# adc_scan_sched

adc_scan_sched, met1 routing:
Bar = 20 um. Cells faint in the background.
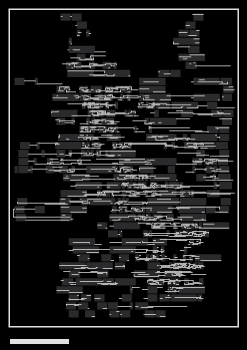
adc_scan_sched, signal wires on met2:
Cells faint in the background.
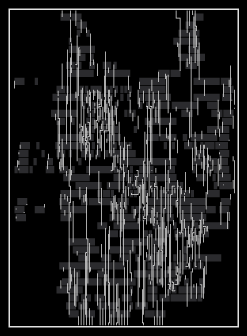
adc_scan_sched, met3 routing:
Bar = 20 um. Cells faint in the background.
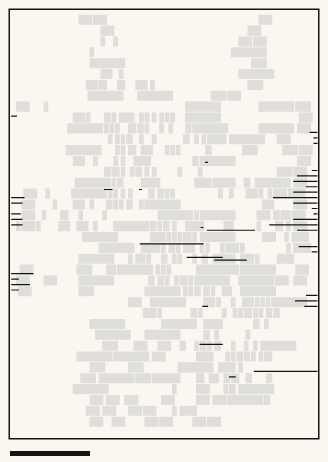
`src/rtl/adc_sched_pkg.sv`:
```
// Shared types and constants for the ADC channel scan scheduler.
package adc_sched_pkg;

  localparam int unsigned NUM_CH    = 8;
  localparam int unsigned DATA_W    = 12;
  localparam int unsigned CH_OFFSET = 1;
  localparam int unsigned ADC_CH_W  = 5;

  typedef enum logic [1:0] {
    StIdle,
    StSelect,
    StIssue,
    StWaitRsp
  } state_e;

endpackage

```
`src/rtl/adc_chan_pick.sv`:
```
// Finds the lowest enabled channel at or above ptr and flags whether it is the
// highest enabled channel in the mask.
module adc_chan_pick #(
  parameter int unsigned NUM_CH = 8,
  parameter int unsigned IDX_W  = 3
) (
  input  logic [NUM_CH-1:0] mask,
  input  logic [IDX_W-1:0]  ptr,
  output logic [IDX_W-1:0]  cur,
  output logic              last
);

  always_comb begin
    cur  = '0;
    last = 1'b1;
    // Descending walk so the lowest qualifying bit is the one left standing.
    for (int i = NUM_CH - 1; i >= 0; i--) begin
      if (mask[i] && (IDX_W'(i) >= ptr)) cur = IDX_W'(i);
    end
    for (int i = 0; i < NUM_CH; i++) begin
      if (mask[i] && (IDX_W'(i) > cur)) last = 1'b0;
    end
  end

endmodule

```
`src/rtl/adc_scan_sched.sv`:
```
// Channel scan scheduler for the modular ADC command/response interface: walks
// the enabled-channel mask, one conversion at a time, and tags the returned samples.
module adc_scan_sched #(
  parameter int unsigned NUM_CH  = adc_sched_pkg::NUM_CH,
  parameter int unsigned DATA_W  = adc_sched_pkg::DATA_W,
  parameter int unsigned TIMEOUT = 1023
) (
  input  logic                              sys_clk,
  input  logic                              reset,
  input  logic [NUM_CH-1:0]                 cfg_chan_en,
  input  logic                              cfg_continuous,
  input  logic                              start,
  input  logic                              stop,
  output logic                              cmd_valid,
  output logic [adc_sched_pkg::ADC_CH_W-1:0] cmd_channel,
  output logic                              cmd_sop,
  output logic                              cmd_eop,
  input  logic                              cmd_ready,
  input  logic                              rsp_valid,
  input  logic [adc_sched_pkg::ADC_CH_W-1:0] rsp_channel,
  input  logic [DATA_W-1:0]                 rsp_data,
  output logic                              smp_valid,
  output logic [$clog2(NUM_CH)-1:0]         smp_index,
  output logic [DATA_W-1:0]                 smp_data,
  output logic                              scan_done,
  output logic                              busy,
  output logic                              err_timeout,
  output logic                              err_mismatch,
  input  logic                              err_clear
);
  import adc_sched_pkg::*;

  localparam int unsigned IDX_W = $clog2(NUM_CH);
  localparam int unsigned CNT_W = $clog2(TIMEOUT + 1);

  state_e              state_q, state_d;
  logic [NUM_CH-1:0]   mask_q, mask_d;
  logic [IDX_W-1:0]    ptr_q, ptr_d;
  logic [IDX_W-1:0]    cur_q, cur_d;
  logic [CNT_W-1:0]    cnt_q, cnt_d;
  logic                stop_pend_q, stop_pend_d;
  logic                smp_valid_d, scan_done_d, err_timeout_d, err_mismatch_d;
  logic [IDX_W-1:0]    smp_index_d;
  logic [DATA_W-1:0]   smp_data_d;
  logic [IDX_W-1:0]    pick_cur;
  logic                pick_last;
  logic [ADC_CH_W-1:0] cur_chan;
  logic                done;

  adc_chan_pick #(
    .NUM_CH (NUM_CH),
    .IDX_W  (IDX_W)
  ) u_pick (
    .mask (mask_q),
    .ptr  (ptr_q),
    .cur  (pick_cur),
    .last (pick_last)
  );

  assign cur_chan    = ADC_CH_W'(cur_q) + ADC_CH_W'(CH_OFFSET);
  assign cmd_valid   = (state_q == StIssue);
  assign cmd_channel = cmd_valid ? cur_chan : '0;
  assign cmd_sop     = cmd_valid;
  assign cmd_eop     = cmd_valid;
  assign busy        = (state_q != StIdle);

  always_comb begin
    state_d        = state_q;
    mask_d         = mask_q;
    ptr_d          = ptr_q;
    cur_d          = cur_q;
    cnt_d          = cnt_q;
    stop_pend_d    = stop_pend_q | (stop && (state_q != StIdle));
    smp_valid_d    = 1'b0;
    smp_index_d    = smp_index;
    smp_data_d     = smp_data;
    scan_done_d    = 1'b0;
    err_timeout_d  = err_timeout & ~err_clear;
    err_mismatch_d = err_mismatch & ~err_clear;
    done           = 1'b0;

    unique case (state_q)
      StIdle: begin
        if (start && (|cfg_chan_en)) begin
          mask_d  = cfg_chan_en;
          ptr_d   = '0;
          state_d = StSelect;
        end
      end
      StSelect: begin
        cur_d   = pick_cur;
        state_d = StIssue;
      end
      StIssue: begin
        if (cmd_ready) begin
          cnt_d   = '0;
          state_d = StWaitRsp;
        end
      end
      StWaitRsp: begin
        cnt_d = cnt_q + CNT_W'(1);
        if (rsp_valid) begin
          done = 1'b1;
          if (rsp_channel == cur_chan) begin
            smp_valid_d = 1'b1;
            smp_index_d = cur_q;
            smp_data_d  = rsp_data;
          end else begin
            err_mismatch_d = 1'b1;
          end
        end else if (cnt_q == CNT_W'(TIMEOUT - 1)) begin
          done          = 1'b1;
          err_timeout_d = 1'b1;
        end
        // ptr_q and mask_q are frozen since SELECT, so pick_last refers to cur_q.
        if (done) begin
          scan_done_d = pick_last;
          if (stop_pend_q) begin
            state_d = StIdle;
          end else if (!pick_last) begin
            ptr_d   = cur_q + IDX_W'(1);
            state_d = StSelect;
          end else if (cfg_continuous && (|cfg_chan_en)) begin
            mask_d  = cfg_chan_en;
            ptr_d   = '0;
            state_d = StSelect;
          end else begin
            state_d = StIdle;
          end
        end
      end
      default: state_d = StIdle;
    endcase

    if (state_d == StIdle) stop_pend_d = 1'b0;
  end

  always_ff @(posedge sys_clk or posedge reset) begin
    if (reset) begin
      state_q      <= StIdle;
      mask_q       <= '0;
      ptr_q        <= '0;
      cur_q        <= '0;
      cnt_q        <= '0;
      stop_pend_q  <= 1'b0;
      smp_valid    <= 1'b0;
      smp_index    <= '0;
      smp_data     <= '0;
      scan_done    <= 1'b0;
      err_timeout  <= 1'b0;
      err_mismatch <= 1'b0;
    end else begin
      state_q      <= state_d;
      mask_q       <= mask_d;
      ptr_q        <= ptr_d;
      cur_q        <= cur_d;
      cnt_q        <= cnt_d;
      stop_pend_q  <= stop_pend_d;
      smp_valid    <= smp_valid_d;
      smp_index    <= smp_index_d;
      smp_data     <= smp_data_d;
      scan_done    <= scan_done_d;
      err_timeout  <= err_timeout_d;
      err_mismatch <= err_mismatch_d;
    end
  end

endmodule

```
`config.mk`:
```
export PLATFORM = sky130hd
export DESIGN_NAME = adc_scan_sched
export DESIGN_NICKNAME = d
export VERILOG_FILES = /design/src/rtl/adc_sched_pkg.sv /design/src/rtl/adc_chan_pick.sv /design/src/rtl/adc_scan_sched.sv
export SDC_FILE = /design/constraint.sdc
export NUM_CORES = 1
export LEC_CHECK = 0
export ABC_AREA = 1
export CAP_MARGIN = 0
export CORE_ASPECT_RATIO = 1.4
export CORE_UTILIZATION = 30
export CTS_CLUSTER_DIAMETER = 150
export DETAILED_ROUTE_END_ITERATION = 16
export SYNTH_ARGS = -nofsm -noshare
export SYNTH_HDL_FRONTEND = slang
export SYNTH_SLANG_ARGS = --single-unit
```
`constraint.sdc`:
```
create_clock -name sys_clk -period 2.6 [get_ports sys_clk]
set_input_delay 0.52 -clock sys_clk [delete_from_list [all_inputs] [get_ports sys_clk]]
set_output_delay 0.52 -clock sys_clk [all_outputs]
set_load 0.03 [all_outputs]
```
==> PnR_summary.wiki <==
== Flow metrics ==
{| class="wikitable"
! Metric !! Value
|-
| Status || finished clean
|-
| Net switching share of the total power || 44.40%
|-
| Minimum setup slack among reg-to-reg paths || 270 ps
|-
| Root buffer selected by CTS || sky130_fd_sc_hd__clkbuf_8
|-
| Final Setup Violations || 0
|-
| Placed wire-length estimate || 4092 um
|-
| Max_cap viols || 0
|-
| Nature of the critical path startpoint || flop
|-
| Dominant kind of combinational cell || simple AND/OR/NAND/NOR gates
|-
| Timing endpoint of the critical path || smp_data[2]$_DFFE_PP0P_
|-
| CTS sink count || 46
|-
| Routed wire length || 5276 um
|-
| Switching Power || 1578 uW
|-
| Global-route wire length before repair || 8742 um
|-
| Combinational cell power || 1840 uW
|-
| Number of cells on the worst reg-to-reg path || 9
|-
| Start point of the critical path || cur_q[0]$_DFFE_PP0N_
|-
| Post-detailed-route wirelength per cell || 12.16 um
|-
| Count of placed standard cells including taps || 426
|-
| Last weighted congestion value of the routability-driven placer || 0.8213
|-
| HP Class || reg -> reg
|-
| Non-Clock Buffer Area Fraction || 20.06%
|-
| Routed wl met3 || 176 um
|-
| Top flip-flop cell by instance count after synthesis || sky130_fd_sc_hd__dfrtp_1
|-
| Overall routing resource usage || 13.48%
|-
| Largest stage delay on the critical path || 480 ps
|-
| P per Cell Area || 1109 mW/mm^2
|-
| Synthesized registers || 46
|-
| Fraction of area in multi-input gates || 31.81%
|-
| Sequential power share || 32.9%
|-
| Non-clock buffer count || 63
|-
| Met1 Resource Use GR || 15.42%
|-
| Reg-to-Reg End || smp_data[2]$_DFFE_PP0P_
|-
| Top Layer Used || met4
|-
| Share of the synthesized area in the top cell type || 48.57%
|-
| Share of final layout cell area taken by clock buffers and inverters || 3.513%
|-
| Iteration count of the initial detailed-routing pass || 4
|-
| Biggest area consumer among synthesized cells || sky130_fd_sc_hd__dfrtp_1
|-
| Req. time, crit path || 2790 ps
|-
| Combinational gate area || 0.001020 mm^2
|-
| # Cells Yosys || 268
|-
| Most frequent logic cell in the layout || sky130_fd_sc_hd__nand2_1
|-
| Commonest cells after routing, fill and taps aside || sky130_fd_sc_hd__nand2_1, sky130_fd_sc_hd__clkdlybuf4s50_1, sky130_fd_sc_hd__dfrtp_1
|-
| Sum of internal, switching and leakage power || 3554 uW
|-
| Synthesized netlist cell count || 268
|-
| TritonCTS clock tree || done
|-
| Number of logic gates || 176
|-
| Setup TNS || 0 ps
|-
| Post-CTS Hold Buffers || 0
|-
| Biggest registers after layout || smp_data: 12 flops, cnt_q: 10 flops, mask_q: 8 flops
|-
| Global route hottest layer || met2
|-
| Top cells by instance count after synthesis || sky130_fd_sc_hd__nand2_1, sky130_fd_sc_hd__dfrtp_1, sky130_fd_sc_hd__inv_1
|}
## Picture notes: 'met1 routing' of adc_scan_sched
The layer holds 43% of the routed length. The wires run mostly horizontal. The longest straight run is 19.3 um. 329 nets have wire on it. The layer carries 2280 um of wire.

## Picture notes: 'signal wires on met2' of adc_scan_sched
The wires run mostly vertical. The layer holds 52% of the routed length. The layer carries 2730 um of wire. 300 nets have wire on it. The longest straight run is 41.5 um.

## Picture notes: 'met3 routing' of adc_scan_sched
The layer carries 177 um of wire. The longest straight run is 15.6 um. 36 nets have wire on it. The layer holds 3.4% of the routed length.

## worst min-delay path, delay by kind of cell, from the launching register on
kind | cells | cell delay, ps
DFF | 1 | 350
and+or+nand+nor | 1 | 60
AOI/OAI and AO/OA | 1 | 50
## stage by stage
step	area (um^2)	hold WS, ps
2_1_floorplan	2370	455.0
3_3_place_gp	3083	468.9
3_5_place_dp	3083	469.8
4_1_cts	3196	491.6
5_1_grt	3206	507.6
6_report	3206	489.9

# dense_layer_ctrl

## src/rtl/dense_layer_ctrl.sv

```systemverilog
// Dense-layer sequencer: streams (row, seg) operand pairs, folds the product results per row, writes one word per row.
// Latency: first write SEGS+MAC_LAT+1 cycles after start; one pair per cycle; no backpressure (ROMs/product unit fixed latency).
// Optional DENSE_RELU_EN clamps negative row results to zero on write.
module dense_layer_ctrl #(
  parameter int DATA_W  = 16,
  parameter int LANES   = 25,
  parameter int SEGS    = 16,
  parameter int OUT_NUM = 84,
  parameter int MAC_LAT = 6
) (
  input  logic                      clk,
  input  logic                      rst_n,
  input  logic                      start,
  output logic                      busy,
  output logic                      done,
  output logic [7:0]                rd_addr_out,
  input  logic [LANES*DATA_W-1:0]   rd_data_in,
  output logic [17:0]               kernel_addr_out,
  input  logic [LANES*DATA_W-1:0]   kernel_data_in,
  output logic [9:0]                bias_addr_out,
  input  logic [DATA_W-1:0]         bias_data_in,
  output logic [LANES*DATA_W-1:0]   vec_a_out,
  output logic [LANES*DATA_W-1:0]   vec_b_out,
  output logic [DATA_W-1:0]         bias_out,
  input  logic [DATA_W-1:0]         prod_in,
  input  logic [31:0]               wr_base,
  output logic [31:0]               wr_addr_out,
  output logic [DATA_W-1:0]         wr_data_out,
  output logic                      wr_en_out
);

  typedef enum logic [1:0] {S_IDLE, S_ISSUE, S_DRAIN, S_DONE} state_t;

  typedef struct packed {
    logic       vld;
    logic       first;
    logic       last;
    logic [9:0] row;
  } tag_t;

  localparam logic [7:0]        SEG_LAST = 8'(SEGS - 1);
  localparam logic [9:0]        ROW_LAST = 10'(OUT_NUM - 1);
  localparam logic [DATA_W-1:0] SAT_MAX  = {1'b0, {(DATA_W-1){1'b1}}};
  localparam logic [DATA_W-1:0] SAT_MIN  = {1'b1, {(DATA_W-1){1'b0}}};

  state_t            state, state_nxt;
  logic [7:0]        seg;
  logic [9:0]        row;
  logic [31:0]       base_q;
  logic [DATA_W-1:0] acc_q;
  logic              wr_final_q;
  tag_t              tag_q [MAC_LAT+1];
  tag_t              arr;
  logic              issue_last;
  logic [DATA_W:0]   sum_w;
  logic [DATA_W-1:0] res_w;
  logic [DATA_W-1:0] wr_val;

  assign issue_last = (state == S_ISSUE) && (seg == SEG_LAST) && (row == ROW_LAST);

  always_ff @(posedge clk) begin
    if (!rst_n) state <= S_IDLE;
    else        state <= state_nxt;
  end

  always_comb begin
    state_nxt = state;
    busy      = 1'b0;
    done      = 1'b0;
    case (state)
      S_IDLE:  if (start) state_nxt = S_ISSUE;
      S_ISSUE: begin
        busy = 1'b1;
        if (issue_last) state_nxt = S_DRAIN;
      end
      S_DRAIN: begin
        busy = 1'b1;
        if (wr_en_out && wr_final_q) state_nxt = S_DONE;
      end
      S_DONE: begin
        done      = 1'b1;
        state_nxt = S_IDLE;
      end
      default: state_nxt = S_IDLE;
    endcase
  end

  // seg runs fastest; counters park at zero outside ISSUE so addresses idle at 0
  always_ff @(posedge clk) begin
    if (!rst_n) begin
      seg    <= '0;
      row    <= '0;
      base_q <= '0;
    end else begin
      if (state == S_IDLE && start) base_q <= wr_base;
      if (state == S_ISSUE) begin
        if (seg == SEG_LAST) begin
          seg <= '0;
          row <= (row == ROW_LAST) ? '0 : row + 10'd1;
        end else begin
          seg <= seg + 8'd1;
        end
      end
    end
  end

  assign rd_addr_out     = seg;
  assign bias_addr_out   = row;
  assign kernel_addr_out = 18'(row) * 18'(SEGS) + 18'(seg);

  // stage 0 lines up with ROM data, stage MAC_LAT with prod_in
  always_ff @(posedge clk) begin
    if (!rst_n) begin
      for (int k = 0; k <= MAC_LAT; k++) tag_q[k] <= '0;
    end else begin
      tag_q[0] <= '{vld: (state == S_ISSUE), first: (seg == 8'd0), last: (seg == SEG_LAST), row: row};
      for (int k = 1; k <= MAC_LAT; k++) tag_q[k] <= tag_q[k-1];
    end
  end

  assign vec_a_out = kernel_data_in;
  assign vec_b_out = rd_data_in;
  assign bias_out  = (tag_q[0].vld && tag_q[0].first) ? bias_data_in : '0;
  assign arr       = tag_q[MAC_LAT];
  assign sum_w     = {acc_q[DATA_W-1], acc_q} + {prod_in[DATA_W-1], prod_in};

  always_comb begin
    res_w = prod_in;
    if (!arr.first) begin
      if (sum_w[DATA_W] != sum_w[DATA_W-1]) res_w = sum_w[DATA_W] ? SAT_MIN : SAT_MAX;
      else                                  res_w = sum_w[DATA_W-1:0];
    end
`ifdef DENSE_RELU_EN
    wr_val = res_w[DATA_W-1] ? '0 : res_w;
`else
    wr_val = res_w;
`endif
  end

  always_ff @(posedge clk) begin
    if (!rst_n) begin
      acc_q       <= '0;
      wr_en_out   <= 1'b0;
      wr_final_q  <= 1'b0;
      wr_data_out <= '0;
      wr_addr_out <= '0;
    end else begin
      wr_en_out  <= 1'b0;
      wr_final_q <= 1'b0;
      if (arr.vld) begin
        acc_q <= res_w;
        if (arr.last) begin
          wr_en_out   <= 1'b1;
          wr_final_q  <= (arr.row == ROW_LAST);
          wr_data_out <= wr_val;
          wr_addr_out <= base_q + 32'(arr.row);
        end
      end
    end
  end

endmodule

```

## config.mk

```make
export PLATFORM = sky130hd
export DESIGN_NAME = dense_layer_ctrl
export DESIGN_NICKNAME = d
export VERILOG_FILES = /design/src/rtl/dense_layer_ctrl.sv
export SDC_FILE = /design/constraint.sdc
export NUM_CORES = 1
export LEC_CHECK = 0
export ABC_CLOCK_PERIOD_IN_PS = 6000
export CAP_MARGIN = 5
export CORE_AREA = 2 2 690 692
export CTS_BUF_LIST = sky130_fd_sc_hd__clkbuf_8
export CTS_CLUSTER_DIAMETER = 120
export CTS_CLUSTER_SIZE = 12
export DETAILED_ROUTE_END_ITERATION = 8
export DIE_AREA = 0 0 692 694
export GPL_TIMING_DRIVEN = 0
export PLACE_DENSITY = 0.3
export SETUP_SLACK_MARGIN = 0.3
export SYNTH_ARGS = -nofsm -noshare
export SYNTH_HDL_FRONTEND = slang
export SYNTH_SLANG_ARGS = --single-unit
```

## constraint.sdc

```tcl
create_clock -name clk -period 6 [get_ports clk]
set_clock_uncertainty 0.2 [all_clocks]
set_input_delay 0.6 -clock clk [delete_from_list [all_inputs] [get_ports clk]]
set_output_delay 0.6 -clock clk [all_outputs]
set_load 0.05 [all_outputs]
```

==> PnR_summary.wiki <==
== Flow metrics ==
{| class="wikitable"
! Metric !! Value
|-
| RSZ-0062 raised after global routing || false
|-
| Startpoint of the worst hold path || tag_q[0][54]$_SDFF_PN0_
|-
| Post-CTS Hold Buffers || 0
|-
| Dominant kind of combinational cell || buffers and inverters
|-
| Number of I/O port buffers || 966
|-
| Root buffer selected by CTS || sky130_fd_sc_hd__clkbuf_8
|-
| Instance count on the critical path || 8
|-
| Die Size || 0.4802 mm^2
|-
| Final-layout fill cell count || 55530
|-
| Clock transition at the register clock pins on the worst setup and hold paths after CTS || 100 ps
|-
| Die Wd || 692 um
|-
| GRT met2 Usage || 16.18%
|-
| Buffers & Inverters on Critical Path || 2
|-
| Share of final layout cell area taken by clock buffers and inverters || 0.9072%
|-
| Placed wire-length estimate || 235000 um
|-
| Biggest consumer || combinational cells
|-
| Cell types occupying the most area after synthesis || sky130_fd_sc_hd__buf_4, sky130_fd_sc_hd__dfxtp_1, sky130_fd_sc_hd__and2_1
|-
| Flip-flops with a built-in enable || 0
|-
| Biggest area consumer among synthesized cells || sky130_fd_sc_hd__buf_4
|-
| Final slew viol count || 0
|-
| Antenna-violating nets left || 0
|-
| Number of logic gates || 707
|-
| Net switching share of the total power || 48.33%
|-
| Commonest cells after routing, fill and taps aside || sky130_fd_sc_hd__clkdlybuf4s50_1, sky130_fd_sc_hd__buf_4, sky130_fd_sc_hd__dfxtp_1
|-
| Status || finished clean
|-
| Top Layer Used || met5
|-
| Number of cells on the worst reg-to-reg path || 11
|-
| DR DRC count || 0
|-
| Timing endpoint of the critical path || kernel_addr_out[11]
|-
| Largest stage delay on the critical path || 910 ps
|-
| Worst ir drop on vdd || 0.0001082 V
|-
| Synthesized netlist cell count || 1799
|-
| Clock period minus final worst setup slack || 4334 ps
|-
| Minimum setup slack among reg-to-reg paths || 2680 ps
|-
| NumNets Final || 3699
|-
| Final Setup Violations || 0
|-
| Sequential-to-total area share from yosys stat || 27.96%
|-
| Switching Power || 2571 uW
|-
| Core utilization at floorplan || 3.163%
|}
==> metrics by stage <==
step                      power (uW)  setup WS [ps]  util, %  hold WS [ps]  instance area (um^2)
after floorplan                 3311           2356        -         200.2                 14970
after global placement          4595           2033    6.859         218.9                 32460
after detailed placement        4577           2010    6.857         218.4                 32450
after CTS                       5444           1482    6.920         225.3                 32750
after global routing            5535           1478    6.927         236.3                 32780
final                           5320           1666    6.936         223.3                 32830
dense_layer_ctrl, met1 routing:
Bar = 200 um. Cells faint in the background.
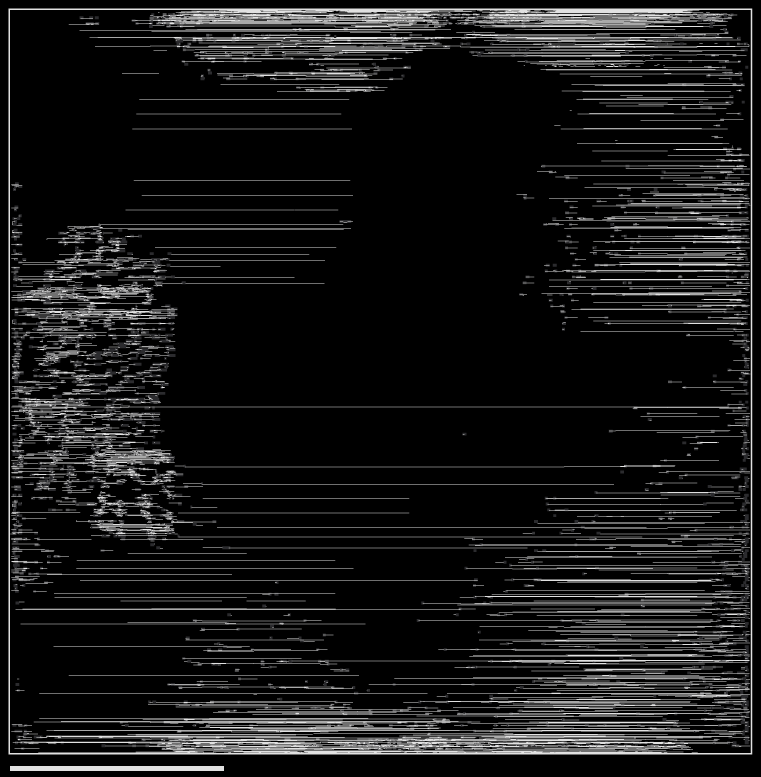
3322 nets have wire on it. The longest straight run is 561 um. The layer holds 44% of the routed length.
total number of vias: 16460
routed wire length: 247700 um
met1 Resource Use GR: 12.81%


# tube_bcd_feeder

**config.mk**
```make
export PLATFORM = sky130hd
export DESIGN_NAME = tube_bcd_feeder
export DESIGN_NICKNAME = d
export VERILOG_FILES = /design/src/rtl/tube_bcd_feeder.sv
export SDC_FILE = /design/constraint.sdc
export NUM_CORES = 1
export LEC_CHECK = 0
export CAP_MARGIN = 25
export CORE_UTILIZATION = 25
export DETAILED_ROUTE_END_ITERATION = 10
export PLACE_DENSITY_LB_ADDON = 0.1
export SKIP_LAST_GASP = 1
export SLEW_MARGIN = 10
export SYNTH_ARGS = -nofsm -noshare
export SYNTH_HDL_FRONTEND = slang
export SYNTH_SLANG_ARGS = --single-unit
```
**constraint.sdc**
```tcl
create_clock -name clk -period 2.9 [get_ports clk]
set_input_delay 0.435 -clock clk [delete_from_list [all_inputs] [get_ports clk]]
set_output_delay 0.435 -clock clk [all_outputs]
set_load 0.02 [all_outputs]
```
**src/rtl/tube_bcd_feeder.sv**
```systemverilog
// Bus-side feeder for the 8-digit seven-segment tube controller.
// Converts one bus word to packed BCD (or passes it as hex), then issues an MSB/LSB write pair.
module tube_bcd_feeder #(
  parameter int CPU_WIDTH = 16
) (
  input  logic                 clk,
  input  logic                 rst_n,
  input  logic                 start,
  input  logic                 hex_mode,
  input  logic [CPU_WIDTH-1:0] bin_in,
  output logic                 busy,
  output logic                 tube_we,
  output logic [CPU_WIDTH-1:0] tube_data
);

  localparam int LP_BCD_W = 2 * CPU_WIDTH;
  localparam int LP_CNT_W = $clog2(CPU_WIDTH);
  localparam logic [LP_CNT_W-1:0] LP_LAST = LP_CNT_W'(CPU_WIDTH - 1);

  typedef enum logic [1:0] {
    S_IDLE,
    S_SHIFT,
    S_WR_HI,
    S_WR_LO
  } state_t;

  state_t                r_state;
  logic [LP_BCD_W-1:0]   r_bcd;
  logic [CPU_WIDTH-1:0]  r_bin;
  logic [LP_CNT_W-1:0]   r_cnt;
  logic                  r_busy;
  logic                  r_we;
  logic [CPU_WIDTH-1:0]  r_data;
  logic [LP_BCD_W-1:0]   w_bcd_adj;

  // Double-dabble correction: every nibble >= 5 gets +3 before the shift.
  always_comb begin
    w_bcd_adj = r_bcd;
    for (int unsigned i = 0; i < LP_BCD_W / 4; i++) begin
      if (r_bcd[4*i +: 4] >= 4'd5) begin
        w_bcd_adj[4*i +: 4] = r_bcd[4*i +: 4] + 4'd3;
      end
    end
  end

  // busy is cleared one cycle after the last write so it covers the final IDLE
  // transition; a start taken in that IDLE cycle keeps it high.
  always_ff @(posedge clk or negedge rst_n) begin
    if (!rst_n) begin
      r_state <= S_IDLE;
      r_bcd   <= '0;
      r_bin   <= '0;
      r_cnt   <= '0;
      r_busy  <= 1'b0;
      r_we    <= 1'b0;
      r_data  <= '0;
    end else begin
      case (r_state)
        S_IDLE: begin
          r_we   <= 1'b0;
          r_busy <= start;
          if (start) begin
            if (hex_mode) begin
              r_bcd   <= {{(LP_BCD_W - CPU_WIDTH){1'b0}}, bin_in};
              r_state <= S_WR_HI;
            end else begin
              r_bin   <= bin_in;
              r_bcd   <= '0;
              r_cnt   <= '0;
              r_state <= S_SHIFT;
            end
          end
        end
        S_SHIFT: begin
          r_we  <= 1'b0;
          r_bcd <= {w_bcd_adj[LP_BCD_W-2:0], r_bin[CPU_WIDTH-1]};
          r_bin <= {r_bin[CPU_WIDTH-2:0], 1'b0};
          r_cnt <= r_cnt + 1'b1;
          if (r_cnt == LP_LAST) begin
            r_state <= S_WR_HI;
          end
        end
        S_WR_HI: begin
          r_we    <= 1'b1;
          r_data  <= r_bcd[LP_BCD_W-1:CPU_WIDTH];
          r_state <= S_WR_LO;
        end
        S_WR_LO: begin
          r_we    <= 1'b1;
          r_data  <= r_bcd[CPU_WIDTH-1:0];
          r_state <= S_IDLE;
        end
        default: begin
          r_we    <= 1'b0;
          r_busy  <= 1'b0;
          r_state <= S_IDLE;
        end
      endcase
    end
  end

  assign busy      = r_busy;
  assign tube_we   = r_we;
  assign tube_data = r_data;

endmodule

```
==> PnR_summary.wiki <==
== Flow metrics ==
{| class="wikitable"
! Metric !! Value
|-
| Final Hold Viols || 0
|-
| AND-OR/OR-AND share of the synthesized area || 18.68%
|-
| Placed wire-length estimate || 7386 um
|-
| Inserted Diodes || 0
|-
| Multiplexer fraction of the synthesized cell area || 9.798%
|-
| Largest register FFs || 32
|-
| Avg Cell Area, Syn || 9.823 um^2
|-
| Violation tally from detailed-route iteration zero || 205
|-
| Biggest cell category by area in the final layout || combinational gates
|-
| Nonclk inv count || 23
|-
| Non-Clock Buffer Area Fraction || 9.759%
|-
| Fraction of layout cells with a size suffix above 1 || 8.315%
|-
| Fmax || 0.4843 GHz
|-
| Fraction of area in registers || 36.22%
|-
| Post-Layout Inst Area || 0.004975 mm^2
|-
| Number of buffers inserted during clock tree synthesis || 9
|-
| Final slew viol count || 0
|-
| Post-synthesis async set-or-reset flop share || 100.0%
|-
| Cell family contributing the most delay on the critical path || buffers and inverters
|-
| Status || finished clean
|-
| HP Class || in -> async
|-
| AND/OR/NAND/NOR Cells, Area Fraction || 12.58%
|-
| Dominant kind of combinational cell || AND-OR/OR-AND gates
|-
| Post-placement cell area || 0.004652 mm^2
|-
| Setup TNS || 0 ps
|-
| P per Cell Area || 1101 mW/mm^2
|-
| Biggest area consumer among synthesized cells || sky130_fd_sc_hd__dfrtp_1
|-
| Worst-case headroom to the max-slew limit || 57.58%
|-
| Amount of wire on met2 after detailed routing || 4731 um
|-
| Final-layout fill cell count || 1688
|}
-- path summary, 6_finish.rpt --
kind,end,slack (ps),cells after the start
setup / recovery,r_cnt[3]$_DFFE_PN0P_,840,6
max in group asynchronous,r_bcd[12]$_DFFE_PN0P_,2280,2
setup reg to reg,r_cnt[3]$_DFFE_PN0P_,840,6
hold reg to reg,busy$_DFFE_PN0P_,520,1
hold / removal,tube_data[1]$_DFFE_PN0P_,40,1
min in group clk,busy$_DFFE_PN0P_,520,1
-- metal layers --
layer	up-vias	global-route usage (%)
met1	1521	19.18
met2	49	20.57
met5	-	0
li1	1570	-
met3	5	4.223
met4	0	3.488
tube_bcd_feeder, met1 routing:
Bar = 50 um. Cells faint in the background.
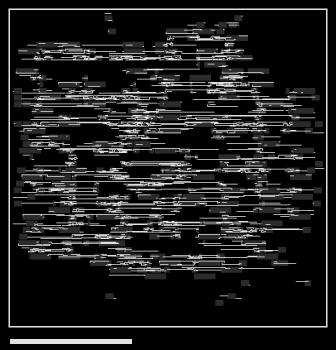
439 nets have wire on it. The longest straight run is 42.8 um.
routed wire length: 10600 um
met1 Resource Use GR: 19.18%
total number of vias: 3145


# mem_arbiter

mem_arbiter, met1 routing:
Bar = 20 um. Cells faint in the background.
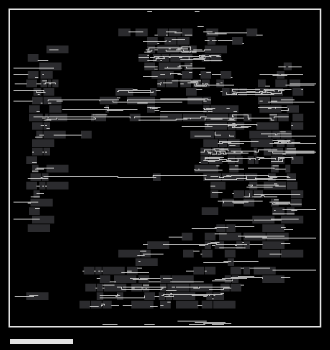
mem_arbiter, signal wires on met2:
Cells faint in the background.
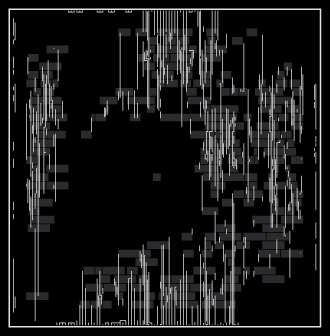
mem_arbiter, met3 routing:
Bar = 20 um. Cells faint in the background.
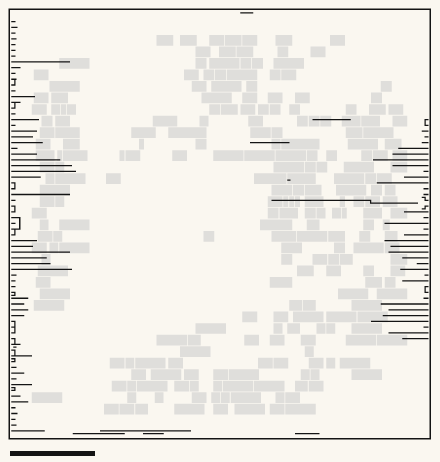
`src/rtl/aurora_mem_pkg.sv`:
```
// Shared types for the instruction/load-store SRAM arbiter.
// This package holds the response-owner encoding and the default data width.
package aurora_mem_pkg;

  localparam int DATA_W_DEFAULT = 32;

  typedef enum logic [1:0] {
    OWN_NONE = 2'd0,
    OWN_IF   = 2'd1,
    OWN_LSU  = 2'd2
  } owner_e;

  // Only reads leave a response one cycle later.
  function automatic owner_e next_owner(input logic i_gnt, input logic d_gnt,
                                        input logic d_we);
    if (i_gnt) return OWN_IF;
    if (d_gnt && !d_we) return OWN_LSU;
    return OWN_NONE;
  endfunction

endpackage

```
`src/rtl/mem_arb_prio.sv`:
```
// Grant priority between ifetch and load/store.
// Load/store normally wins; an ifetch that has lost STARVE_MAX consecutive cycles wins next.
module mem_arb_prio
  import aurora_mem_pkg::*;
#(
  parameter int STARVE_MAX = 4
) (
  input  logic clk,
  input  logic rst,
  input  logic i_req,
  input  logic d_req,
  output logic i_win,
  output logic d_win
);

  localparam int CNT_W = ($clog2(STARVE_MAX + 1) > 0) ? $clog2(STARVE_MAX + 1) : 1;

  logic [CNT_W-1:0] starve_q, starve_d;
  logic             starved;

  assign starved = (starve_q == CNT_W'(STARVE_MAX));

  always_comb begin
    i_win = 1'b0;
    d_win = 1'b0;
    if (!rst) begin
      if (d_req && !(i_req && starved)) d_win = 1'b1;
      else if (i_req)                   i_win = 1'b1;
    end
  end

  // Count only cycles in which a pending ifetch lost; saturate at the limit.
  always_comb begin
    starve_d = '0;
    if (i_req && !i_win) starve_d = starved ? starve_q : starve_q + CNT_W'(1);
  end

  always_ff @(posedge clk) begin
    if (rst) starve_q <= '0;
    else     starve_q <= starve_d;
  end

endmodule

```
`src/rtl/mem_arbiter.sv`:
```
// Two-port (ifetch read-only, load/store) arbiter in front of a single-port SRAM
// with 1-cycle read latency; one access per cycle, responses routed by owner tag.
module mem_arbiter
  import aurora_mem_pkg::*;
#(
  parameter int ADDR_W     = 12,
  parameter int DATA_W     = DATA_W_DEFAULT,
  parameter int STARVE_MAX = 4
) (
  input  logic                clk,
  input  logic                rst,
  input  logic                i_req,
  input  logic [31:0]         i_addr,
  output logic                i_gnt,
  output logic                i_rvalid,
  output logic [DATA_W-1:0]   i_rdata,
  input  logic                d_req,
  input  logic                d_we,
  input  logic [DATA_W/8-1:0] d_be,
  input  logic [31:0]         d_addr,
  input  logic [DATA_W-1:0]   d_wdata,
  output logic                d_gnt,
  output logic                d_rvalid,
  output logic [DATA_W-1:0]   d_rdata,
  output logic                mem_en,
  output logic [DATA_W/8-1:0] mem_we,
  output logic [ADDR_W-1:0]   mem_addr,
  output logic [DATA_W-1:0]   mem_wdata,
  input  logic [DATA_W-1:0]   mem_rdata
);

  logic   i_win, d_win;
  owner_e owner_q, owner_d;

  mem_arb_prio #(
    .STARVE_MAX(STARVE_MAX)
  ) u_prio (
    .clk   (clk),
    .rst   (rst),
    .i_req (i_req),
    .d_req (d_req),
    .i_win (i_win),
    .d_win (d_win)
  );

  assign i_gnt = i_win;
  assign d_gnt = d_win;

  // Byte address to word address; sub-word and out-of-range bits are dropped.
  always_comb begin
    mem_en    = 1'b0;
    mem_we    = '0;
    mem_addr  = '0;
    mem_wdata = '0;
    if (d_win) begin
      mem_en    = 1'b1;
      mem_addr  = d_addr[ADDR_W+1:2];
      mem_wdata = d_wdata;
      if (d_we) mem_we = d_be;
    end else if (i_win) begin
      mem_en    = 1'b1;
      mem_addr  = i_addr[ADDR_W+1:2];
      mem_wdata = d_wdata;
    end
  end

  assign owner_d = next_owner(i_win, d_win, d_we);

  always_ff @(posedge clk) begin
    if (rst) owner_q <= OWN_NONE;
    else     owner_q <= owner_d;
  end

  // A reset landing in the response cycle drops that response.
  assign i_rvalid = !rst && (owner_q == OWN_IF);
  assign d_rvalid = !rst && (owner_q == OWN_LSU);
  assign i_rdata  = mem_rdata;
  assign d_rdata  = mem_rdata;

  logic unused_addr_bits;
  assign unused_addr_bits = ^{i_addr[31:ADDR_W+2], i_addr[1:0],
                              d_addr[31:ADDR_W+2], d_addr[1:0]};

endmodule
```
`config.mk`:
```
export PLATFORM = sky130hd
export DESIGN_NAME = mem_arbiter
export DESIGN_NICKNAME = d
export VERILOG_FILES = /design/src/rtl/aurora_mem_pkg.sv /design/src/rtl/mem_arb_prio.sv /design/src/rtl/mem_arbiter.sv
export SDC_FILE = /design/constraint.sdc
export NUM_CORES = 1
export LEC_CHECK = 0
export CORE_AREA = 5 5 94 96
export CTS_BUF_LIST = sky130_fd_sc_hd__clkbuf_2 sky130_fd_sc_hd__clkbuf_4 sky130_fd_sc_hd__clkbuf_8
export CTS_CLUSTER_SIZE = 30
export DETAILED_ROUTE_END_ITERATION = 10
export DIE_AREA = 0 0 99 101
export PLACE_DENSITY = 0.72
export SYNTH_ARGS = -nofsm -noshare
export SYNTH_HDL_FRONTEND = slang
export SYNTH_SLANG_ARGS = --single-unit
```
`constraint.sdc`:
```
create_clock -name clk -period 1.9 [get_ports clk]
set_input_delay 0.38 -clock clk [delete_from_list [all_inputs] [get_ports clk]]
set_output_delay 0.38 -clock clk [all_outputs]
set_load 0.05 [all_outputs]
```
==> PnR_summary.wiki <==
== Flow metrics ==
{| class="wikitable"
! Metric !! Value
|-
| Number of cells on the worst reg-to-reg path || 6
|-
| Final slew viol count || 0
|-
| Source of the worst register-to-register timing path || u_prio.starve_q[0]$_SDFFE_PP0P_
|-
| Reg-to-Reg End || u_prio.starve_q[1]$_SDFFE_PP0P_
|-
| Hold Path Sink || u_prio.starve_q[0]$_SDFFE_PP0P_
|-
| Biggest area consumer among synthesized cells || sky130_fd_sc_hd__buf_4
|-
| CTS HTree Levels || 1
|-
| Synthesized registers || 5
|-
| Clock latency on the worst-skew pair || 220 ps
|-
| Share of total power in the clock network || 19.6%
|-
| Sequential-to-total area share from yosys stat || 7.380%
|-
| Share of final layout cell area taken by clock buffers and inverters || 1.684%
|-
| Largest stage delay on the critical path || 340 ps
|-
| Reported leakage power || 0.001116 uW
|-
| Biggest cell category by area in the final layout || non-clock buffers
|-
| Nonclk inv count || 3
|-
| Fmax || 0.5336 GHz
|-
| Power of the sequential group || 110 uW
|-
| Top flip-flop cell by instance count after synthesis || sky130_fd_sc_hd__dfxtp_1
|-
| Status || finished clean
|}
Notes on 'met1 routing' of mem_arbiter above:
254 nets have wire on it. The wires run mostly horizontal. The layer carries 1850 um of wire. The longest straight run is 30.8 um.

Notes on 'signal wires on met2' of mem_arbiter above:
The wires run mostly vertical. 292 nets have wire on it. The longest straight run is 64.3 um. The layer holds 52% of the routed length. The layer carries 2780 um of wire.

Notes on 'met3 routing' of mem_arbiter above:
84 nets have wire on it. The layer carries 560 um of wire. The layer holds 10% of the routed length. The wires run mostly horizontal. The longest straight run is 23.2 um.

layer usage:
layer | vias to the layer above | global-route usage, % | share of wire [%]
met3 | 30 | 3.737 | 10
met2 | 91 | 17.98 | 52
met4 | 0 | 4.412 | 3.0
li1 | 644 | - | -
met5 | - | 0 | 0
met1 | 616 | 9.636 | 35
logic make-up after synthesis:
kind of cell             after synthesis  synth area share (%)
AND/OR/NAND/NOR                       77                 38.56
AND-OR/OR-AND                         15                 10.42
adder cells (fa/ha/maj)                2                 1.845
buffers and inverters                 78                 41.79
flip-flops                             5                 7.380

# fifo_burst_reader_flat

### src/rtl/fifo_burst_reader_if.sv
// Handshake bundle between the burst reader, its show-ahead FIFO and the downstream beat sink.
// slave is the reader side; master is the side that drives the reader's inputs.
interface fifo_burst_reader_if #(
  parameter int unsigned DATA_W = 2,
  parameter int unsigned LEN_W  = 4
);
  logic              start;
  logic [LEN_W-1:0]  burst_len;
  logic              fifo_empty;
  logic [DATA_W-1:0] fifo_rd_data;
  logic              fifo_rd_en;
  logic              out_valid;
  logic              out_ready;
  logic [DATA_W-1:0] out_data;
  logic              out_last;
  logic              busy;
  logic              done;
  logic              timeout;

  modport slave (
    input  start, burst_len, fifo_empty, fifo_rd_data, out_ready,
    output fifo_rd_en, out_valid, out_data, out_last, busy, done, timeout
  );

  modport master (
    output start, burst_len, fifo_empty, fifo_rd_data, out_ready,
    input  fifo_rd_en, out_valid, out_data, out_last, busy, done, timeout
  );
endinterface

### src/rtl/fifo_burst_reader.sv
// Reads a fixed-length burst from a show-ahead FIFO into a registered valid/ready beat stream.
// Optional stall abort is built only when FIFO_READER_TIMEOUT_EN is defined.
module fifo_burst_reader #(
  parameter int unsigned DATA_W         = 2,
  parameter int unsigned LEN_W          = 4,
  parameter int unsigned TIMEOUT_CYCLES = 16
) (
  input  logic               clk,
  input  logic               reset_n,
  fifo_burst_reader_if.slave bus
);

  typedef enum logic [1:0] {
    ST_IDLE  = 2'd0,
    ST_RUN   = 2'd1,
    ST_DRAIN = 2'd2,
    ST_DONE  = 2'd3
  } state_e;

  state_e            state_q, state_d;
  logic [LEN_W-1:0]  rem_q, rem_d;
  logic              out_valid_q, out_valid_d;
  logic              out_last_q, out_last_d;
  logic [DATA_W-1:0] out_data_q, out_data_d;
  logic              done_q, done_d;
  logic              rd_en_c;
  logic              drain_exit_c;

`ifdef FIFO_READER_TIMEOUT_EN
  localparam int unsigned StallW = (TIMEOUT_CYCLES > 1) ? $clog2(TIMEOUT_CYCLES) : 1;
  localparam logic [StallW-1:0] StallLim = StallW'(TIMEOUT_CYCLES - 1);

  logic [StallW-1:0] stall_q, stall_d;
  logic              abort_q, abort_d;
  logic              timeout_q, timeout_d;

  // An aborted burst leaves its held beat without out_last, so it drains on any handshake.
  assign drain_exit_c = out_valid_q && bus.out_ready && (out_last_q || abort_q);
  assign bus.timeout  = timeout_q;
`else
  assign drain_exit_c = out_valid_q && bus.out_ready && out_last_q;
  assign bus.timeout  = 1'b0;
`endif

  // Pop only when the output register is free or being emptied this cycle.
  assign rd_en_c = (state_q == ST_RUN) && !bus.fifo_empty &&
                   (!out_valid_q || bus.out_ready) && (rem_q != '0);

  assign bus.fifo_rd_en = rd_en_c;
  assign bus.busy       = (state_q != ST_IDLE);
  assign bus.out_valid  = out_valid_q;
  assign bus.out_last   = out_last_q;
  assign bus.out_data   = out_data_q;
  assign bus.done       = done_q;

  always_comb begin
    state_d     = state_q;
    rem_d       = rem_q;
    out_valid_d = out_valid_q;
    out_last_d  = out_last_q;
    out_data_d  = out_data_q;
`ifdef FIFO_READER_TIMEOUT_EN
    stall_d     = '0;
    abort_d     = abort_q;
`endif

    if (rd_en_c) begin
      out_data_d  = bus.fifo_rd_data;
      out_valid_d = 1'b1;
      rem_d       = rem_q - LEN_W'(1);
      out_last_d  = (rem_q == LEN_W'(1));
    end else if (out_valid_q && bus.out_ready) begin
      out_valid_d = 1'b0;
      out_last_d  = 1'b0;
    end

    unique case (state_q)
      ST_IDLE: begin
        if (bus.start) begin
          if (bus.burst_len == '0) begin
            state_d = ST_DONE;
          end else begin
            state_d = ST_RUN;
            rem_d   = bus.burst_len;
          end
        end
      end
      ST_RUN: begin
        if (rd_en_c && (rem_q == LEN_W'(1))) state_d = ST_DRAIN;
`ifdef FIFO_READER_TIMEOUT_EN
        // A beat handshaking on the abort edge is already gone, so skip DRAIN then.
        if (bus.fifo_empty) begin
          if (stall_q == StallLim) begin
            abort_d = 1'b1;
            state_d = out_valid_d ? ST_DRAIN : ST_DONE;
          end else begin
            stall_d = stall_q + StallW'(1);
          end
        end
`endif
      end
      ST_DRAIN: begin
        if (drain_exit_c) state_d = ST_DONE;
      end
      ST_DONE: begin
        state_d = ST_IDLE;
`ifdef FIFO_READER_TIMEOUT_EN
        abort_d = 1'b0;
`endif
      end
      default: state_d = ST_IDLE;
    endcase

    done_d = (state_d == ST_DONE);
`ifdef FIFO_READER_TIMEOUT_EN
    timeout_d = done_d && abort_d;
`endif
  end

  always_ff @(posedge clk or negedge reset_n) begin
    if (!reset_n) begin
      state_q     <= ST_IDLE;
      rem_q       <= '0;
      out_valid_q <= 1'b0;
      out_last_q  <= 1'b0;
      out_data_q  <= '0;
      done_q      <= 1'b0;
`ifdef FIFO_READER_TIMEOUT_EN
      stall_q     <= '0;
      abort_q     <= 1'b0;
      timeout_q   <= 1'b0;
`endif
    end else begin
      state_q     <= state_d;
      rem_q       <= rem_d;
      out_valid_q <= out_valid_d;
      out_last_q  <= out_last_d;
      out_data_q  <= out_data_d;
      done_q      <= done_d;
`ifdef FIFO_READER_TIMEOUT_EN
      stall_q     <= stall_d;
      abort_q     <= abort_d;
      timeout_q   <= timeout_d;
`endif
    end
  end

endmodule

### src/flat_wrapper.sv
// flat-port wrapper written by rule: the top's interface ports become plain ports
module fifo_burst_reader_flat 
#(
  parameter int unsigned DATA_W         = 2,
  parameter int unsigned LEN_W          = 4,
  parameter int unsigned TIMEOUT_CYCLES = 16
)
  (clk, reset_n, bus_start, bus_burst_len, bus_fifo_empty, bus_fifo_rd_data, bus_out_ready, bus_fifo_rd_en, bus_out_valid, bus_out_data, bus_out_last, bus_busy, bus_done, bus_timeout);
  fifo_burst_reader_if #(.DATA_W(DATA_W), .LEN_W(LEN_W)) bus_i ();
  input  logic clk;
  input  logic reset_n;
  input wire logic [$bits(bus_i.start)-1:0] bus_start;
  input wire logic [$bits(bus_i.burst_len)-1:0] bus_burst_len;
  input wire logic [$bits(bus_i.fifo_empty)-1:0] bus_fifo_empty;
  input wire logic [$bits(bus_i.fifo_rd_data)-1:0] bus_fifo_rd_data;
  input wire logic [$bits(bus_i.out_ready)-1:0] bus_out_ready;
  output wire logic [$bits(bus_i.fifo_rd_en)-1:0] bus_fifo_rd_en;
  output wire logic [$bits(bus_i.out_valid)-1:0] bus_out_valid;
  output wire logic [$bits(bus_i.out_data)-1:0] bus_out_data;
  output wire logic [$bits(bus_i.out_last)-1:0] bus_out_last;
  output wire logic [$bits(bus_i.busy)-1:0] bus_busy;
  output wire logic [$bits(bus_i.done)-1:0] bus_done;
  output wire logic [$bits(bus_i.timeout)-1:0] bus_timeout;
  assign bus_i.start = bus_start;
  assign bus_i.burst_len = bus_burst_len;
  assign bus_i.fifo_empty = bus_fifo_empty;
  assign bus_i.fifo_rd_data = bus_fifo_rd_data;
  assign bus_i.out_ready = bus_out_ready;
  assign bus_fifo_rd_en = bus_i.fifo_rd_en;
  assign bus_out_valid = bus_i.out_valid;
  assign bus_out_data = bus_i.out_data;
  assign bus_out_last = bus_i.out_last;
  assign bus_busy = bus_i.busy;
  assign bus_done = bus_i.done;
  assign bus_timeout = bus_i.timeout;
  fifo_burst_reader #(.DATA_W(DATA_W), .LEN_W(LEN_W), .TIMEOUT_CYCLES(TIMEOUT_CYCLES)) u_core (.clk(clk), .reset_n(reset_n), .bus(bus_i));
endmodule
### config.mk
export PLATFORM = sky130hd
export DESIGN_NAME = fifo_burst_reader_flat
export DESIGN_NICKNAME = d
export VERILOG_FILES = /design/src/rtl/fifo_burst_reader_if.sv /design/src/rtl/fifo_burst_reader.sv /design/src/flat_wrapper.sv
export SDC_FILE = /design/constraint.sdc
export NUM_CORES = 1
export LEC_CHECK = 0
export ABC_AREA = 1
export CORE_UTILIZATION = 35
export CTS_CLUSTER_DIAMETER = 50
export DETAILED_ROUTE_END_ITERATION = 6
export GPL_TIMING_DRIVEN = 0
export PLACE_DENSITY = 0.67
export RECOVER_POWER = 100
export SLEW_MARGIN = 5
export SYNTH_ARGS = -nofsm -noshare
export SYNTH_HDL_FRONTEND = slang
export SYNTH_SLANG_ARGS = --single-unit
export TNS_END_PERCENT = 1
### constraint.sdc
create_clock -name clk -period 1.4 [get_ports clk]
set_clock_uncertainty 0.2 [all_clocks]
set_input_delay 0.28 -clock clk [delete_from_list [all_inputs] [get_ports clk]]
set_output_delay 0.28 -clock clk [all_outputs]
set_load 0.01 [all_outputs]
fifo_burst_reader_flat, cell outlines without signal wires:
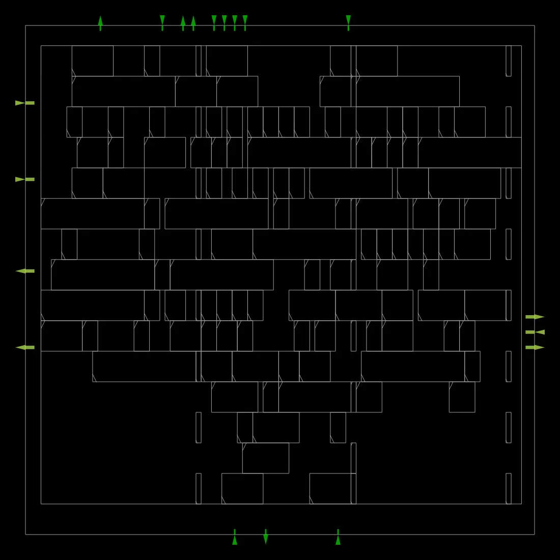
number of core rows: 15
Seq Cell Count: 11

==> PnR_summary.wiki <==
== Flow metrics ==
{| class="wikitable"
! Metric !! Value
|-
| Status || complete, but fails checks
|-
| Violations in the final reports || negative setup slack
|-
| Core utilization at floorplan || 37.63%
|-
| Final Instance Count excl. Fillers || 142
|-
| Root buffer selected by CTS || sky130_fd_sc_hd__clkbuf_4
|-
| Number of logic gates || 65
|-
| Biggest area consumer among synthesized cells || sky130_fd_sc_hd__dfrtp_1
|-
| Timing endpoint of the critical path || bus_fifo_rd_en
|-
| AND/OR/NAND/NOR Cells, Area Fraction || 43.62%
|-
| Commonest cells after routing, fill and taps aside || sky130_fd_sc_hd__nand2_1, sky130_fd_sc_hd__dfrtp_1, sky130_fd_sc_hd__clkdlybuf4s50_1
|-
| Pin slew with the least headroom to its limit || 513.0 ps
|-
| Die Size || 0.002054 mm^2
|-
| Post-synthesis async set-or-reset flop share || 100.0%
|-
| AND-OR/OR-AND share of the synthesized area || 0.7619%
|-
| Iteration count of the initial detailed-routing pass || 4
|-
| Layout area overhead || 48.76%
|-
| Top Layer Used || met4
|-
| Antenna-violating nets left || 0
|-
| Vias per cell || 4.437
|-
| Share of total power in the clock network || 11.9%
|-
| Biggest cell category by area in the final layout || combinational gates
|-
| Number of warnings printed during yosys synthesis || 0
|-
| Total number of vias || 630
|-
| Source of the worst register-to-register timing path || u_core.rem_q[1]$_DFF_PN0_
|-
| Number of cells on the worst reg-to-reg path || 9
|-
| Combinational gate area || 381.6 um^2
|-
| Tally of unique sky130hd cells used after synthesis || 18
|-
| Data arrival time of the worst path || 1220 ps
|-
| Fraction of area in registers || 28.17%
|-
| Overall routing resource usage || 17.42%
|-
| Switching Power || 842.3 uW
|-
| Req. time, crit path || 920 ps
|-
| Crit Path Category || in -> out
|-
| DR DRC count || 0
|-
| Nonclk inv count || 12
|-
| Cell types occupying the most area after synthesis || sky130_fd_sc_hd__dfrtp_1, sky130_fd_sc_hd__nand2_1, sky130_fd_sc_hd__inv_1
|-
| CTS sink count || 11
|-
| Leftover overflow at the end of global routing || 0
|-
| Post-Layout Inst Area || 977.2 um^2
|-
| Worst-case headroom to the max-slew limit || 65.69%
|-
| Inserted Diodes || 0
|-
| Synthesized registers || 11
|-
| Final Hold Viols || 0
|-
| Global route hottest layer || met2
|-
| Post-detailed-route wirelength per cell || 10.44 um
|-
| Worst ir drop on vdd || 0.0009330 V
|-
| Maximum root-to-sink buffer count || 2
|-
| CTS HTree Levels || 1
|-
| Comb pwr share || 59.4%
|-
| NumNets Final || 131
|-
| Global-route wire length before repair || 2352 um
|-
| Vertical die dimension || 45.32 um
|-
| Final worst path period share || 121.3%
|-
| # Post-CTS Setup Buffers || 6
|-
| Worst-path maximum fanout || 2
|-
| Internal power consumption || 1070 uW
|-
| Post-route worst setup slack || -298.2 ps
|-
| TritonCTS clock tree || done
|-
| Final Setup Violations || 10
|-
| Fin Hold WS || 201.2 ps
|-
| Setup TNS || -1028 ps
|-
| P per Cell Area || 1957 mW/mm^2
|-
| Largest net degree at the start of global routing || 12
|-
| # resized after CTS || 34
|-
| Area fraction in full adders, half adders and majority gates || 3.810%
|-
| Max_cap viols || 0
|-
| Avg Cell Area, Syn || 7.381 um^2
|-
| Fraction of area in multi-input gates || 39.05%
|}
fifo_burst_reader_flat, met3 routing:
Bar = 10 um. Cells faint in the background.
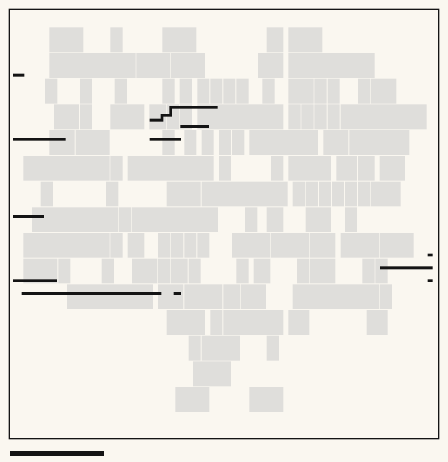
9 nets have wire on it. The layer carries 48.0 um of wire. The layer holds 3.2% of the routed length. The longest straight run is 14.5 um.
routed wire length: 1483 um
met3 Usage GRT: 6.000%

-- flip-flops by register name (all words and copies together), names as in the netlist --
register / cells
u_core.state_q: 2
u_core.bus.out_data: 2
u_core.bus.out_valid: 1
u_core.bus.done: 1
u_core.bus.out_last: 1
u_core.rem_q: 4
-- critical path, stage by stage --
cell and delay (ps):
sky130_fd_sc_hd__clkdlybuf4s50_1 480, sky130_fd_sc_hd__inv_1 50, sky130_fd_sc_hd__nand2_2 80, sky130_fd_sc_hd__nand3_4 100
sky130_fd_sc_hd__nor2_8 120, sky130_fd_sc_hd__buf_6 100

# div

<file path="src/rtl/div.sv">
// rtl/div.sv - sequential restoring divider, 2*WIDTH-bit dividend by WIDTH-bit divisor
// Optional early termination for zero divisor / small dividend: define DIV_EARLY_EXIT_EN.
module div #(
    parameter int WIDTH = 8
) (
    input  logic               clk,
    input  logic               rst,
    input  logic               start,
    input  logic [2*WIDTH-1:0] in1,
    input  logic [WIDTH-1:0]   in2,
    output logic [2*WIDTH-1:0] out_q,
    output logic [WIDTH-1:0]   out_r,
    output logic               div_zero,
    output logic               busy,
    output logic               finish
);
    localparam int DW = 2 * WIDTH;
    localparam int CW = $clog2(DW) + 1;

    typedef enum logic [1:0] {IDLE, RUN, DONE} state_t;

    state_t          state, state_nxt;
    logic [DW-1:0]   qd;
    logic [WIDTH-1:0] rem;
    logic [WIDTH-1:0] dvsr;
    logic [CW-1:0]   cnt;
    logic [WIDTH:0]  rem_sh;
    logic [WIDTH-1:0] rem_nxt;
    logic            q_bit;
    logic            last_iter;
`ifdef DIV_EARLY_EXIT_EN
    logic            early;
`endif

    // qd holds the unconsumed dividend bits on the left and the quotient bits
    // shifted in on the right; a zero divisor naturally yields all-ones / in1 low bits.
    always_comb begin
        rem_sh    = {rem, qd[DW-1]};
        q_bit     = (rem_sh >= {1'b0, dvsr});
        rem_nxt   = q_bit ? (rem_sh[WIDTH-1:0] - dvsr) : rem_sh[WIDTH-1:0];
        last_iter = (cnt == CW'(DW - 1));
`ifdef DIV_EARLY_EXIT_EN
        early     = (in2 == '0) || (in1 < {{WIDTH{1'b0}}, in2});
`endif
    end

    always_ff @(posedge clk) begin
        if (rst) state <= IDLE;
        else     state <= state_nxt;
    end

    always_comb begin
        state_nxt = state;
        case (state)
            IDLE: begin
                if (start) begin
`ifdef DIV_EARLY_EXIT_EN
                    state_nxt = early ? DONE : RUN;
`else
                    state_nxt = RUN;
`endif
                end
            end
            RUN:     if (last_iter) state_nxt = DONE;
            DONE:    state_nxt = IDLE;
            default: state_nxt = IDLE;
        endcase
    end

    always_ff @(posedge clk) begin
        if (rst) begin
            qd       <= '0;
            rem      <= '0;
            dvsr     <= '0;
            cnt      <= '0;
            out_q    <= '0;
            out_r    <= '0;
            div_zero <= 1'b0;
        end else begin
            case (state)
                IDLE: begin
                    if (start) begin
                        qd   <= in1;
                        dvsr <= in2;
                        rem  <= '0;
                        cnt  <= '0;
`ifdef DIV_EARLY_EXIT_EN
                        if (early) begin
                            out_q    <= (in2 == '0) ? {DW{1'b1}} : '0;
                            out_r    <= in1[WIDTH-1:0];
                            div_zero <= (in2 == '0);
                        end
`endif
                    end
                end
                RUN: begin
                    qd  <= {qd[DW-2:0], q_bit};
                    rem <= rem_nxt;
                    cnt <= cnt + CW'(1);
                    if (last_iter) begin
                        out_q    <= {qd[DW-2:0], q_bit};
                        out_r    <= rem_nxt;
                        div_zero <= (dvsr == '0);
                    end
                end
                default: ;
            endcase
        end
    end

    assign busy   = (state != IDLE);
    assign finish = (state == DONE);
endmodule
</file>
<file path="config.mk">
export PLATFORM = sky130hd
export DESIGN_NAME = div
export DESIGN_NICKNAME = d
export VERILOG_FILES = /design/src/rtl/div.sv
export SDC_FILE = /design/constraint.sdc
export NUM_CORES = 1
export LEC_CHECK = 0
export CAP_MARGIN = 20
export CORE_UTILIZATION = 34
export CTS_BUF_LIST = sky130_fd_sc_hd__clkbuf_16
export DETAILED_ROUTE_END_ITERATION = 10
export HOLD_SLACK_MARGIN = 0.15
export PLACE_DENSITY = 0.57
export SKIP_CTS_REPAIR_TIMING = 1
export SLEW_MARGIN = 40
export SYNTH_ARGS = -nofsm -noshare
export SYNTH_HDL_FRONTEND = slang
export SYNTH_SLANG_ARGS = --single-unit
</file>
<file path="constraint.sdc">
create_clock -name clk -period 2.6 [get_ports clk]
set_input_delay 0.52 -clock clk [delete_from_list [all_inputs] [get_ports clk]]
set_output_delay 0.52 -clock clk [all_outputs]
set_load 0.05 [all_outputs]
</file>
div, met1 routing:
Bar = 20 um. Cells faint in the background.
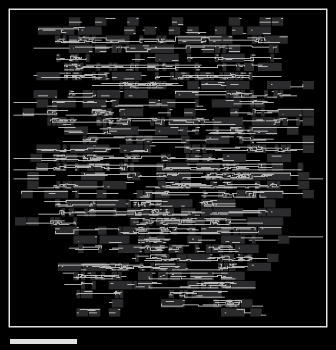
The layer holds 51% of the routed length. The longest straight run is 34.5 um. 413 nets have wire on it. The layer carries 3560 um of wire.

div, signal wires on met2:
Cells faint in the background.
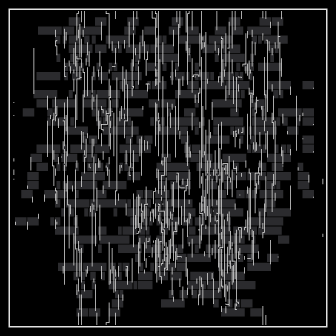
The layer carries 3010 um of wire. The longest straight run is 41.1 um.

==> PnR_summary.wiki <==
== Flow metrics ==
{| class="wikitable"
! Metric !! Value
|-
| Final Instance Count excl. Fillers || 526
|-
| Share of the synthesized area in the top cell type || 43.99%
|-
| Final-layout fill cell count || 851
|-
| Number of global-route vias before repair || 2506
|-
| Fraction of area in multi-input gates || 38.78%
|-
| Tapcell count || 105
|-
| HP Class || reg -> reg
|-
| Combinational cell power || 515 uW
|-
| CTS sink count || 64
|-
| Leading cell type by number of instances after synthesis || sky130_fd_sc_hd__nand2_1
|-
| Cell Chain, Critical Path || inv_1, ha_1, a21o_1, a21oi_2, o211a_1, or3b_1, a311oi_2
|-
| Internal power consumption || 1980 uW
|-
| Number of buffers inserted during clock tree synthesis || 9
|-
| Fraction of layout cells with a size suffix above 1 || 7.363%
|-
| NumNets Final || 455
|-
| Core footprint || 0.008258 mm^2
|-
| Flop area || 0.001281 mm^2
|-
| Post-placement cell area || 0.003550 mm^2
|-
| Area fraction in full adders, half adders and majority gates || 4.983%
|-
| Final-layout clock buffer total || 9
|-
| Placed wire-length estimate || 4909 um
|-
| Avg Cell Area, Syn || 7.958 um^2
|-
| Cell types occupying the most area after synthesis || sky130_fd_sc_hd__dfxtp_1, sky130_fd_sc_hd__nand2_1, sky130_fd_sc_hd__a21oi_1
|-
| # Cells Yosys || 366
|-
| Met1 Routed Length || 3558 um
|-
| Flip-flops with a built-in enable || 0
|-
| Syn Std Cell Area || 0.002913 mm^2
|-
| TritonCTS clock tree || done
|-
| Count of placed standard cells including taps || 511
|-
| Tally of unique sky130hd cells used after synthesis || 47
|-
| Met3 Usage GRT || 2.576%
|-
| Commonest cells after routing, fill and taps aside || sky130_fd_sc_hd__nand2_1, sky130_fd_sc_hd__dfxtp_1, sky130_fd_sc_hd__clkdlybuf4s50_1
|-
| RSZ-0062 raised after global routing || false
|-
| Clock transition at the register clock pins on the worst setup and hold paths after CTS || 60 ps
|-
| GRT met2 Usage || 24.40%
|-
| Power of the sequential group || 1070 uW
|-
| DR DRC count || 0
|-
| Chip area from the yosys synthesis statistics || 0.002913 mm^2
|-
| Number of I/O port buffers || 53
|-
| Root buffer selected by CTS || sky130_fd_sc_hd__clkbuf_16
|-
| Maximum root-to-sink buffer count || 2
|-
| Crit Path Category || reg -> reg
|-
| Clock period minus final worst setup slack || 2336 ps
|-
| Die Wd || 94.56 um
|-
| Seq Cell Count || 64
|-
| Worst-path maximum fanout || 17
|-
| Synthesized registers || 64
|-
| Status || finished clean
|-
| Iteration count of the initial detailed-routing pass || 4
|-
| Biggest registers after layout || out_q: 16 flops, qd: 16 flops
|-
| Number of core rows || 33
|-
| Worst-path cell with the longest stage delay || sky130_fd_sc_hd__or3b_1
|-
| Number of warnings in the stage logs || 26
|-
| Worst-case headroom to the max-slew limit || 61.18%
|-
| Routed wire length || 7029 um
|-
| Power consumed by the clock network || 1150 uW
|-
| Dominant kind of combinational cell || simple AND/OR/NAND/NOR gates
|-
| Final slew viol count || 0
|-
| Biggest consumer || the clock network
|-
| Top Layer Used || met4
|-
| AND-OR/OR-AND share of the synthesized area || 20.45%
|-
| Post-Layout Inst Area || 0.003836 mm^2
|-
| Fmax || 0.4281 GHz
|-
| Inserted Diodes || 0
|-
| Post-detailed-route wirelength per cell || 13.36 um
|-
| Final Hold Viols || 0
|-
| Req. time, crit path || 2830 ps
|}
[worst paths after layout]
| check | from | to | slack [ps] | depth (start not counted) |
|---|---|---|---|---|
| worst max-delay path | dvsr[3]$_SDFFE_PP0P_ | out_r[5]$_SDFFE_PP0P_ | 260 | 7 |
| worst min register to register | out_q[13]$_SDFFE_PP0P_ | out_q[13]$_SDFFE_PP0P_ | 450 | 2 |
| worst max register to register | dvsr[3]$_SDFFE_PP0P_ | out_r[5]$_SDFFE_PP0P_ | 260 | 7 |
| worst min-delay path | out_q[13]$_SDFFE_PP0P_ | out_q[13]$_SDFFE_PP0P_ | 450 | 2 |

# vend_payout_ctrl

vend_payout_ctrl, met1 routing:
Bar = 10 um. Cells faint in the background.
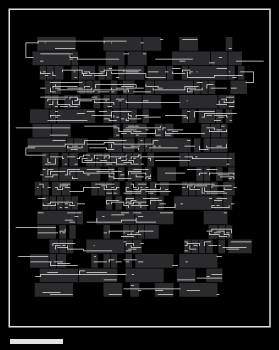
vend_payout_ctrl, signal wires on met2:
Cells faint in the background.
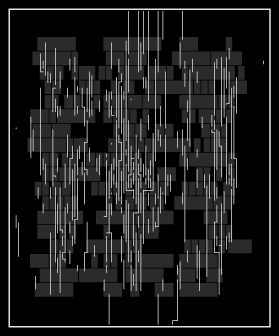
vend_payout_ctrl, met3 routing:
Bar = 10 um. Cells faint in the background.
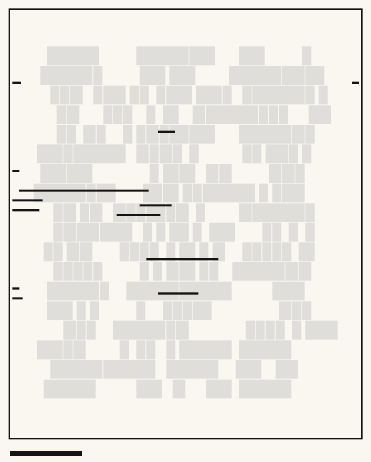
File: config.mk
export PLATFORM = sky130hd
export DESIGN_NAME = vend_payout_ctrl
export DESIGN_NICKNAME = d
export VERILOG_FILES = /design/src/rtl/vend_pkg.sv /design/src/rtl/payout_req_counter.sv /design/src/rtl/vend_payout_ctrl.sv
export SDC_FILE = /design/constraint.sdc
export NUM_CORES = 1
export LEC_CHECK = 0
export ABC_AREA = 1
export CORE_ASPECT_RATIO = 1.25
export CORE_MARGIN = 3
export CORE_UTILIZATION = 51
export CTS_CLUSTER_DIAMETER = 80
export CTS_CLUSTER_SIZE = 28
export DETAILED_ROUTE_END_ITERATION = 12
export GPL_TIMING_DRIVEN = 0
export PLACE_DENSITY = 0.75
export SLEW_MARGIN = 10
export SYNTH_ARGS = -nofsm -noshare
export SYNTH_HDL_FRONTEND = slang
export SYNTH_SLANG_ARGS = --single-unit
File: constraint.sdc
create_clock -name clk -period 2.5 [get_ports clk]
set_input_delay 0.375 -clock clk [delete_from_list [all_inputs] [get_ports clk]]
set_output_delay 0.375 -clock clk [all_outputs]
set_load 0.01 [all_outputs]
File: src/rtl/vend_pkg.sv
// -----------------------------------------------------------------------------
// vend_pkg
//   Types and constants shared by the vending machine controller and its
//   payout back end.
//     payout_state_t : payout sequencer states
//     payout_cw()    : width of a counter that must hold 0..depth
//     COIN_*_VALUE   : coin denominations used by vendingMachine
// -----------------------------------------------------------------------------
package vend_pkg;

    localparam int COIN_5_VALUE  = 5;
    localparam int COIN_10_VALUE = 10;

    typedef enum logic [2:0] {
        ST_IDLE           = 3'd0,
        ST_VEND_RUN       = 3'd1,
        ST_VEND_WAIT_HOME = 3'd2,
        ST_CHANGE_KICK    = 3'd3,
        ST_CHANGE_WAIT    = 3'd4,
        ST_FAULT          = 3'd5
    } payout_state_t;

    // Width needed to represent every value from 0 up to and including depth.
    function automatic int payout_cw(input int depth);
        return $clog2(depth + 1);
    endfunction

endpackage

File: src/rtl/payout_req_counter.sv
// -----------------------------------------------------------------------------
// payout_req_counter
//   Saturating up/down counter of outstanding payout requests with a sticky
//   overflow flag. An increment arriving while the count is at QDEPTH is
//   dropped and sets the flag; only reset clears it. Increment and decrement
//   in the same cycle cancel (nothing is dropped).
// Ports
//   clk         in   rising-edge clock
//   reset       in   synchronous, active-high
//   i_inc       in   one new request this cycle
//   i_dec       in   one request serviced this cycle
//   o_count     out  outstanding requests (0..QDEPTH)
//   o_overflow  out  sticky: an increment was dropped at saturation
// -----------------------------------------------------------------------------
module payout_req_counter
    import vend_pkg::*;
#(
    parameter int QDEPTH = 4,
    parameter int CW     = payout_cw(QDEPTH)
) (
    input  logic          clk,
    input  logic          reset,
    input  logic          i_inc,
    input  logic          i_dec,
    output logic [CW-1:0] o_count,
    output logic          o_overflow
);

    localparam logic [CW-1:0] COUNT_MAX = CW'(QDEPTH);

    logic [CW-1:0] r_count;
    logic          r_overflow;

    // NOTE: state registers use non-blocking assignments so every flop samples
    // the pre-edge values of the others, independent of statement order.
    // NOTE: reset is synchronous (sampled only at the clock edge), so it lives
    // inside the edge-triggered block rather than in the sensitivity list.
    always_ff @(posedge clk) begin
        if (reset) begin
            r_count    <= '0;
            r_overflow <= 1'b0;
        end else begin
            case ({i_inc, i_dec})
                2'b10: begin
                    if (r_count == COUNT_MAX) r_overflow <= 1'b1;
                    else                      r_count    <= r_count + 1'b1;
                end
                2'b01: begin
                    if (r_count != '0) r_count <= r_count - 1'b1;
                end
                default: ;  // idle, or inc and dec cancel
            endcase
        end
    end

    assign o_count    = r_count;
    assign o_overflow = r_overflow;

endmodule

File: src/rtl/vend_payout_ctrl.sv
// -----------------------------------------------------------------------------
// vend_payout_ctrl
//   Payout back end of the vending machine. Queues product (dispense) and
//   5-unit change (change_5) requests and sequences the vend motor and the
//   coin hopper against their home / exit sensors. Product is served before
//   change. All outputs are registered.
// Optional feature
//   PAYOUT_TIMEOUT_EN : when defined, a sensor wait longer than TIMEOUT_CYCLES
//   parks the block in FAULT (actuators off, fault=1, busy=1) until reset.
//   When undefined, sensor waits are unbounded and fault is tied low.
// Ports
//   clk             in   rising-edge clock
//   reset           in   synchronous, active-high
//   dispense        in   1-cycle pulse: one product owed
//   change_5        in   1-cycle pulse: one 5-unit coin owed
//   motor_home      in   vend mechanism at home position (level)
//   coin_sensed     in   1-cycle pulse: hopper exit sensor saw a coin
//   motor_on        out  vend motor drive (level)
//   hopper_kick     out  1-cycle hopper release pulse
//   busy            out  sequencer not idle
//   overflow        out  sticky: a request was dropped at saturation
//   fault           out  sticky sensor timeout
//   pending_items   out  outstanding product requests
//   pending_change  out  outstanding change requests
// -----------------------------------------------------------------------------
module vend_payout_ctrl
    import vend_pkg::*;
#(
    parameter int MOTOR_CYCLES   = 8,
    parameter int TIMEOUT_CYCLES = 64,
    parameter int QDEPTH         = 4,
    parameter int CW             = payout_cw(QDEPTH)
) (
    input  logic          clk,
    input  logic          reset,
    input  logic          dispense,
    input  logic          change_5,
    input  logic          motor_home,
    input  logic          coin_sensed,
    output logic          motor_on,
    output logic          hopper_kick,
    output logic          busy,
    output logic          overflow,
    output logic          fault,
    output logic [CW-1:0] pending_items,
    output logic [CW-1:0] pending_change
);

    // One timer serves both the motor run length and the sensor timeout.
    localparam int TIMER_MAX = (MOTOR_CYCLES > TIMEOUT_CYCLES) ? MOTOR_CYCLES : TIMEOUT_CYCLES;
    localparam int TW        = $clog2(TIMER_MAX + 1);

    payout_state_t r_state;
    payout_state_t w_next_state;
    logic [TW-1:0] r_timer;
    logic          w_items_dec;
    logic          w_change_dec;
    logic          w_items_ovf;
    logic          w_change_ovf;
    logic          r_motor_on;
    logic          r_hopper_kick;
    logic          r_busy;

    payout_req_counter #(.QDEPTH(QDEPTH), .CW(CW)) u_items_cnt (
        .clk        (clk),
        .reset      (reset),
        .i_inc      (dispense),
        .i_dec      (w_items_dec),
        .o_count    (pending_items),
        .o_overflow (w_items_ovf)
    );

    payout_req_counter #(.QDEPTH(QDEPTH), .CW(CW)) u_change_cnt (
        .clk        (clk),
        .reset      (reset),
        .i_inc      (change_5),
        .i_dec      (w_change_dec),
        .o_count    (pending_change),
        .o_overflow (w_change_ovf)
    );

    // NOTE: every signal driven here gets a default first, so no path through
    // the case leaves it unassigned and no latch is inferred.
    always_comb begin
        w_next_state = r_state;
        w_items_dec  = 1'b0;
        w_change_dec = 1'b0;
        case (r_state)
            ST_IDLE: begin
                if (pending_items != '0)       w_next_state = ST_VEND_RUN;
                else if (pending_change != '0) w_next_state = ST_CHANGE_KICK;
            end
            ST_VEND_RUN: begin
                // motor_home is not examined until the motor has run its minimum time
                if (r_timer == TW'(MOTOR_CYCLES - 1)) w_next_state = ST_VEND_WAIT_HOME;
            end
            ST_VEND_WAIT_HOME: begin
                if (motor_home) begin
                    w_items_dec  = 1'b1;
                    w_next_state = ST_IDLE;
                end
`ifdef PAYOUT_TIMEOUT_EN
                else if (r_timer == TW'(TIMEOUT_CYCLES - 1)) begin
                    w_next_state = ST_FAULT;
                end
`endif
            end
            ST_CHANGE_KICK: begin
                w_next_state = ST_CHANGE_WAIT;
            end
            ST_CHANGE_WAIT: begin
                if (coin_sensed) begin
                    w_change_dec = 1'b1;
                    w_next_state = ST_IDLE;
                end
`ifdef PAYOUT_TIMEOUT_EN
                else if (r_timer == TW'(TIMEOUT_CYCLES - 1)) begin
                    w_next_state = ST_FAULT;
                end
`endif
            end
            ST_FAULT: begin
                w_next_state = ST_FAULT;  // left only through reset
            end
            default: begin
                w_next_state = ST_IDLE;
            end
        endcase
    end

    // Outputs are decoded from the next state and registered, so they switch on
    // the same edge as the state itself while staying glitch-free.
    always_ff @(posedge clk) begin
        if (reset) begin
            r_state       <= ST_IDLE;
            r_timer       <= '0;
            r_motor_on    <= 1'b0;
            r_hopper_kick <= 1'b0;
            r_busy        <= 1'b0;
        end else begin
            r_state       <= w_next_state;
            r_motor_on    <= (w_next_state == ST_VEND_RUN) || (w_next_state == ST_VEND_WAIT_HOME);
            r_hopper_kick <= (w_next_state == ST_CHANGE_KICK);
            r_busy        <= (w_next_state != ST_IDLE);
            // Timer measures cycles since entry into the current state.
            if (w_next_state != r_state)      r_timer <= '0;
            else if (r_timer != TW'(TIMER_MAX)) r_timer <= r_timer + 1'b1;
        end
    end

`ifdef PAYOUT_TIMEOUT_EN
    logic r_fault;

    always_ff @(posedge clk) begin
        if (reset) r_fault <= 1'b0;
        else       r_fault <= (w_next_state == ST_FAULT);
    end

    assign fault = r_fault;
`else
    assign fault = 1'b0;
`endif

    assign motor_on    = r_motor_on;
    assign hopper_kick = r_hopper_kick;
    assign busy        = r_busy;
    assign overflow    = w_items_ovf | w_change_ovf;

endmodule

==> PnR_summary.wiki <==
== Flow metrics ==
{| class="wikitable"
! Metric !! Value
|-
| Final slew viol count || 0
|-
| Chip area from the yosys synthesis statistics || 0.001164 mm^2
|-
| Number of cells on the worst reg-to-reg path || 11
|-
| Reg-to-Reg End || u_items_cnt.o_count[2]$_SDFFE_PP0P_
|-
| Core footprint || 0.002072 mm^2
|-
| Final worst path period share || 68.89%
|-
| Power of the sequential group || 420 uW
|-
| Cell Chain, Critical Path || clkdlybuf4s50_1, inv_1, nor2_1, nand2_1, fa_1, inv_1, nand2_1, nand2_1, nand3_1, nand2_1, nor2_1
|-
| Share of the core filled with cells || 66.49%
|-
| Data arrival time of the worst path || 1950 ps
|-
| Power consumed by the clock network || 165 uW
|-
| Post-route worst setup slack || 777.7 ps
|-
| Global-route wire length before repair || 3898 um
|-
| Post-place setup slack || 444.0 ps
|-
| Share of the synthesized area in the top cell type || 36.13%
|-
| Share of total power in the clock network || 18.2%
|-
| Non-Clock Buffer Area Fraction || 11.44%
|-
| Fin Hold WS || 476.4 ps
|-
| Nature of the critical path startpoint || input pin
|-
| Comb pwr share || 35.3%
|-
| WHS Path Cells || 2
|-
| Internal power consumption || 579.3 uW
|-
| Violation tally from detailed-route iteration zero || 22
|-
| Fraction of layout cells with a size suffix above 1 || 4.663%
|-
| Number of global-route vias before repair || 1020
|-
| Number of antenna violations at the first check in global routing || 0
|-
| Sum of internal, switching and leakage power || 904.7 uW
|-
| Hold Path Sink || u_items_cnt.o_overflow$_SDFFE_PP0P_
|-
| # Cells Yosys || 174
|-
| Placed wire-length estimate || 1807 um
|-
| CTS HTree Levels || 1
|-
| Tally of unique sky130hd cells used after synthesis || 24
|-
| Leftover overflow at the end of global routing || 0
|-
| Flip-flops with a built-in enable || 0
|-
| Cell types occupying the most area after synthesis || sky130_fd_sc_hd__dfxtp_1, sky130_fd_sc_hd__inv_1, sky130_fd_sc_hd__nor2_1
|-
| Multiplexer fraction of the synthesized cell area || 0%
|-
| Worst Setup End Kind || flop
|-
| Status || finished clean
|-
| Synthesized net count || 184
|-
| AND-OR/OR-AND share of the synthesized area || 6.237%
|-
| Die Size || 0.002895 mm^2
|-
| Dominant kind of combinational cell || simple AND/OR/NAND/NOR gates
|-
| Tapcell count || 30
|-
| Buffers & Inverters on Critical Path || 3
|-
| Top flip-flop cell by instance count after synthesis || sky130_fd_sc_hd__dfxtp_1
|-
| Syn Std Cell Area || 0.001164 mm^2
|-
| Layout area overhead || 18.39%
|-
| # Post-CTS Setup Buffers || 0
|-
| Largest stage delay on the critical path || 480 ps
|-
| Core utilization at floorplan || 56.16%
|}
About 'met1 routing' of vend_payout_ctrl:
195 nets have wire on it. The wires run mostly horizontal. The layer carries 965 um of wire.

About 'signal wires on met2' of vend_payout_ctrl:
166 nets have wire on it. The layer carries 1160 um of wire. The wires run mostly vertical. The layer holds 52% of the routed length. The longest straight run is 19.0 um.
routed wire length: 2215 um
GRT met2 Usage: 33.98%
total number of vias: 1077

About 'met3 routing' of vend_payout_ctrl:
The longest straight run is 17.7 um. The layer holds 2.5% of the routed length. The wires run mostly horizontal. 10 nets have wire on it. The layer carries 56.1 um of wire.

==> routing by layer <==
layer  vias to the layer above  GRT usage (%)  part of all wire, %
met3                         5          2.519                  2.5
li1                        578              -                    -
met4                         0          9.350                  1.7
met5                         -              0                    0
met1                       479          17.16                   44
met2                        15          33.98                   52
==> sequential cells by signal, summed over array words and instances (netlist names) <==
name and flops:
u_items_cnt.o_overflow 1, r_state 3, r_timer 7, u_items_cnt.o_count 3, busy 1, u_change_cnt.o_count 3, motor_on 1, u_change_cnt.o_overflow 1
hopper_kick 1

# decoder_i_ld_index_imm_seq

decoder_i_ld_index_imm_seq, met1 routing:
Bar = 20 um. Cells faint in the background.
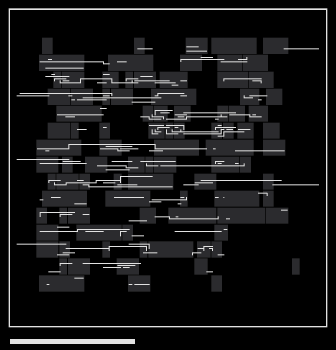
decoder_i_ld_index_imm_seq, signal wires on met2:
Cells faint in the background.
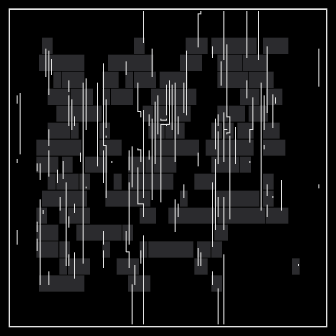
==> src/rtl/decoder_i_ld_index_imm_seq_pkg.sv <==
// Shared state encoding and width helpers for the LD <index>,nn sequencer.
package decoder_i_ld_index_imm_seq_pkg;

  typedef enum logic [1:0] {
    StIdle   = 2'd0,
    StFetch  = 2'd1,
    StFinish = 2'd2
  } state_t;

  // Width of a binary index-select field; never narrower than one bit.
  function automatic int unsigned idx_w(input int unsigned n);
    return (n < 2) ? 1 : $clog2(n);
  endfunction

  function automatic int unsigned lane_w(input int unsigned n);
    return (n < 2) ? 1 : $clog2(n);
  endfunction

endpackage

==> src/rtl/decoder_onehot_n.sv <==
// Binary select to N-wide one-hot with enable; out-of-range selects give all zeros.
module decoder_onehot_n #(
  parameter int unsigned NumOut = 2,
  parameter int unsigned SelW   = 1
) (
  input  logic              i_en,
  input  logic [SelW-1:0]   i_sel,
  output logic [NumOut-1:0] o_onehot
);

  always_comb begin
    o_onehot = '0;
    for (int unsigned i = 0; i < NumOut; i++) begin
      if (i_en && (i_sel == SelW'(i))) begin
        o_onehot[i] = 1'b1;
      end
    end
  end

endmodule

==> src/rtl/decoder_i_ld_index_imm_seq.sv <==
// LD <index>,nn sequencer: latches the index select, fetches IMM_BYTES operand bytes and
// issues one byte-write strobe per byte, then pulses the instruction-end controls.
module decoder_i_ld_index_imm_seq
  import decoder_i_ld_index_imm_seq_pkg::*;
#(
  parameter int unsigned NUM_IDX    = 2,
  parameter int unsigned IMM_BYTES  = 2,
  parameter int unsigned DATA_W     = 8,
  parameter int unsigned IDX_LSB    = 2,
  parameter bit          HIGH_FIRST = 1'b0,
  localparam int unsigned IDX_W     = idx_w(NUM_IDX),
  localparam int unsigned LANE_W    = lane_w(IMM_BYTES)
) (
  input  logic              clk,
  input  logic              reset,
  input  logic              enable,
  input  logic [7:0]        ITABLE,
  input  logic              opd_valid,
  input  logic [DATA_W-1:0] opd_data,
  output logic              opd_ready,
  output logic              Pa_Ophd,
  output logic [NUM_IDX-1:0] PR_Write_idx,
  output logic [LANE_W-1:0] PR_Write_lane,
  output logic [DATA_W-1:0] PR_Write_data,
  output logic              PR_Reset_XPT,
  output logic              PR_InvertIn,
  output logic              P2_Set_CM1,
  output logic              P2_Reset_ITABLE,
  output logic              busy,
  output logic              err_idx
);

  localparam logic [IDX_W:0]    NumIdxCmp = (IDX_W + 1)'(NUM_IDX);
  localparam logic [LANE_W-1:0] LastCnt   = LANE_W'(IMM_BYTES - 1);

  state_t              r_state, w_state_d;
  logic [IDX_W-1:0]    r_sel;
  logic [LANE_W-1:0]   r_cnt;
  logic                r_wr_en;
  logic [LANE_W-1:0]   r_wr_lane;
  logic [DATA_W-1:0]   r_wr_data;
  logic                r_start;
  logic                r_err;

  logic [IDX_W-1:0]    w_sel_field;
  logic                w_sel_bad;
  logic                w_start;
  logic                w_accept;
  logic                w_last;
  logic [LANE_W-1:0]   w_lane;
  logic                w_unused_itable;

  assign w_sel_field     = ITABLE[IDX_LSB +: IDX_W];
  assign w_sel_bad       = ({1'b0, w_sel_field} >= NumIdxCmp);
  assign w_start         = (r_state == StIdle) && enable;
  assign w_accept        = opd_valid && opd_ready;
  assign w_last          = (r_cnt == LastCnt);
  assign w_lane          = HIGH_FIRST ? (LastCnt - r_cnt) : r_cnt;
  assign w_unused_itable = ^ITABLE;

  always_comb begin
    w_state_d = r_state;
    unique case (r_state)
      StIdle:   if (enable) w_state_d = w_sel_bad ? StFinish : StFetch;
      StFetch:  if (w_accept && w_last) w_state_d = StFinish;
      StFinish: w_state_d = StIdle;
      default:  w_state_d = StIdle;
    endcase
  end

  always_ff @(posedge clk) begin
    if (reset) begin
      r_state   <= StIdle;
      r_sel     <= '0;
      r_cnt     <= '0;
      r_wr_en   <= 1'b0;
      r_wr_lane <= '0;
      r_wr_data <= '0;
      r_start   <= 1'b0;
      r_err     <= 1'b0;
    end else begin
      r_state <= w_state_d;
      r_start <= w_start;
      r_wr_en <= w_accept;
      if (w_start) begin
        r_sel <= w_sel_field;
        if (w_sel_bad) r_err <= 1'b1;
      end
      if (w_accept) begin
        r_wr_lane <= w_lane;
        r_wr_data <= opd_data;
        r_cnt     <= r_cnt + LANE_W'(1);
      end
      if (r_state == StFinish) r_cnt <= '0;
    end
  end

  // A bad select never reaches FETCH, so the strobe enable alone gates writes.
  decoder_onehot_n #(
    .NumOut(NUM_IDX),
    .SelW  (IDX_W)
  ) u_onehot (
    .i_en    (r_wr_en),
    .i_sel   (r_sel),
    .o_onehot(PR_Write_idx)
  );

  assign opd_ready       = (r_state == StFetch);
  assign Pa_Ophd         = (r_state == StFetch);
  assign busy            = (r_state != StIdle);
  assign P2_Set_CM1      = (r_state == StFinish);
  assign P2_Reset_ITABLE = (r_state == StFinish);
  assign PR_Reset_XPT    = r_start;
  assign PR_InvertIn     = r_start;
  assign PR_Write_lane   = r_wr_lane;
  assign PR_Write_data   = r_wr_data;
  assign err_idx         = r_err;

endmodule

==> config.mk <==
export PLATFORM = sky130hd
export DESIGN_NAME = decoder_i_ld_index_imm_seq
export DESIGN_NICKNAME = d
export VERILOG_FILES = /design/src/rtl/decoder_i_ld_index_imm_seq_pkg.sv /design/src/rtl/decoder_onehot_n.sv /design/src/rtl/decoder_i_ld_index_imm_seq.sv
export SDC_FILE = /design/constraint.sdc
export NUM_CORES = 1
export LEC_CHECK = 0
export CAP_MARGIN = 20
export CORE_MARGIN = 4
export CORE_UTILIZATION = 35
export DETAILED_ROUTE_END_ITERATION = 8
export GPL_ROUTABILITY_DRIVEN = 0
export GPL_TIMING_DRIVEN = 1
export HOLD_SLACK_MARGIN = 0.05
export PLACE_DENSITY_LB_ADDON = 0.25
export SLEW_MARGIN = 10
export SYNTH_ARGS = -nofsm -noshare
export SYNTH_HDL_FRONTEND = slang
export SYNTH_SLANG_ARGS = --single-unit
export TNS_END_PERCENT = 100
==> constraint.sdc <==
create_clock -name clk -period 1.2 [get_ports clk]
set_input_delay 0.24 -clock clk [delete_from_list [all_inputs] [get_ports clk]]
set_output_delay 0.24 -clock clk [all_outputs]
set_load 0.02 [all_outputs]
==> PnR_summary.wiki <==
== Flow metrics ==
{| class="wikitable"
! Metric !! Value
|-
| Setup TNS || -58.08 ps
|-
| Req. time, crit path || 960 ps
|-
| Layout area overhead || 46.65%
|-
| Number of warnings in the stage logs || 36
|-
| Nature of the critical path startpoint || flop
|-
| Met1 Routed Length || 547 um
|-
| NumNets Final || 114
|-
| Combinational cell power || 206 uW
|-
| AND/OR/NAND/NOR Cells, Area Fraction || 23.62%
|-
| HP Class || reg -> reg
|-
| Status || complete, but fails checks
|-
| CTS HTree Levels || 1
|-
| Count of placed standard cells including taps || 113
|-
| Violations in the final reports || negative setup slack
|-
| Number of core rows || 15
|-
| Top cells by instance count after synthesis || sky130_fd_sc_hd__dfxtp_1, sky130_fd_sc_hd__nor2_1, sky130_fd_sc_hd__mux2i_1
|-
| Vertical die dimension || 50.62 um
|-
| Avg Cell Area, Syn || 10.25 um^2
|-
| Sequential-to-total area share from yosys stat || 47.24%
|-
| Routed wl met3 || 137 um
|-
| Sequential power share || 52.4%
|-
| Start point of the critical path || r_state[0]$_SDFFE_PP0P_
|-
| Post-CTS Hold Buffers || 0
|-
| Synthesized netlist cell count || 62
|-
| RSZ-0062 raised after global routing || true
|-
| Post-route worst setup slack || -33.50 ps
|-
| Biggest consumer || registers
|-
| Final Setup Violations || 3
|-
| Share of total power in the clock network || 27.4%
|-
| Worst-path cell with the longest stage delay || sky130_fd_sc_hd__dfxtp_2
|}
About 'met1 routing' of decoder_i_ld_index_imm_seq:
The wires run mostly horizontal. The layer carries 547 um of wire.
total number of vias: 513
met1 Resource Use GR: 11.96%
routed wire length: 1291 um

About 'signal wires on met2' of decoder_i_ld_index_imm_seq:
The layer holds 46% of the routed length. The wires run mostly vertical. The layer carries 598 um of wire.
GRT met2 Usage: 18.70%

## layout make-up
type | count | area, um^2
Clock buffer | 4 | 26.28
Fill cell | 174 | 794.5
Multi-Input combinational cell | 39 | 282.8
Sequential cell | 15 | 304.0
Tap cell | 25 | 31.28
Timing Repair Buffer | 35 | 287.8
## final timing paths
check                                  end  slack (ps)  depth (start not counted)
max                                   busy         -30                          2
min             PR_Write_lane$_SDFFE_PP0P_         500                          2
max reg2reg  PR_Write_data[0]$_SDFFE_PP0P_          90                          4
min reg2reg     PR_Write_lane$_SDFFE_PP0P_         500                          2

# step_sequencer

step_sequencer, met1 routing:
Bar = 20 um. Cells faint in the background.
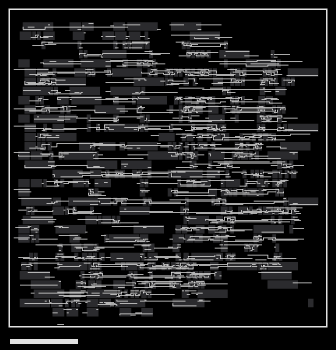
step_sequencer, signal wires on met2:
Cells faint in the background.
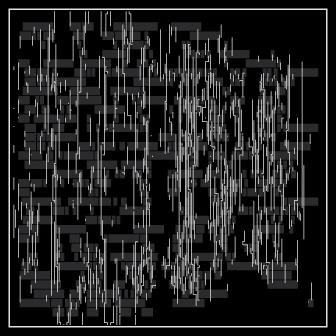
### src/rtl/stepper_pkg.sv
// Shared types and constants for the step sequencer and its coil phase generator.
// Half-step coil table is selected in step_phase_gen by STEP_SEQ_HALF_STEP_EN.
package stepper_pkg;

  localparam int unsigned DEF_DATA_W    = 8;
  localparam int unsigned DEF_DELAY_W   = 16;
  localparam int unsigned SETTLE_CYCLES = 2;

  typedef enum logic [2:0] {
    IDLE,
    LOAD,
    SETTLE,
    CHECK,
    STEP,
    WAIT
  } state_t;

  // Coil drive patterns {A,B,C,D}, indexed by phase.
  localparam logic [3:0] FULL_STEP_TABLE [0:3] = '{
    4'b1100, 4'b0110, 4'b0011, 4'b1001
  };

  localparam logic [3:0] HALF_STEP_TABLE [0:7] = '{
    4'b1000, 4'b1100, 4'b0100, 4'b0110,
    4'b0010, 4'b0011, 4'b0001, 4'b1001
  };

endpackage

### src/rtl/step_phase_gen.sv
// Stepper phase index and registered coil drive; STEP_SEQ_HALF_STEP_EN selects
// the 8-entry half-step table, otherwise the 4-entry full-step table is used.
module step_phase_gen
  import stepper_pkg::*;
(
  input  logic       clk,
  input  logic       reset_n,
  input  logic       energize,
  input  logic       advance,
  input  logic       retreat,
  output logic [3:0] coil
);

`ifdef STEP_SEQ_HALF_STEP_EN
  localparam int unsigned PHASE_W = 3;
`else
  localparam int unsigned PHASE_W = 2;
`endif

  logic [PHASE_W-1:0] idx;
  logic [PHASE_W-1:0] idx_next;

  function automatic logic [3:0] pattern(input logic [PHASE_W-1:0] i);
`ifdef STEP_SEQ_HALF_STEP_EN
    return HALF_STEP_TABLE[i];
`else
    return FULL_STEP_TABLE[i];
`endif
  endfunction

  // Index wraps naturally at the table length in both directions.
  always_comb begin
    idx_next = idx;
    if (advance) begin
      idx_next = idx + PHASE_W'(1);
    end else if (retreat) begin
      idx_next = idx - PHASE_W'(1);
    end
  end

  always_ff @(posedge clk or negedge reset_n) begin
    if (!reset_n) begin
      idx  <= '0;
      coil <= 4'b0000;
    end else if (advance || retreat) begin
      idx  <= idx_next;
      coil <= pattern(idx_next);
    end else if (energize) begin
      coil <= pattern(idx);
    end
  end

endmodule

### src/rtl/step_sequencer.sv
// Move-command sequencer driving a signed step-count register and stepper coils.
// Build with STEP_SEQ_HALF_STEP_EN for half-step coil sequencing.
module step_sequencer
  import stepper_pkg::*;
#(
  parameter int unsigned DATA_W  = DEF_DATA_W,
  parameter int unsigned DELAY_W = DEF_DELAY_W
) (
  input  logic               clk,
  input  logic               reset_n,
  input  logic               cmd_valid,
  output logic               cmd_ready,
  input  logic [DATA_W-1:0]  cmd_steps,
  input  logic [DELAY_W-1:0] cmd_delay,
  input  logic               abort,
  output logic               reg_load,
  output logic               reg_increment,
  output logic               reg_decrement,
  output logic [DATA_W-1:0]  reg_data,
  input  logic               negative,
  input  logic               positive,
  input  logic               zero,
  output logic [3:0]         coil,
  output logic               busy,
  output logic               done
);

  localparam int unsigned SETTLE_W = $clog2(SETTLE_CYCLES);

  state_t               state;
  logic [DELAY_W-1:0]   delay_q;
  logic [DELAY_W-1:0]   delay_cnt;
  logic [SETTLE_W-1:0]  settle_cnt;
  logic                 stepped;

  logic fwd_c;
  logic rev_c;
  logic accept_c;
  logic advance_c;
  logic retreat_c;

  assign cmd_ready = (state == IDLE);

  // Exactly one flag set selects a direction; anything else reads as zero.
  always_comb begin
    fwd_c     = positive && !negative && !zero;
    rev_c     = negative && !positive && !zero;
    accept_c  = (state == IDLE) && cmd_valid;
    advance_c = (state == CHECK) && !abort && fwd_c;
    retreat_c = (state == CHECK) && !abort && rev_c;
  end

  always_ff @(posedge clk or negedge reset_n) begin
    if (!reset_n) begin
      state         <= IDLE;
      reg_load      <= 1'b0;
      reg_increment <= 1'b0;
      reg_decrement <= 1'b0;
      reg_data      <= '0;
      busy          <= 1'b0;
      done          <= 1'b0;
      delay_q       <= '0;
      delay_cnt     <= '0;
      settle_cnt    <= '0;
      stepped       <= 1'b0;
    end else begin
      reg_load      <= 1'b0;
      reg_increment <= 1'b0;
      reg_decrement <= 1'b0;
      done          <= 1'b0;
      // Abort pre-empts every active state, including a CHECK about to strobe.
      if (state != IDLE && abort) begin
        state <= IDLE;
        busy  <= 1'b0;
        done  <= 1'b1;
      end else begin
        case (state)
          IDLE: begin
            if (cmd_valid) begin
              state    <= LOAD;
              reg_data <= cmd_steps;
              delay_q  <= cmd_delay;
              reg_load <= 1'b1;
              busy     <= 1'b1;
            end
          end
          LOAD: begin
            state      <= SETTLE;
            settle_cnt <= SETTLE_W'(SETTLE_CYCLES - 1);
            stepped    <= 1'b0;
          end
          SETTLE: begin
            if (settle_cnt == '0) begin
              if (stepped && delay_q != '0) begin
                state     <= WAIT;
                delay_cnt <= delay_q - DELAY_W'(1);
              end else begin
                state <= CHECK;
              end
            end else begin
              settle_cnt <= settle_cnt - SETTLE_W'(1);
            end
          end
          CHECK: begin
            if (fwd_c) begin
              state         <= STEP;
              reg_decrement <= 1'b1;
            end else if (rev_c) begin
              state         <= STEP;
              reg_increment <= 1'b1;
            end else begin
              state <= IDLE;
              busy  <= 1'b0;
              done  <= 1'b1;
            end
          end
          STEP: begin
            state      <= SETTLE;
            settle_cnt <= SETTLE_W'(SETTLE_CYCLES - 1);
            stepped    <= 1'b1;
          end
          WAIT: begin
            if (delay_cnt == '0) begin
              state <= CHECK;
            end else begin
              delay_cnt <= delay_cnt - DELAY_W'(1);
            end
          end
          default: begin
            state <= IDLE;
            busy  <= 1'b0;
          end
        endcase
      end
    end
  end

  step_phase_gen u_phase (
    .clk      (clk),
    .reset_n  (reset_n),
    .energize (accept_c),
    .advance  (advance_c),
    .retreat  (retreat_c),
    .coil     (coil)
  );

endmodule

### config.mk
export PLATFORM = sky130hd
export DESIGN_NAME = step_sequencer
export DESIGN_NICKNAME = d
export VERILOG_FILES = /design/src/rtl/stepper_pkg.sv /design/src/rtl/step_phase_gen.sv /design/src/rtl/step_sequencer.sv
export SDC_FILE = /design/constraint.sdc
export NUM_CORES = 1
export LEC_CHECK = 0
export ABC_AREA = 1
export CELL_PAD_IN_SITES_DETAIL_PLACEMENT = 0
export CELL_PAD_IN_SITES_GLOBAL_PLACEMENT = 1
export CORE_MARGIN = 2
export CORE_UTILIZATION = 39
export DETAILED_ROUTE_END_ITERATION = 10
export PLACE_DENSITY_LB_ADDON = 0.1
export SLEW_MARGIN = 5
export SYNTH_ARGS = -nofsm -noshare
export SYNTH_HDL_FRONTEND = slang
export SYNTH_SLANG_ARGS = --single-unit
### constraint.sdc
create_clock -name clk -period 2.27 [get_ports clk]
set_input_delay 0.5675 -clock clk [delete_from_list [all_inputs] [get_ports clk]]
set_output_delay 0.5675 -clock clk [all_outputs]
set_load 0.005 [all_outputs]
==> PnR_summary.wiki <==
== Flow metrics ==
{| class="wikitable"
! Metric !! Value
|-
| Nature of the critical path startpoint || flop
|-
| Top-level port count || 49
|-
| Pin slew with the least headroom to its limit || 681.8 ps
|-
| Met3 Usage GRT || 4.029%
|-
| Post-place setup slack || 190.0 ps
|-
| Final-layout fill cell count || 795
|-
| Root buffer selected by CTS || sky130_fd_sc_hd__clkbuf_8
|-
| Number of buffers inserted during clock tree synthesis || 5
|-
| Post-placement cell area || 0.003681 mm^2
|-
| Violation tally from detailed-route iteration zero || 132
|-
| Number of I/O port buffers || 48
|-
| Chip area from the yosys synthesis statistics || 0.003108 mm^2
|-
| Worst Setup End Kind || primary output
|-
| AND/OR/NAND/NOR Cells, Area Fraction || 38.65%
|-
| DR DRC count || 0
|-
| Req. time, crit path || 1700 ps
|-
| Die Size || 0.008699 mm^2
|-
| # Post-CTS Setup Buffers || 0
|-
| Status || finished clean
|-
| Synthesized netlist cell count || 437
|-
| Power consumed by the clock network || 571 uW
|-
| Synthesized registers || 56
|-
| Share of total power in the clock network || 12.2%
|-
| Share of the core filled with cells || 48.98%
|-
| # resized after CTS || 0
|-
| Biggest cell category by area in the final layout || combinational gates
|-
| Max_cap viols || 0
|-
| HP Class || in -> async
|-
| Sequential-to-total area share from yosys stat || 45.09%
|-
| Non-clock buffer count || 55
|-
| Final slew viol count || 0
|-
| Reg-to-Reg End || delay_cnt[4]$_DFFE_PN0P_
|-
| Count of placed standard cells including taps || 580
|-
| Biggest area consumer among synthesized cells || sky130_fd_sc_hd__dfrtp_1
|-
| Die Wd || 93.27 um
|-
| Layout area overhead || 21.78%
|-
| XOR/XNOR Area Share || 2.536%
|-
| Power of the sequential group || 1760 uW
|-
| Synthesized net count || 469
|-
| Number of global-route vias before repair || 2724
|-
| Number of warnings in the stage logs || 27
|-
| Timing endpoint of the critical path || cmd_ready
|-
| Source of the worst register-to-register timing path || state[1]$_DFFE_PN0P_
|-
| Clock transition at the register clock pins on the worst setup and hold paths after CTS || 110 ps
|-
| Last weighted congestion value of the routability-driven placer || 0.9026
|-
| AND-OR/OR-AND share of the synthesized area || 5.233%
|-
| Number of logic gates || 325
|-
| CTS HTree Levels || 2
|-
| Clock latency on the worst-skew pair || 310 ps
|-
| Fraction of layout cells with a size suffix above 1 || 7.803%
|-
| Area fraction in full adders, half adders and majority gates || 0.4026%
|-
| Net switching share of the total power || 44.58%
|-
| TritonCTS clock tree || done
|-
| Core utilization at floorplan || 40.22%
|-
| Overall routing resource usage || 18.92%
|-
| Nonclk inv count || 43
|-
| Tapcell count || 102
|-
| Top Layer Used || met4
|-
| Leftover overflow at the end of global routing || 0
|-
| Share of final layout cell area taken by clock buffers and inverters || 2.347%
|-
| Flip-flops with a built-in enable || 0
|-
| Combinational gate area || 0.001460 mm^2
|}
## Picture notes: 'met1 routing' of step_sequencer
The layer holds 49% of the routed length. The longest straight run is 31.3 um.
total number of vias: 2814
met1 Resource Use GR: 27.18%

## Picture notes: 'signal wires on met2' of step_sequencer
The layer carries 3480 um of wire. The longest straight run is 46.9 um. The layer holds 45% of the routed length. 386 nets have wire on it.

flip-flops by register name, summed over array words and instances, names as in the netlist, 2 cells and up:
| name | count |
|---|---|
| reg_data | 8 |
| state | 3 |
| delay_cnt | 16 |
| u_phase.coil | 4 |
| delay_q | 16 |
| u_phase.idx | 2 |
worst max-delay path, cell delays in order, from the launching register on:
cell and delay [ps]:
sky130_fd_sc_hd__dfrtp_2 460, sky130_fd_sc_hd__nor2_2 150, sky130_fd_sc_hd__nand2_2 100, sky130_fd_sc_hd__inv_1 80
sky130_fd_sc_hd__clkdlybuf4s50_1 500

# serial_addsub

$ cat src/rtl/serial_addsub.sv
// -----------------------------------------------------------------------------
// serial_addsub
//
// Digit-serial unsigned add / subtract engine. Operands are latched on an
// accepted start and processed DIGIT bits per clock, LSB first, over
// N = BITS/DIGIT CALC cycles. Subtraction is computed as A + ~B + 1; when the
// final carry is 0 (A < B) one extra FIX cycle negates the working sum so the
// result is always the magnitude |A - B|.
//
// Ports:
//   clk        system clock, rising edge
//   rst_n      asynchronous active-low reset
//   start      operation request, accepted only while ready = 1
//   mode       0 = add, 1 = subtract (sampled with start)
//   num1       operand A (sampled with start)
//   num2       operand B (sampled with start)
//   ready      high only while idle
//   done       single-cycle pulse, result and flags valid
//   result     sum (add) or magnitude |A - B| (sub)
//   carry_out  add: carry out of MSB; sub: 1 when A >= B
//   negative   sub and A < B; always 0 for add
//
// DIGIT must divide BITS exactly.
// -----------------------------------------------------------------------------
module serial_addsub #(
    parameter int BITS  = 8,
    parameter int DIGIT = 4
) (
    input  logic            clk,
    input  logic            rst_n,
    input  logic            start,
    input  logic            mode,
    input  logic [BITS-1:0] num1,
    input  logic [BITS-1:0] num2,
    output logic            ready,
    output logic            done,
    output logic [BITS-1:0] result,
    output logic            carry_out,
    output logic            negative
);

    localparam int N     = BITS / DIGIT;
    localparam int CNT_W = (N > 1) ? $clog2(N) : 1;

    typedef enum logic [1:0] {
        IDLE = 2'd0,
        CALC = 2'd1,
        FIX  = 2'd2,
        DONE = 2'd3
    } state_t;

    state_t            state_reg, state_next;
    logic [BITS-1:0]   a_reg, b_reg, sum_reg;
    logic              mode_reg, carry_reg;
    logic [CNT_W-1:0]  cnt_reg;

    logic [DIGIT-1:0]  a_dig, b_dig;
    logic [DIGIT:0]    dig_sum;
    logic [BITS-1:0]   sum_upd;
    logic              last_dig;

    // Current digit slice; B is inverted in subtract mode, the +1 of the
    // two's complement comes from the working carry seeded with mode.
    always_comb begin
        a_dig    = a_reg[int'(cnt_reg) * DIGIT +: DIGIT];
        b_dig    = b_reg[int'(cnt_reg) * DIGIT +: DIGIT];
        if (mode_reg) begin
            b_dig = ~b_dig;
        end
        dig_sum  = {1'b0, a_dig} + {1'b0, b_dig} + {{DIGIT{1'b0}}, carry_reg};
        sum_upd  = sum_reg;
        sum_upd[int'(cnt_reg) * DIGIT +: DIGIT] = dig_sum[DIGIT-1:0];
        last_dig = (cnt_reg == CNT_W'(N - 1));
    end

    // Next-state logic
    always_comb begin
        state_next = state_reg;
        case (state_reg)
            IDLE: if (start) state_next = CALC;
            CALC: begin
                if (last_dig) begin
                    // A subtract that ends without a carry out borrowed,
                    // so the sum is negative and needs negating.
                    state_next = (mode_reg && !dig_sum[DIGIT]) ? FIX : DONE;
                end
            end
            FIX:  state_next = DONE;
            DONE: state_next = IDLE;
            default: state_next = IDLE;
        endcase
    end

    always_ff @(posedge clk or negedge rst_n) begin
        if (!rst_n) begin
            state_reg <= IDLE;
        end else begin
            state_reg <= state_next;
        end
    end

    // Datapath and output registers. Outputs only load on the edge that
    // enters DONE, so they hold the previous result while busy.
    always_ff @(posedge clk or negedge rst_n) begin
        if (!rst_n) begin
            a_reg     <= '0;
            b_reg     <= '0;
            sum_reg   <= '0;
            mode_reg  <= 1'b0;
            carry_reg <= 1'b0;
            cnt_reg   <= '0;
            result    <= '0;
            carry_out <= 1'b0;
            negative  <= 1'b0;
        end else begin
            case (state_reg)
                IDLE: begin
                    if (start) begin
                        a_reg     <= num1;
                        b_reg     <= num2;
                        mode_reg  <= mode;
                        carry_reg <= mode;
                        cnt_reg   <= '0;
                        sum_reg   <= '0;
                    end
                end
                CALC: begin
                    sum_reg   <= sum_upd;
                    carry_reg <= dig_sum[DIGIT];
                    cnt_reg   <= cnt_reg + CNT_W'(1);
                    if (last_dig && state_next == DONE) begin
                        result    <= sum_upd;
                        carry_out <= dig_sum[DIGIT];
                        negative  <= 1'b0;
                    end
                end
                FIX: begin
                    sum_reg   <= ~sum_reg + BITS'(1);
                    result    <= ~sum_reg + BITS'(1);
                    carry_out <= 1'b0;
                    negative  <= 1'b1;
                end
                default: begin
                end
            endcase
        end
    end

    assign ready = (state_reg == IDLE);
    assign done  = (state_reg == DONE);

endmodule

$ cat config.mk
export PLATFORM = sky130hd
export DESIGN_NAME = serial_addsub
export DESIGN_NICKNAME = d
export VERILOG_FILES = /design/src/rtl/serial_addsub.sv
export SDC_FILE = /design/constraint.sdc
export NUM_CORES = 1
export LEC_CHECK = 0
export CELL_PAD_IN_SITES_DETAIL_PLACEMENT = 1
export CELL_PAD_IN_SITES_GLOBAL_PLACEMENT = 2
export CORE_UTILIZATION = 32
export CTS_BUF_LIST = sky130_fd_sc_hd__clkbuf_16
export CTS_CLUSTER_DIAMETER = 120
export DETAILED_ROUTE_END_ITERATION = 7
export PLACE_DENSITY_LB_ADDON = 0.1
export SLEW_MARGIN = 20
export SYNTH_ARGS = -nofsm -noshare
export SYNTH_HDL_FRONTEND = slang
export SYNTH_SLANG_ARGS = --single-unit
$ cat constraint.sdc
create_clock -name clk -period 3.2 [get_ports clk]
set_input_delay 0.32 -clock clk [delete_from_list [all_inputs] [get_ports clk]]
set_output_delay 0.32 -clock clk [all_outputs]
set_load 0.02 [all_outputs]
serial_addsub, met1 routing:
Bar = 20 um. Cells faint in the background.
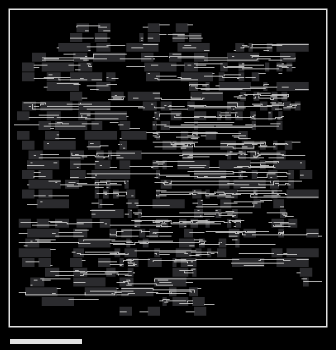
The wires run mostly horizontal. The layer holds 45% of the routed length.

==> PnR_summary.wiki <==
== Flow metrics ==
{| class="wikitable"
! Metric !! Value
|-
| Clock transition at the register clock pins on the worst setup and hold paths after CTS || 60 ps
|-
| Fin Hold WS || 146.2 ps
|-
| Root buffer selected by CTS || sky130_fd_sc_hd__clkbuf_16
|-
| Worst Clk Skew || 2.809 ps
|-
| Synthesized registers || 39
|-
| Inserted Diodes || 0
|-
| Top flip-flop cell by instance count after synthesis || sky130_fd_sc_hd__dfrtp_1
|-
| Status || finished clean
|-
| NumNets Final || 291
|-
| Layout area overhead || 24.21%
|-
| Non-clock buffer count || 37
|-
| Cell family contributing the most delay on the critical path || multiplexers
|-
| Final Hold Viols || 0
|-
| # Post-CTS Setup Buffers || 0
|-
| Share of final layout cell area taken by clock buffers and inverters || 5.885%
|-
| Worst-path cell with the longest stage delay || sky130_fd_sc_hd__dfrtp_1
|-
| Non-Clock Buffer Area Fraction || 11.94%
|-
| # resized after CTS || 0
|-
| Global-route wire length before repair || 10310 um
|-
| Number of logic gates || 165
|-
| Worst-case headroom to the max-slew limit || 40.50%
|-
| RSZ-0062 raised after global routing || false
|-
| Die Wd || 87.92 um
|-
| Met3 Usage GRT || 2.828%
|-
| Die Size || 0.007730 mm^2
|-
| Vertical die dimension || 87.92 um
|-
| Area fraction in full adders, half adders and majority gates || 6.462%
|-
| Data arrival time of the worst path || 3100 ps
|-
| Number of I/O port buffers || 31
|-
| Instance count on the critical path || 10
|-
| Sequential-to-total area share from yosys stat || 41.31%
|-
| Top-level port count || 32
|-
| Pin slew with the least headroom to its limit || 892.5 ps
|-
| Most frequent logic cell in the layout || sky130_fd_sc_hd__dfrtp_1
|-
| XOR/XNOR Area Share || 3.337%
|-
| Combinational gate area || 0.001270 mm^2
|-
| Flop area || 975.9 um^2
|-
| Avg Cell Area, Syn || 10.36 um^2
|-
| Cell types occupying the most area after synthesis || sky130_fd_sc_hd__dfrtp_1, sky130_fd_sc_hd__mux2_2, sky130_fd_sc_hd__ha_1
|-
| Post-CTS Hold Buffers || 0
|-
| Worst-path maximum fanout || 18
|-
| # Cells Yosys || 228
|-
| Final-layout clock buffer total || 5
|-
| Fraction of area in registers || 33.26%
|-
| Placed wire-length estimate || 4269 um
|-
| Post-route worst setup slack || 268.9 ps
|-
| Number of antenna violations at the first check in global routing || 0
|-
| Core footprint || 0.006944 mm^2
|-
| Syn Std Cell Area || 0.002362 mm^2
|}
worst paths after layout:
kind | from | endpoint | slack, ps
hold reg to reg | a_reg[6]$_DFFE_PN0P_ | a_reg[6]$_DFFE_PN0P_ | 500
min in group clk | a_reg[6]$_DFFE_PN0P_ | a_reg[6]$_DFFE_PN0P_ | 500
hold / removal | rst_n | sum_reg[3]$_DFFE_PN0P_ | 150
max in group asynchronous | rst_n | carry_reg$_DFFE_PN0P_ | 2480
setup reg to reg | cnt_reg$_DFFE_PN0P_ | result[0]$_DFFE_PN0P_ | 270
setup / recovery | cnt_reg$_DFFE_PN0P_ | result[0]$_DFFE_PN0P_ | 270

# sdram_port_arbiter_flat

sdram_port_arbiter_flat, met1 routing:
Bar = 50 um. Cells faint in the background.
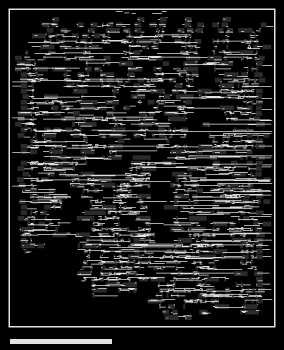
--- config.mk ---
export PLATFORM = sky130hd
export DESIGN_NAME = sdram_port_arbiter_flat
export DESIGN_NICKNAME = d
export VERILOG_FILES = /design/src/rtl/sdram_port_arbiter_if.sv /design/src/rtl/sdram_port_arbiter.sv /design/src/flat_wrapper.sv
export SDC_FILE = /design/constraint.sdc
export NUM_CORES = 1
export LEC_CHECK = 0
export ABC_AREA = 1
export CAP_MARGIN = 20
export CELL_PAD_IN_SITES_DETAIL_PLACEMENT = 1
export CELL_PAD_IN_SITES_GLOBAL_PLACEMENT = 2
export CORE_ASPECT_RATIO = 1.2
export CORE_UTILIZATION = 21
export DETAILED_ROUTE_END_ITERATION = 12
export GPL_ROUTABILITY_DRIVEN = 0
export GPL_TIMING_DRIVEN = 1
export PLACE_DENSITY_LB_ADDON = 0.12
export SLEW_MARGIN = 5
export SYNTH_ARGS = -nofsm -noshare
export SYNTH_HDL_FRONTEND = slang
export SYNTH_SLANG_ARGS = --single-unit
--- constraint.sdc ---
create_clock -name CLK -period 2.3 [get_ports CLK]
set_clock_uncertainty 0.2 [all_clocks]
set_input_delay 0.46 -clock CLK [delete_from_list [all_inputs] [get_ports CLK]]
set_output_delay 0.46 -clock CLK [all_outputs]
set_load 0.02 [all_outputs]
--- src/rtl/sdram_port_arbiter_if.sv ---
// One client port of sdram_port_arbiter: a stb/ack request channel towards the
// arbiter and a stb/ack response channel back to the client.
interface sdram_port_arbiter_if #(
   parameter int ADR_W  = 24,
   parameter int DATA_W = 16
);
   logic              i_stb;
   logic              i_ack;
   logic              we;
   logic [ADR_W-1:0]  adr;
   logic [DATA_W-1:0] wdata;
   logic              o_stb;
   logic              o_ack;
   logic [DATA_W-1:0] rdata;
   logic              o_err;

   modport master (
      output i_stb, we, adr, wdata, o_ack,
      input  i_ack, o_stb, rdata, o_err
   );

   modport slave (
      input  i_stb, we, adr, wdata, o_ack,
      output i_ack, o_stb, rdata, o_err
   );
endinterface

--- src/rtl/sdram_port_arbiter.sv ---
// Round-robin arbiter sharing one SDRAM_Controller read/write command path
// between two clients, one transaction in flight, guarded by a watchdog.
module sdram_port_arbiter #(
   parameter int ADR_W   = 24,
   parameter int DATA_W  = 16,
   parameter int TIMEOUT = 1024
) (
   input  logic               CLK,
   input  logic               RST,
   sdram_port_arbiter_if.slave pA,
   sdram_port_arbiter_if.slave pB,
   output logic               rd_i_stb,
   input  logic               rd_i_ack,
   output logic               wt_i_stb,
   input  logic               wt_i_ack,
   output logic [ADR_W-1:0]   sd_adr,
   output logic [DATA_W-1:0]  sd_wdata,
   input  logic               rd_o_stb,
   input  logic               wt_o_stb,
   output logic               sd_o_ack,
   input  logic [DATA_W-1:0]  sd_rdata,
   output logic               busy,
   output logic               owner
);

   typedef enum logic [1:0] {IDLE, ISSUE, WAIT, RESP} state_t;

   localparam logic [15:0] TMO_LAST = 16'(TIMEOUT - 1);

   state_t            state;
   logic              owner_q;
   logic              we_q;
   logic [ADR_W-1:0]  adr_q;
   logic [DATA_W-1:0] wdata_q;
   logic [DATA_W-1:0] rdata_q;
   logic              err_q;
   logic              a_o_stb_q;
   logic              b_o_stb_q;
   logic              rd_stb_q;
   logic              wt_stb_q;
   logic              sd_ack_q;
   logic [15:0]       tmo_cnt;

   logic grant_a;
   logic grant_b;
   logic issued;
   logic rd_done;
   logic wt_done;
   logic expire;
   logic finish;

   // On a tie the port that did not win last time is granted; owner resets to B
   // so A wins the very first tie.
   assign grant_a = RST && (state == IDLE) && pA.i_stb && (!pB.i_stb || owner_q);
   assign grant_b = RST && (state == IDLE) && pB.i_stb && (!pA.i_stb || !owner_q);

   // NOTE: every signal written in always_comb gets a default first, so no
   // path can leave it unassigned and infer a latch.
   always_comb begin
      issued  = 1'b0;
      rd_done = 1'b0;
      wt_done = 1'b0;
      expire  = 1'b0;
      if (state == ISSUE) begin
         issued = (rd_stb_q && rd_i_ack) || (wt_stb_q && wt_i_ack);
         expire = !issued && (tmo_cnt >= TMO_LAST);
      end else if (state == WAIT) begin
         // A completion of the wrong type is acked by sd_o_ack but ignored.
         rd_done = !we_q && rd_o_stb;
         wt_done = we_q && wt_o_stb;
         expire  = !rd_done && !wt_done && (tmo_cnt >= TMO_LAST);
      end
      finish = rd_done || wt_done || expire;
   end

   // NOTE: sequential state uses non-blocking assignments only, so every
   // register sees the pre-edge values of the others regardless of order.
   always_ff @(posedge CLK) begin
      if (!RST) begin
         state     <= IDLE;
         owner_q   <= 1'b1;
         we_q      <= 1'b0;
         adr_q     <= '0;
         wdata_q   <= '0;
         rdata_q   <= '0;
         err_q     <= 1'b0;
         a_o_stb_q <= 1'b0;
         b_o_stb_q <= 1'b0;
         rd_stb_q  <= 1'b0;
         wt_stb_q  <= 1'b0;
         sd_ack_q  <= 1'b0;
         tmo_cnt   <= '0;
      end else begin
         case (state)
            IDLE: begin
               if (grant_a || grant_b) begin
                  owner_q  <= grant_b;
                  we_q     <= grant_b ? pB.we    : pA.we;
                  adr_q    <= grant_b ? pB.adr   : pA.adr;
                  wdata_q  <= grant_b ? pB.wdata : pA.wdata;
                  rd_stb_q <= grant_b ? !pB.we   : !pA.we;
                  wt_stb_q <= grant_b ? pB.we    : pA.we;
                  tmo_cnt  <= '0;
                  state    <= ISSUE;
               end
            end
            ISSUE, WAIT: begin
               tmo_cnt <= tmo_cnt + 16'd1;
               if (issued) begin
                  rd_stb_q <= 1'b0;
                  wt_stb_q <= 1'b0;
                  sd_ack_q <= 1'b1;
                  state    <= WAIT;
               end else if (finish) begin
                  rd_stb_q  <= 1'b0;
                  wt_stb_q  <= 1'b0;
                  sd_ack_q  <= 1'b0;
                  rdata_q   <= rd_done ? sd_rdata : '0;
                  err_q     <= expire;
                  a_o_stb_q <= !owner_q;
                  b_o_stb_q <= owner_q;
                  state     <= RESP;
               end
            end
            RESP: begin
               if ((a_o_stb_q && pA.o_ack) || (b_o_stb_q && pB.o_ack)) begin
                  a_o_stb_q <= 1'b0;
                  b_o_stb_q <= 1'b0;
                  state     <= IDLE;
               end
            end
            default: state <= IDLE;
         endcase
      end
   end

   assign pA.i_ack = grant_a;
   assign pB.i_ack = grant_b;
   assign pA.o_stb = a_o_stb_q;
   assign pB.o_stb = b_o_stb_q;
   assign pA.rdata = owner_q ? '0 : rdata_q;
   assign pB.rdata = owner_q ? rdata_q : '0;
   assign pA.o_err = !owner_q && err_q;
   assign pB.o_err = owner_q && err_q;

   assign rd_i_stb = rd_stb_q;
   assign wt_i_stb = wt_stb_q;
   assign sd_adr   = adr_q;
   assign sd_wdata = wdata_q;
   assign sd_o_ack = sd_ack_q;
   assign busy     = (state != IDLE);
   assign owner    = owner_q;

endmodule

--- src/flat_wrapper.sv ---
// flat-port wrapper written by rule: the top's interface ports become plain ports
module sdram_port_arbiter_flat 
#(
   parameter int ADR_W   = 24,
   parameter int DATA_W  = 16,
   parameter int TIMEOUT = 1024
)
  (CLK, RST, rd_i_stb, rd_i_ack, wt_i_stb, wt_i_ack, sd_adr, sd_wdata, rd_o_stb, wt_o_stb, sd_o_ack, sd_rdata, busy, owner, pA_i_stb, pA_we, pA_adr, pA_wdata, pA_o_ack, pA_i_ack, pA_o_stb, pA_rdata, pA_o_err, pB_i_stb, pB_we, pB_adr, pB_wdata, pB_o_ack, pB_i_ack, pB_o_stb, pB_rdata, pB_o_err);
  sdram_port_arbiter_if #(.ADR_W(ADR_W), .DATA_W(DATA_W)) pA_i ();
  sdram_port_arbiter_if #(.ADR_W(ADR_W), .DATA_W(DATA_W)) pB_i ();
  input  logic CLK;
  input  logic RST;
  output logic rd_i_stb;
  input  logic rd_i_ack;
  output logic wt_i_stb;
  input  logic wt_i_ack;
  output logic [ADR_W-1:0] sd_adr;
  output logic [DATA_W-1:0] sd_wdata;
  input  logic rd_o_stb;
  input  logic wt_o_stb;
  output logic sd_o_ack;
  input  logic [DATA_W-1:0] sd_rdata;
  output logic busy;
  output logic owner;
  input wire logic [$bits(pA_i.i_stb)-1:0] pA_i_stb;
  input wire logic [$bits(pA_i.we)-1:0] pA_we;
  input wire logic [$bits(pA_i.adr)-1:0] pA_adr;
  input wire logic [$bits(pA_i.wdata)-1:0] pA_wdata;
  input wire logic [$bits(pA_i.o_ack)-1:0] pA_o_ack;
  output wire logic [$bits(pA_i.i_ack)-1:0] pA_i_ack;
  output wire logic [$bits(pA_i.o_stb)-1:0] pA_o_stb;
  output wire logic [$bits(pA_i.rdata)-1:0] pA_rdata;
  output wire logic [$bits(pA_i.o_err)-1:0] pA_o_err;
  input wire logic [$bits(pB_i.i_stb)-1:0] pB_i_stb;
  input wire logic [$bits(pB_i.we)-1:0] pB_we;
  input wire logic [$bits(pB_i.adr)-1:0] pB_adr;
  input wire logic [$bits(pB_i.wdata)-1:0] pB_wdata;
  input wire logic [$bits(pB_i.o_ack)-1:0] pB_o_ack;
  output wire logic [$bits(pB_i.i_ack)-1:0] pB_i_ack;
  output wire logic [$bits(pB_i.o_stb)-1:0] pB_o_stb;
  output wire logic [$bits(pB_i.rdata)-1:0] pB_rdata;
  output wire logic [$bits(pB_i.o_err)-1:0] pB_o_err;
  assign pA_i.i_stb = pA_i_stb;
  assign pA_i.we = pA_we;
  assign pA_i.adr = pA_adr;
  assign pA_i.wdata = pA_wdata;
  assign pA_i.o_ack = pA_o_ack;
  assign pA_i_ack = pA_i.i_ack;
  assign pA_o_stb = pA_i.o_stb;
  assign pA_rdata = pA_i.rdata;
  assign pA_o_err = pA_i.o_err;
  assign pB_i.i_stb = pB_i_stb;
  assign pB_i.we = pB_we;
  assign pB_i.adr = pB_adr;
  assign pB_i.wdata = pB_wdata;
  assign pB_i.o_ack = pB_o_ack;
  assign pB_i_ack = pB_i.i_ack;
  assign pB_o_stb = pB_i.o_stb;
  assign pB_rdata = pB_i.rdata;
  assign pB_o_err = pB_i.o_err;
  sdram_port_arbiter #(.ADR_W(ADR_W), .DATA_W(DATA_W), .TIMEOUT(TIMEOUT)) u_core (.CLK(CLK), .RST(RST), .pA(pA_i), .pB(pB_i), .rd_i_stb(rd_i_stb), .rd_i_ack(rd_i_ack), .wt_i_stb(wt_i_stb), .wt_i_ack(wt_i_ack), .sd_adr(sd_adr), .sd_wdata(sd_wdata), .rd_o_stb(rd_o_stb), .wt_o_stb(wt_o_stb), .sd_o_ack(sd_o_ack), .sd_rdata(sd_rdata), .busy(busy), .owner(owner));
endmodule
==> PnR_summary.wiki <==
== Flow metrics ==
{| class="wikitable"
! Metric !! Value
|-
| Status || finished clean
|-
| Nonclk inv count || 67
|-
| Flip-flops with a built-in enable || 0
|-
| Vias per cell || 4.312
|-
| CTS sink count || 82
|-
| Cell family contributing the most delay on the critical path || buffers and inverters
|-
| AND/OR/NAND/NOR Cells, Area Fraction || 31.49%
|-
| Pin slew with the least headroom to its limit || 489.7 ps
|-
| Number of antenna violations at the first check in global routing || 1
|-
| TritonCTS clock tree || done
|-
| Antenna-violating nets left || 0
|-
| Synthesized netlist cell count || 642
|-
| Combinational gate area || 0.002067 mm^2
|-
| Post-CTS Hold Buffers || 0
|-
| Clock latency on the worst-skew pair || 340 ps
|-
| GRT met2 Usage || 27.88%
|-
| Number of warnings in the stage logs || 30
|-
| Top cells by instance count after synthesis || sky130_fd_sc_hd__nand2_1, sky130_fd_sc_hd__nor2_1, sky130_fd_sc_hd__dfxtp_1
|-
| Biggest cell category by area in the final layout || non-clock buffers
|-
| Cell types occupying the most area after synthesis || sky130_fd_sc_hd__dfxtp_1, sky130_fd_sc_hd__nand2_1, sky130_fd_sc_hd__nor2_1
|-
| Met3 Usage GRT || 4.287%
|-
| Crit Path Category || reg -> out
|-
| Worst Setup End Kind || primary output
|-
| Met1 Routed Length || 6484 um
|-
| Die Size || 0.02022 mm^2
|-
| Comb pwr share || 39.6%
|-
| Post-placement cell area || 0.006495 mm^2
|-
| Fmax || 0.4460 GHz
|}
About 'met1 routing' of sdram_port_arbiter_flat:
The layer holds 41% of the routed length. The longest straight run is 44.6 um. The layer carries 6480 um of wire.
total number of vias: 4748
met1 Resource Use GR: 17.28%
routed wire length: 15700 um

[stage by stage]
stage	worst slack, ps	utilization (%)	cells	hold slack (ps)	setup TNS (ps)
floorplan	335.0	-	642	236.8	0
global placement	-281.3	34.07	1085	250.5	-3885
detailed placement	-319.6	34.07	1085	256.2	-7295
CTS	7.692	35.50	1100	266.9	0
global route	2.394	35.71	1101	279.3	0
finish	57.82	35.71	1101	265.3	0
[what timing repair did]
item                                    4_1_cts  5_1_grt
gates resized                                23       12
endpoints found under the setup margin       35       14
setup buffers                                 0        0


==> notes/layouts.md <==
Pictures saved along the way, in no particular order.

Sequential cells coloured by netlist name.
Other sequential cells in the stronger grey, the rest of the logic in the fainter grey.
(a)
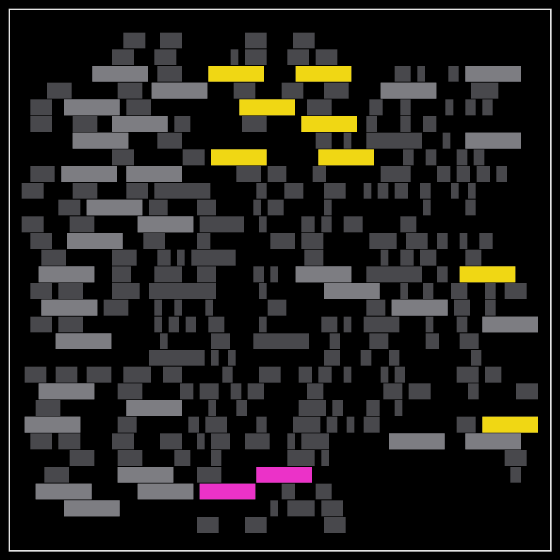
(b)
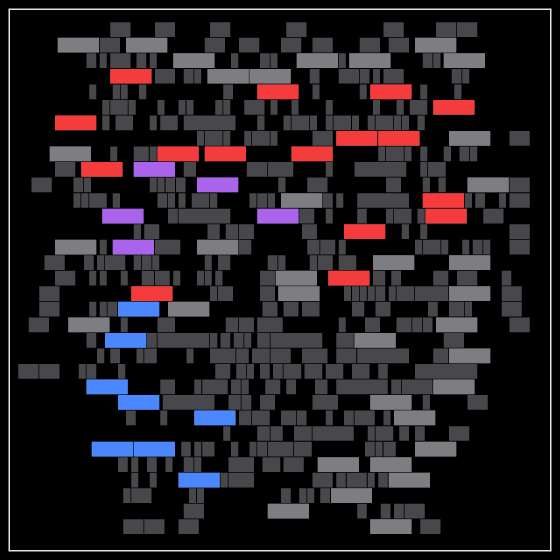
(c)
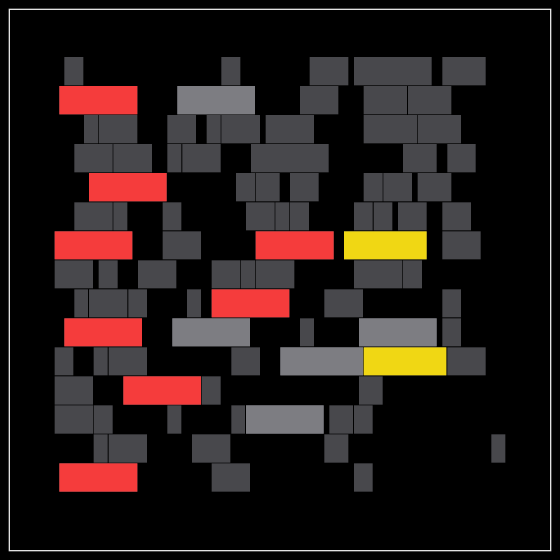
(d)
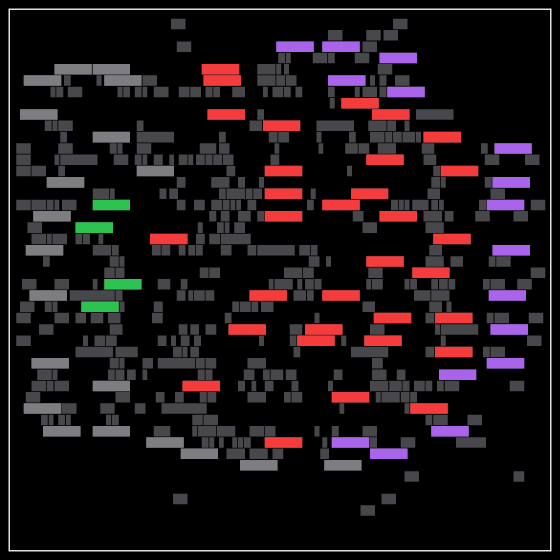
(e)
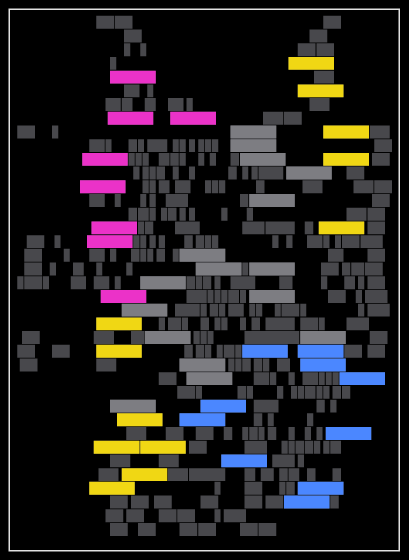
(f)
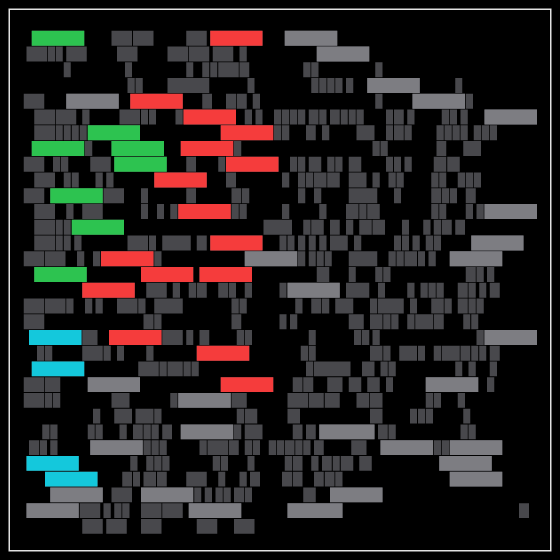
Of these, fewest sequential cells: (c)
Of these, fewest cells: (c)
| picture | from |
|---|---|
| (b) | div |
| (d) | tube_bcd_feeder |
| (e) | adc_scan_sched |
| (f) | step_sequencer |
| (c) | decoder_i_ld_index_imm_seq |
| (a) | serial_addsub |

Key to (b):
Key: dvsr = blue [placed flops 8, where bottom left]; qd = red [placed flops 16]; cnt = purple [placed flops 5]
Another 35 sequential cells are not coloured.


==> layout pictures side by side <==
Cell outlines without signal wires.
panel A
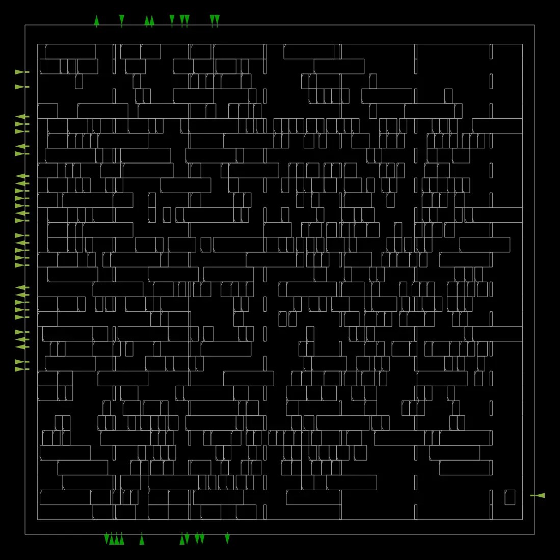
panel B
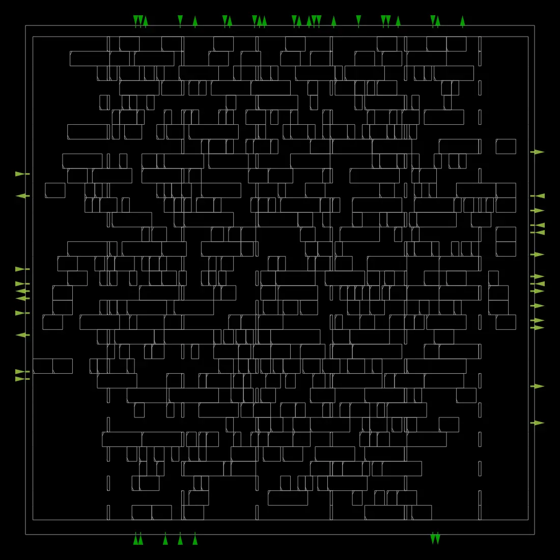
panel C
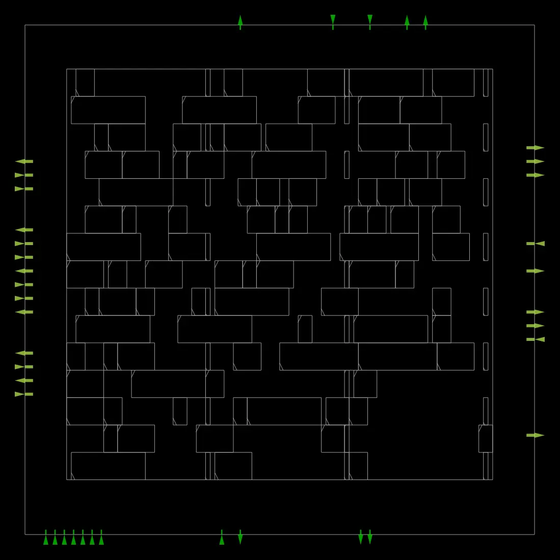
panel D
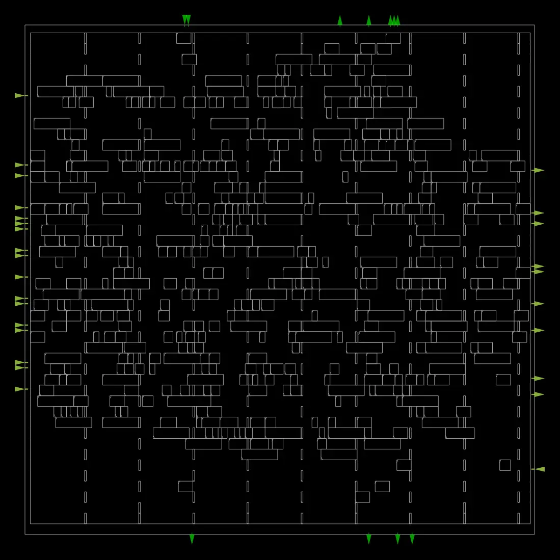
panel E
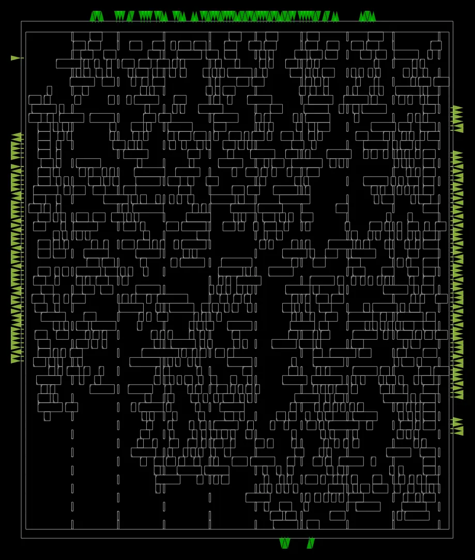
panel F
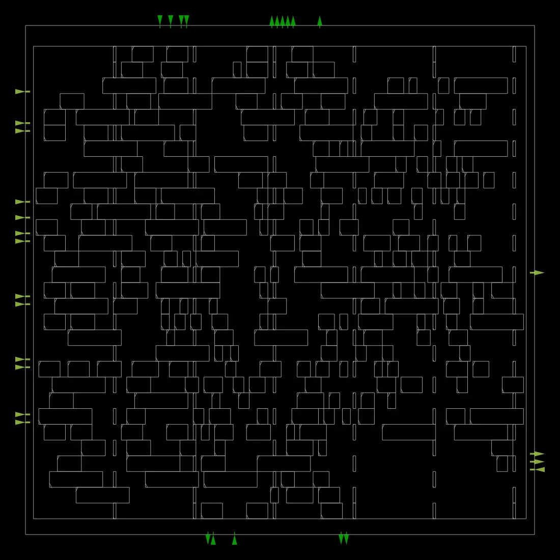
| picture | from |
|---|---|
| panel D | tube_bcd_feeder |
| panel B | div |
| panel F | serial_addsub |
| panel C | decoder_i_ld_index_imm_seq |
| panel A | step_sequencer |
| panel E | sdram_port_arbiter_flat |

Power figures rest on the tool's default switching activity, not on a simulated workload.
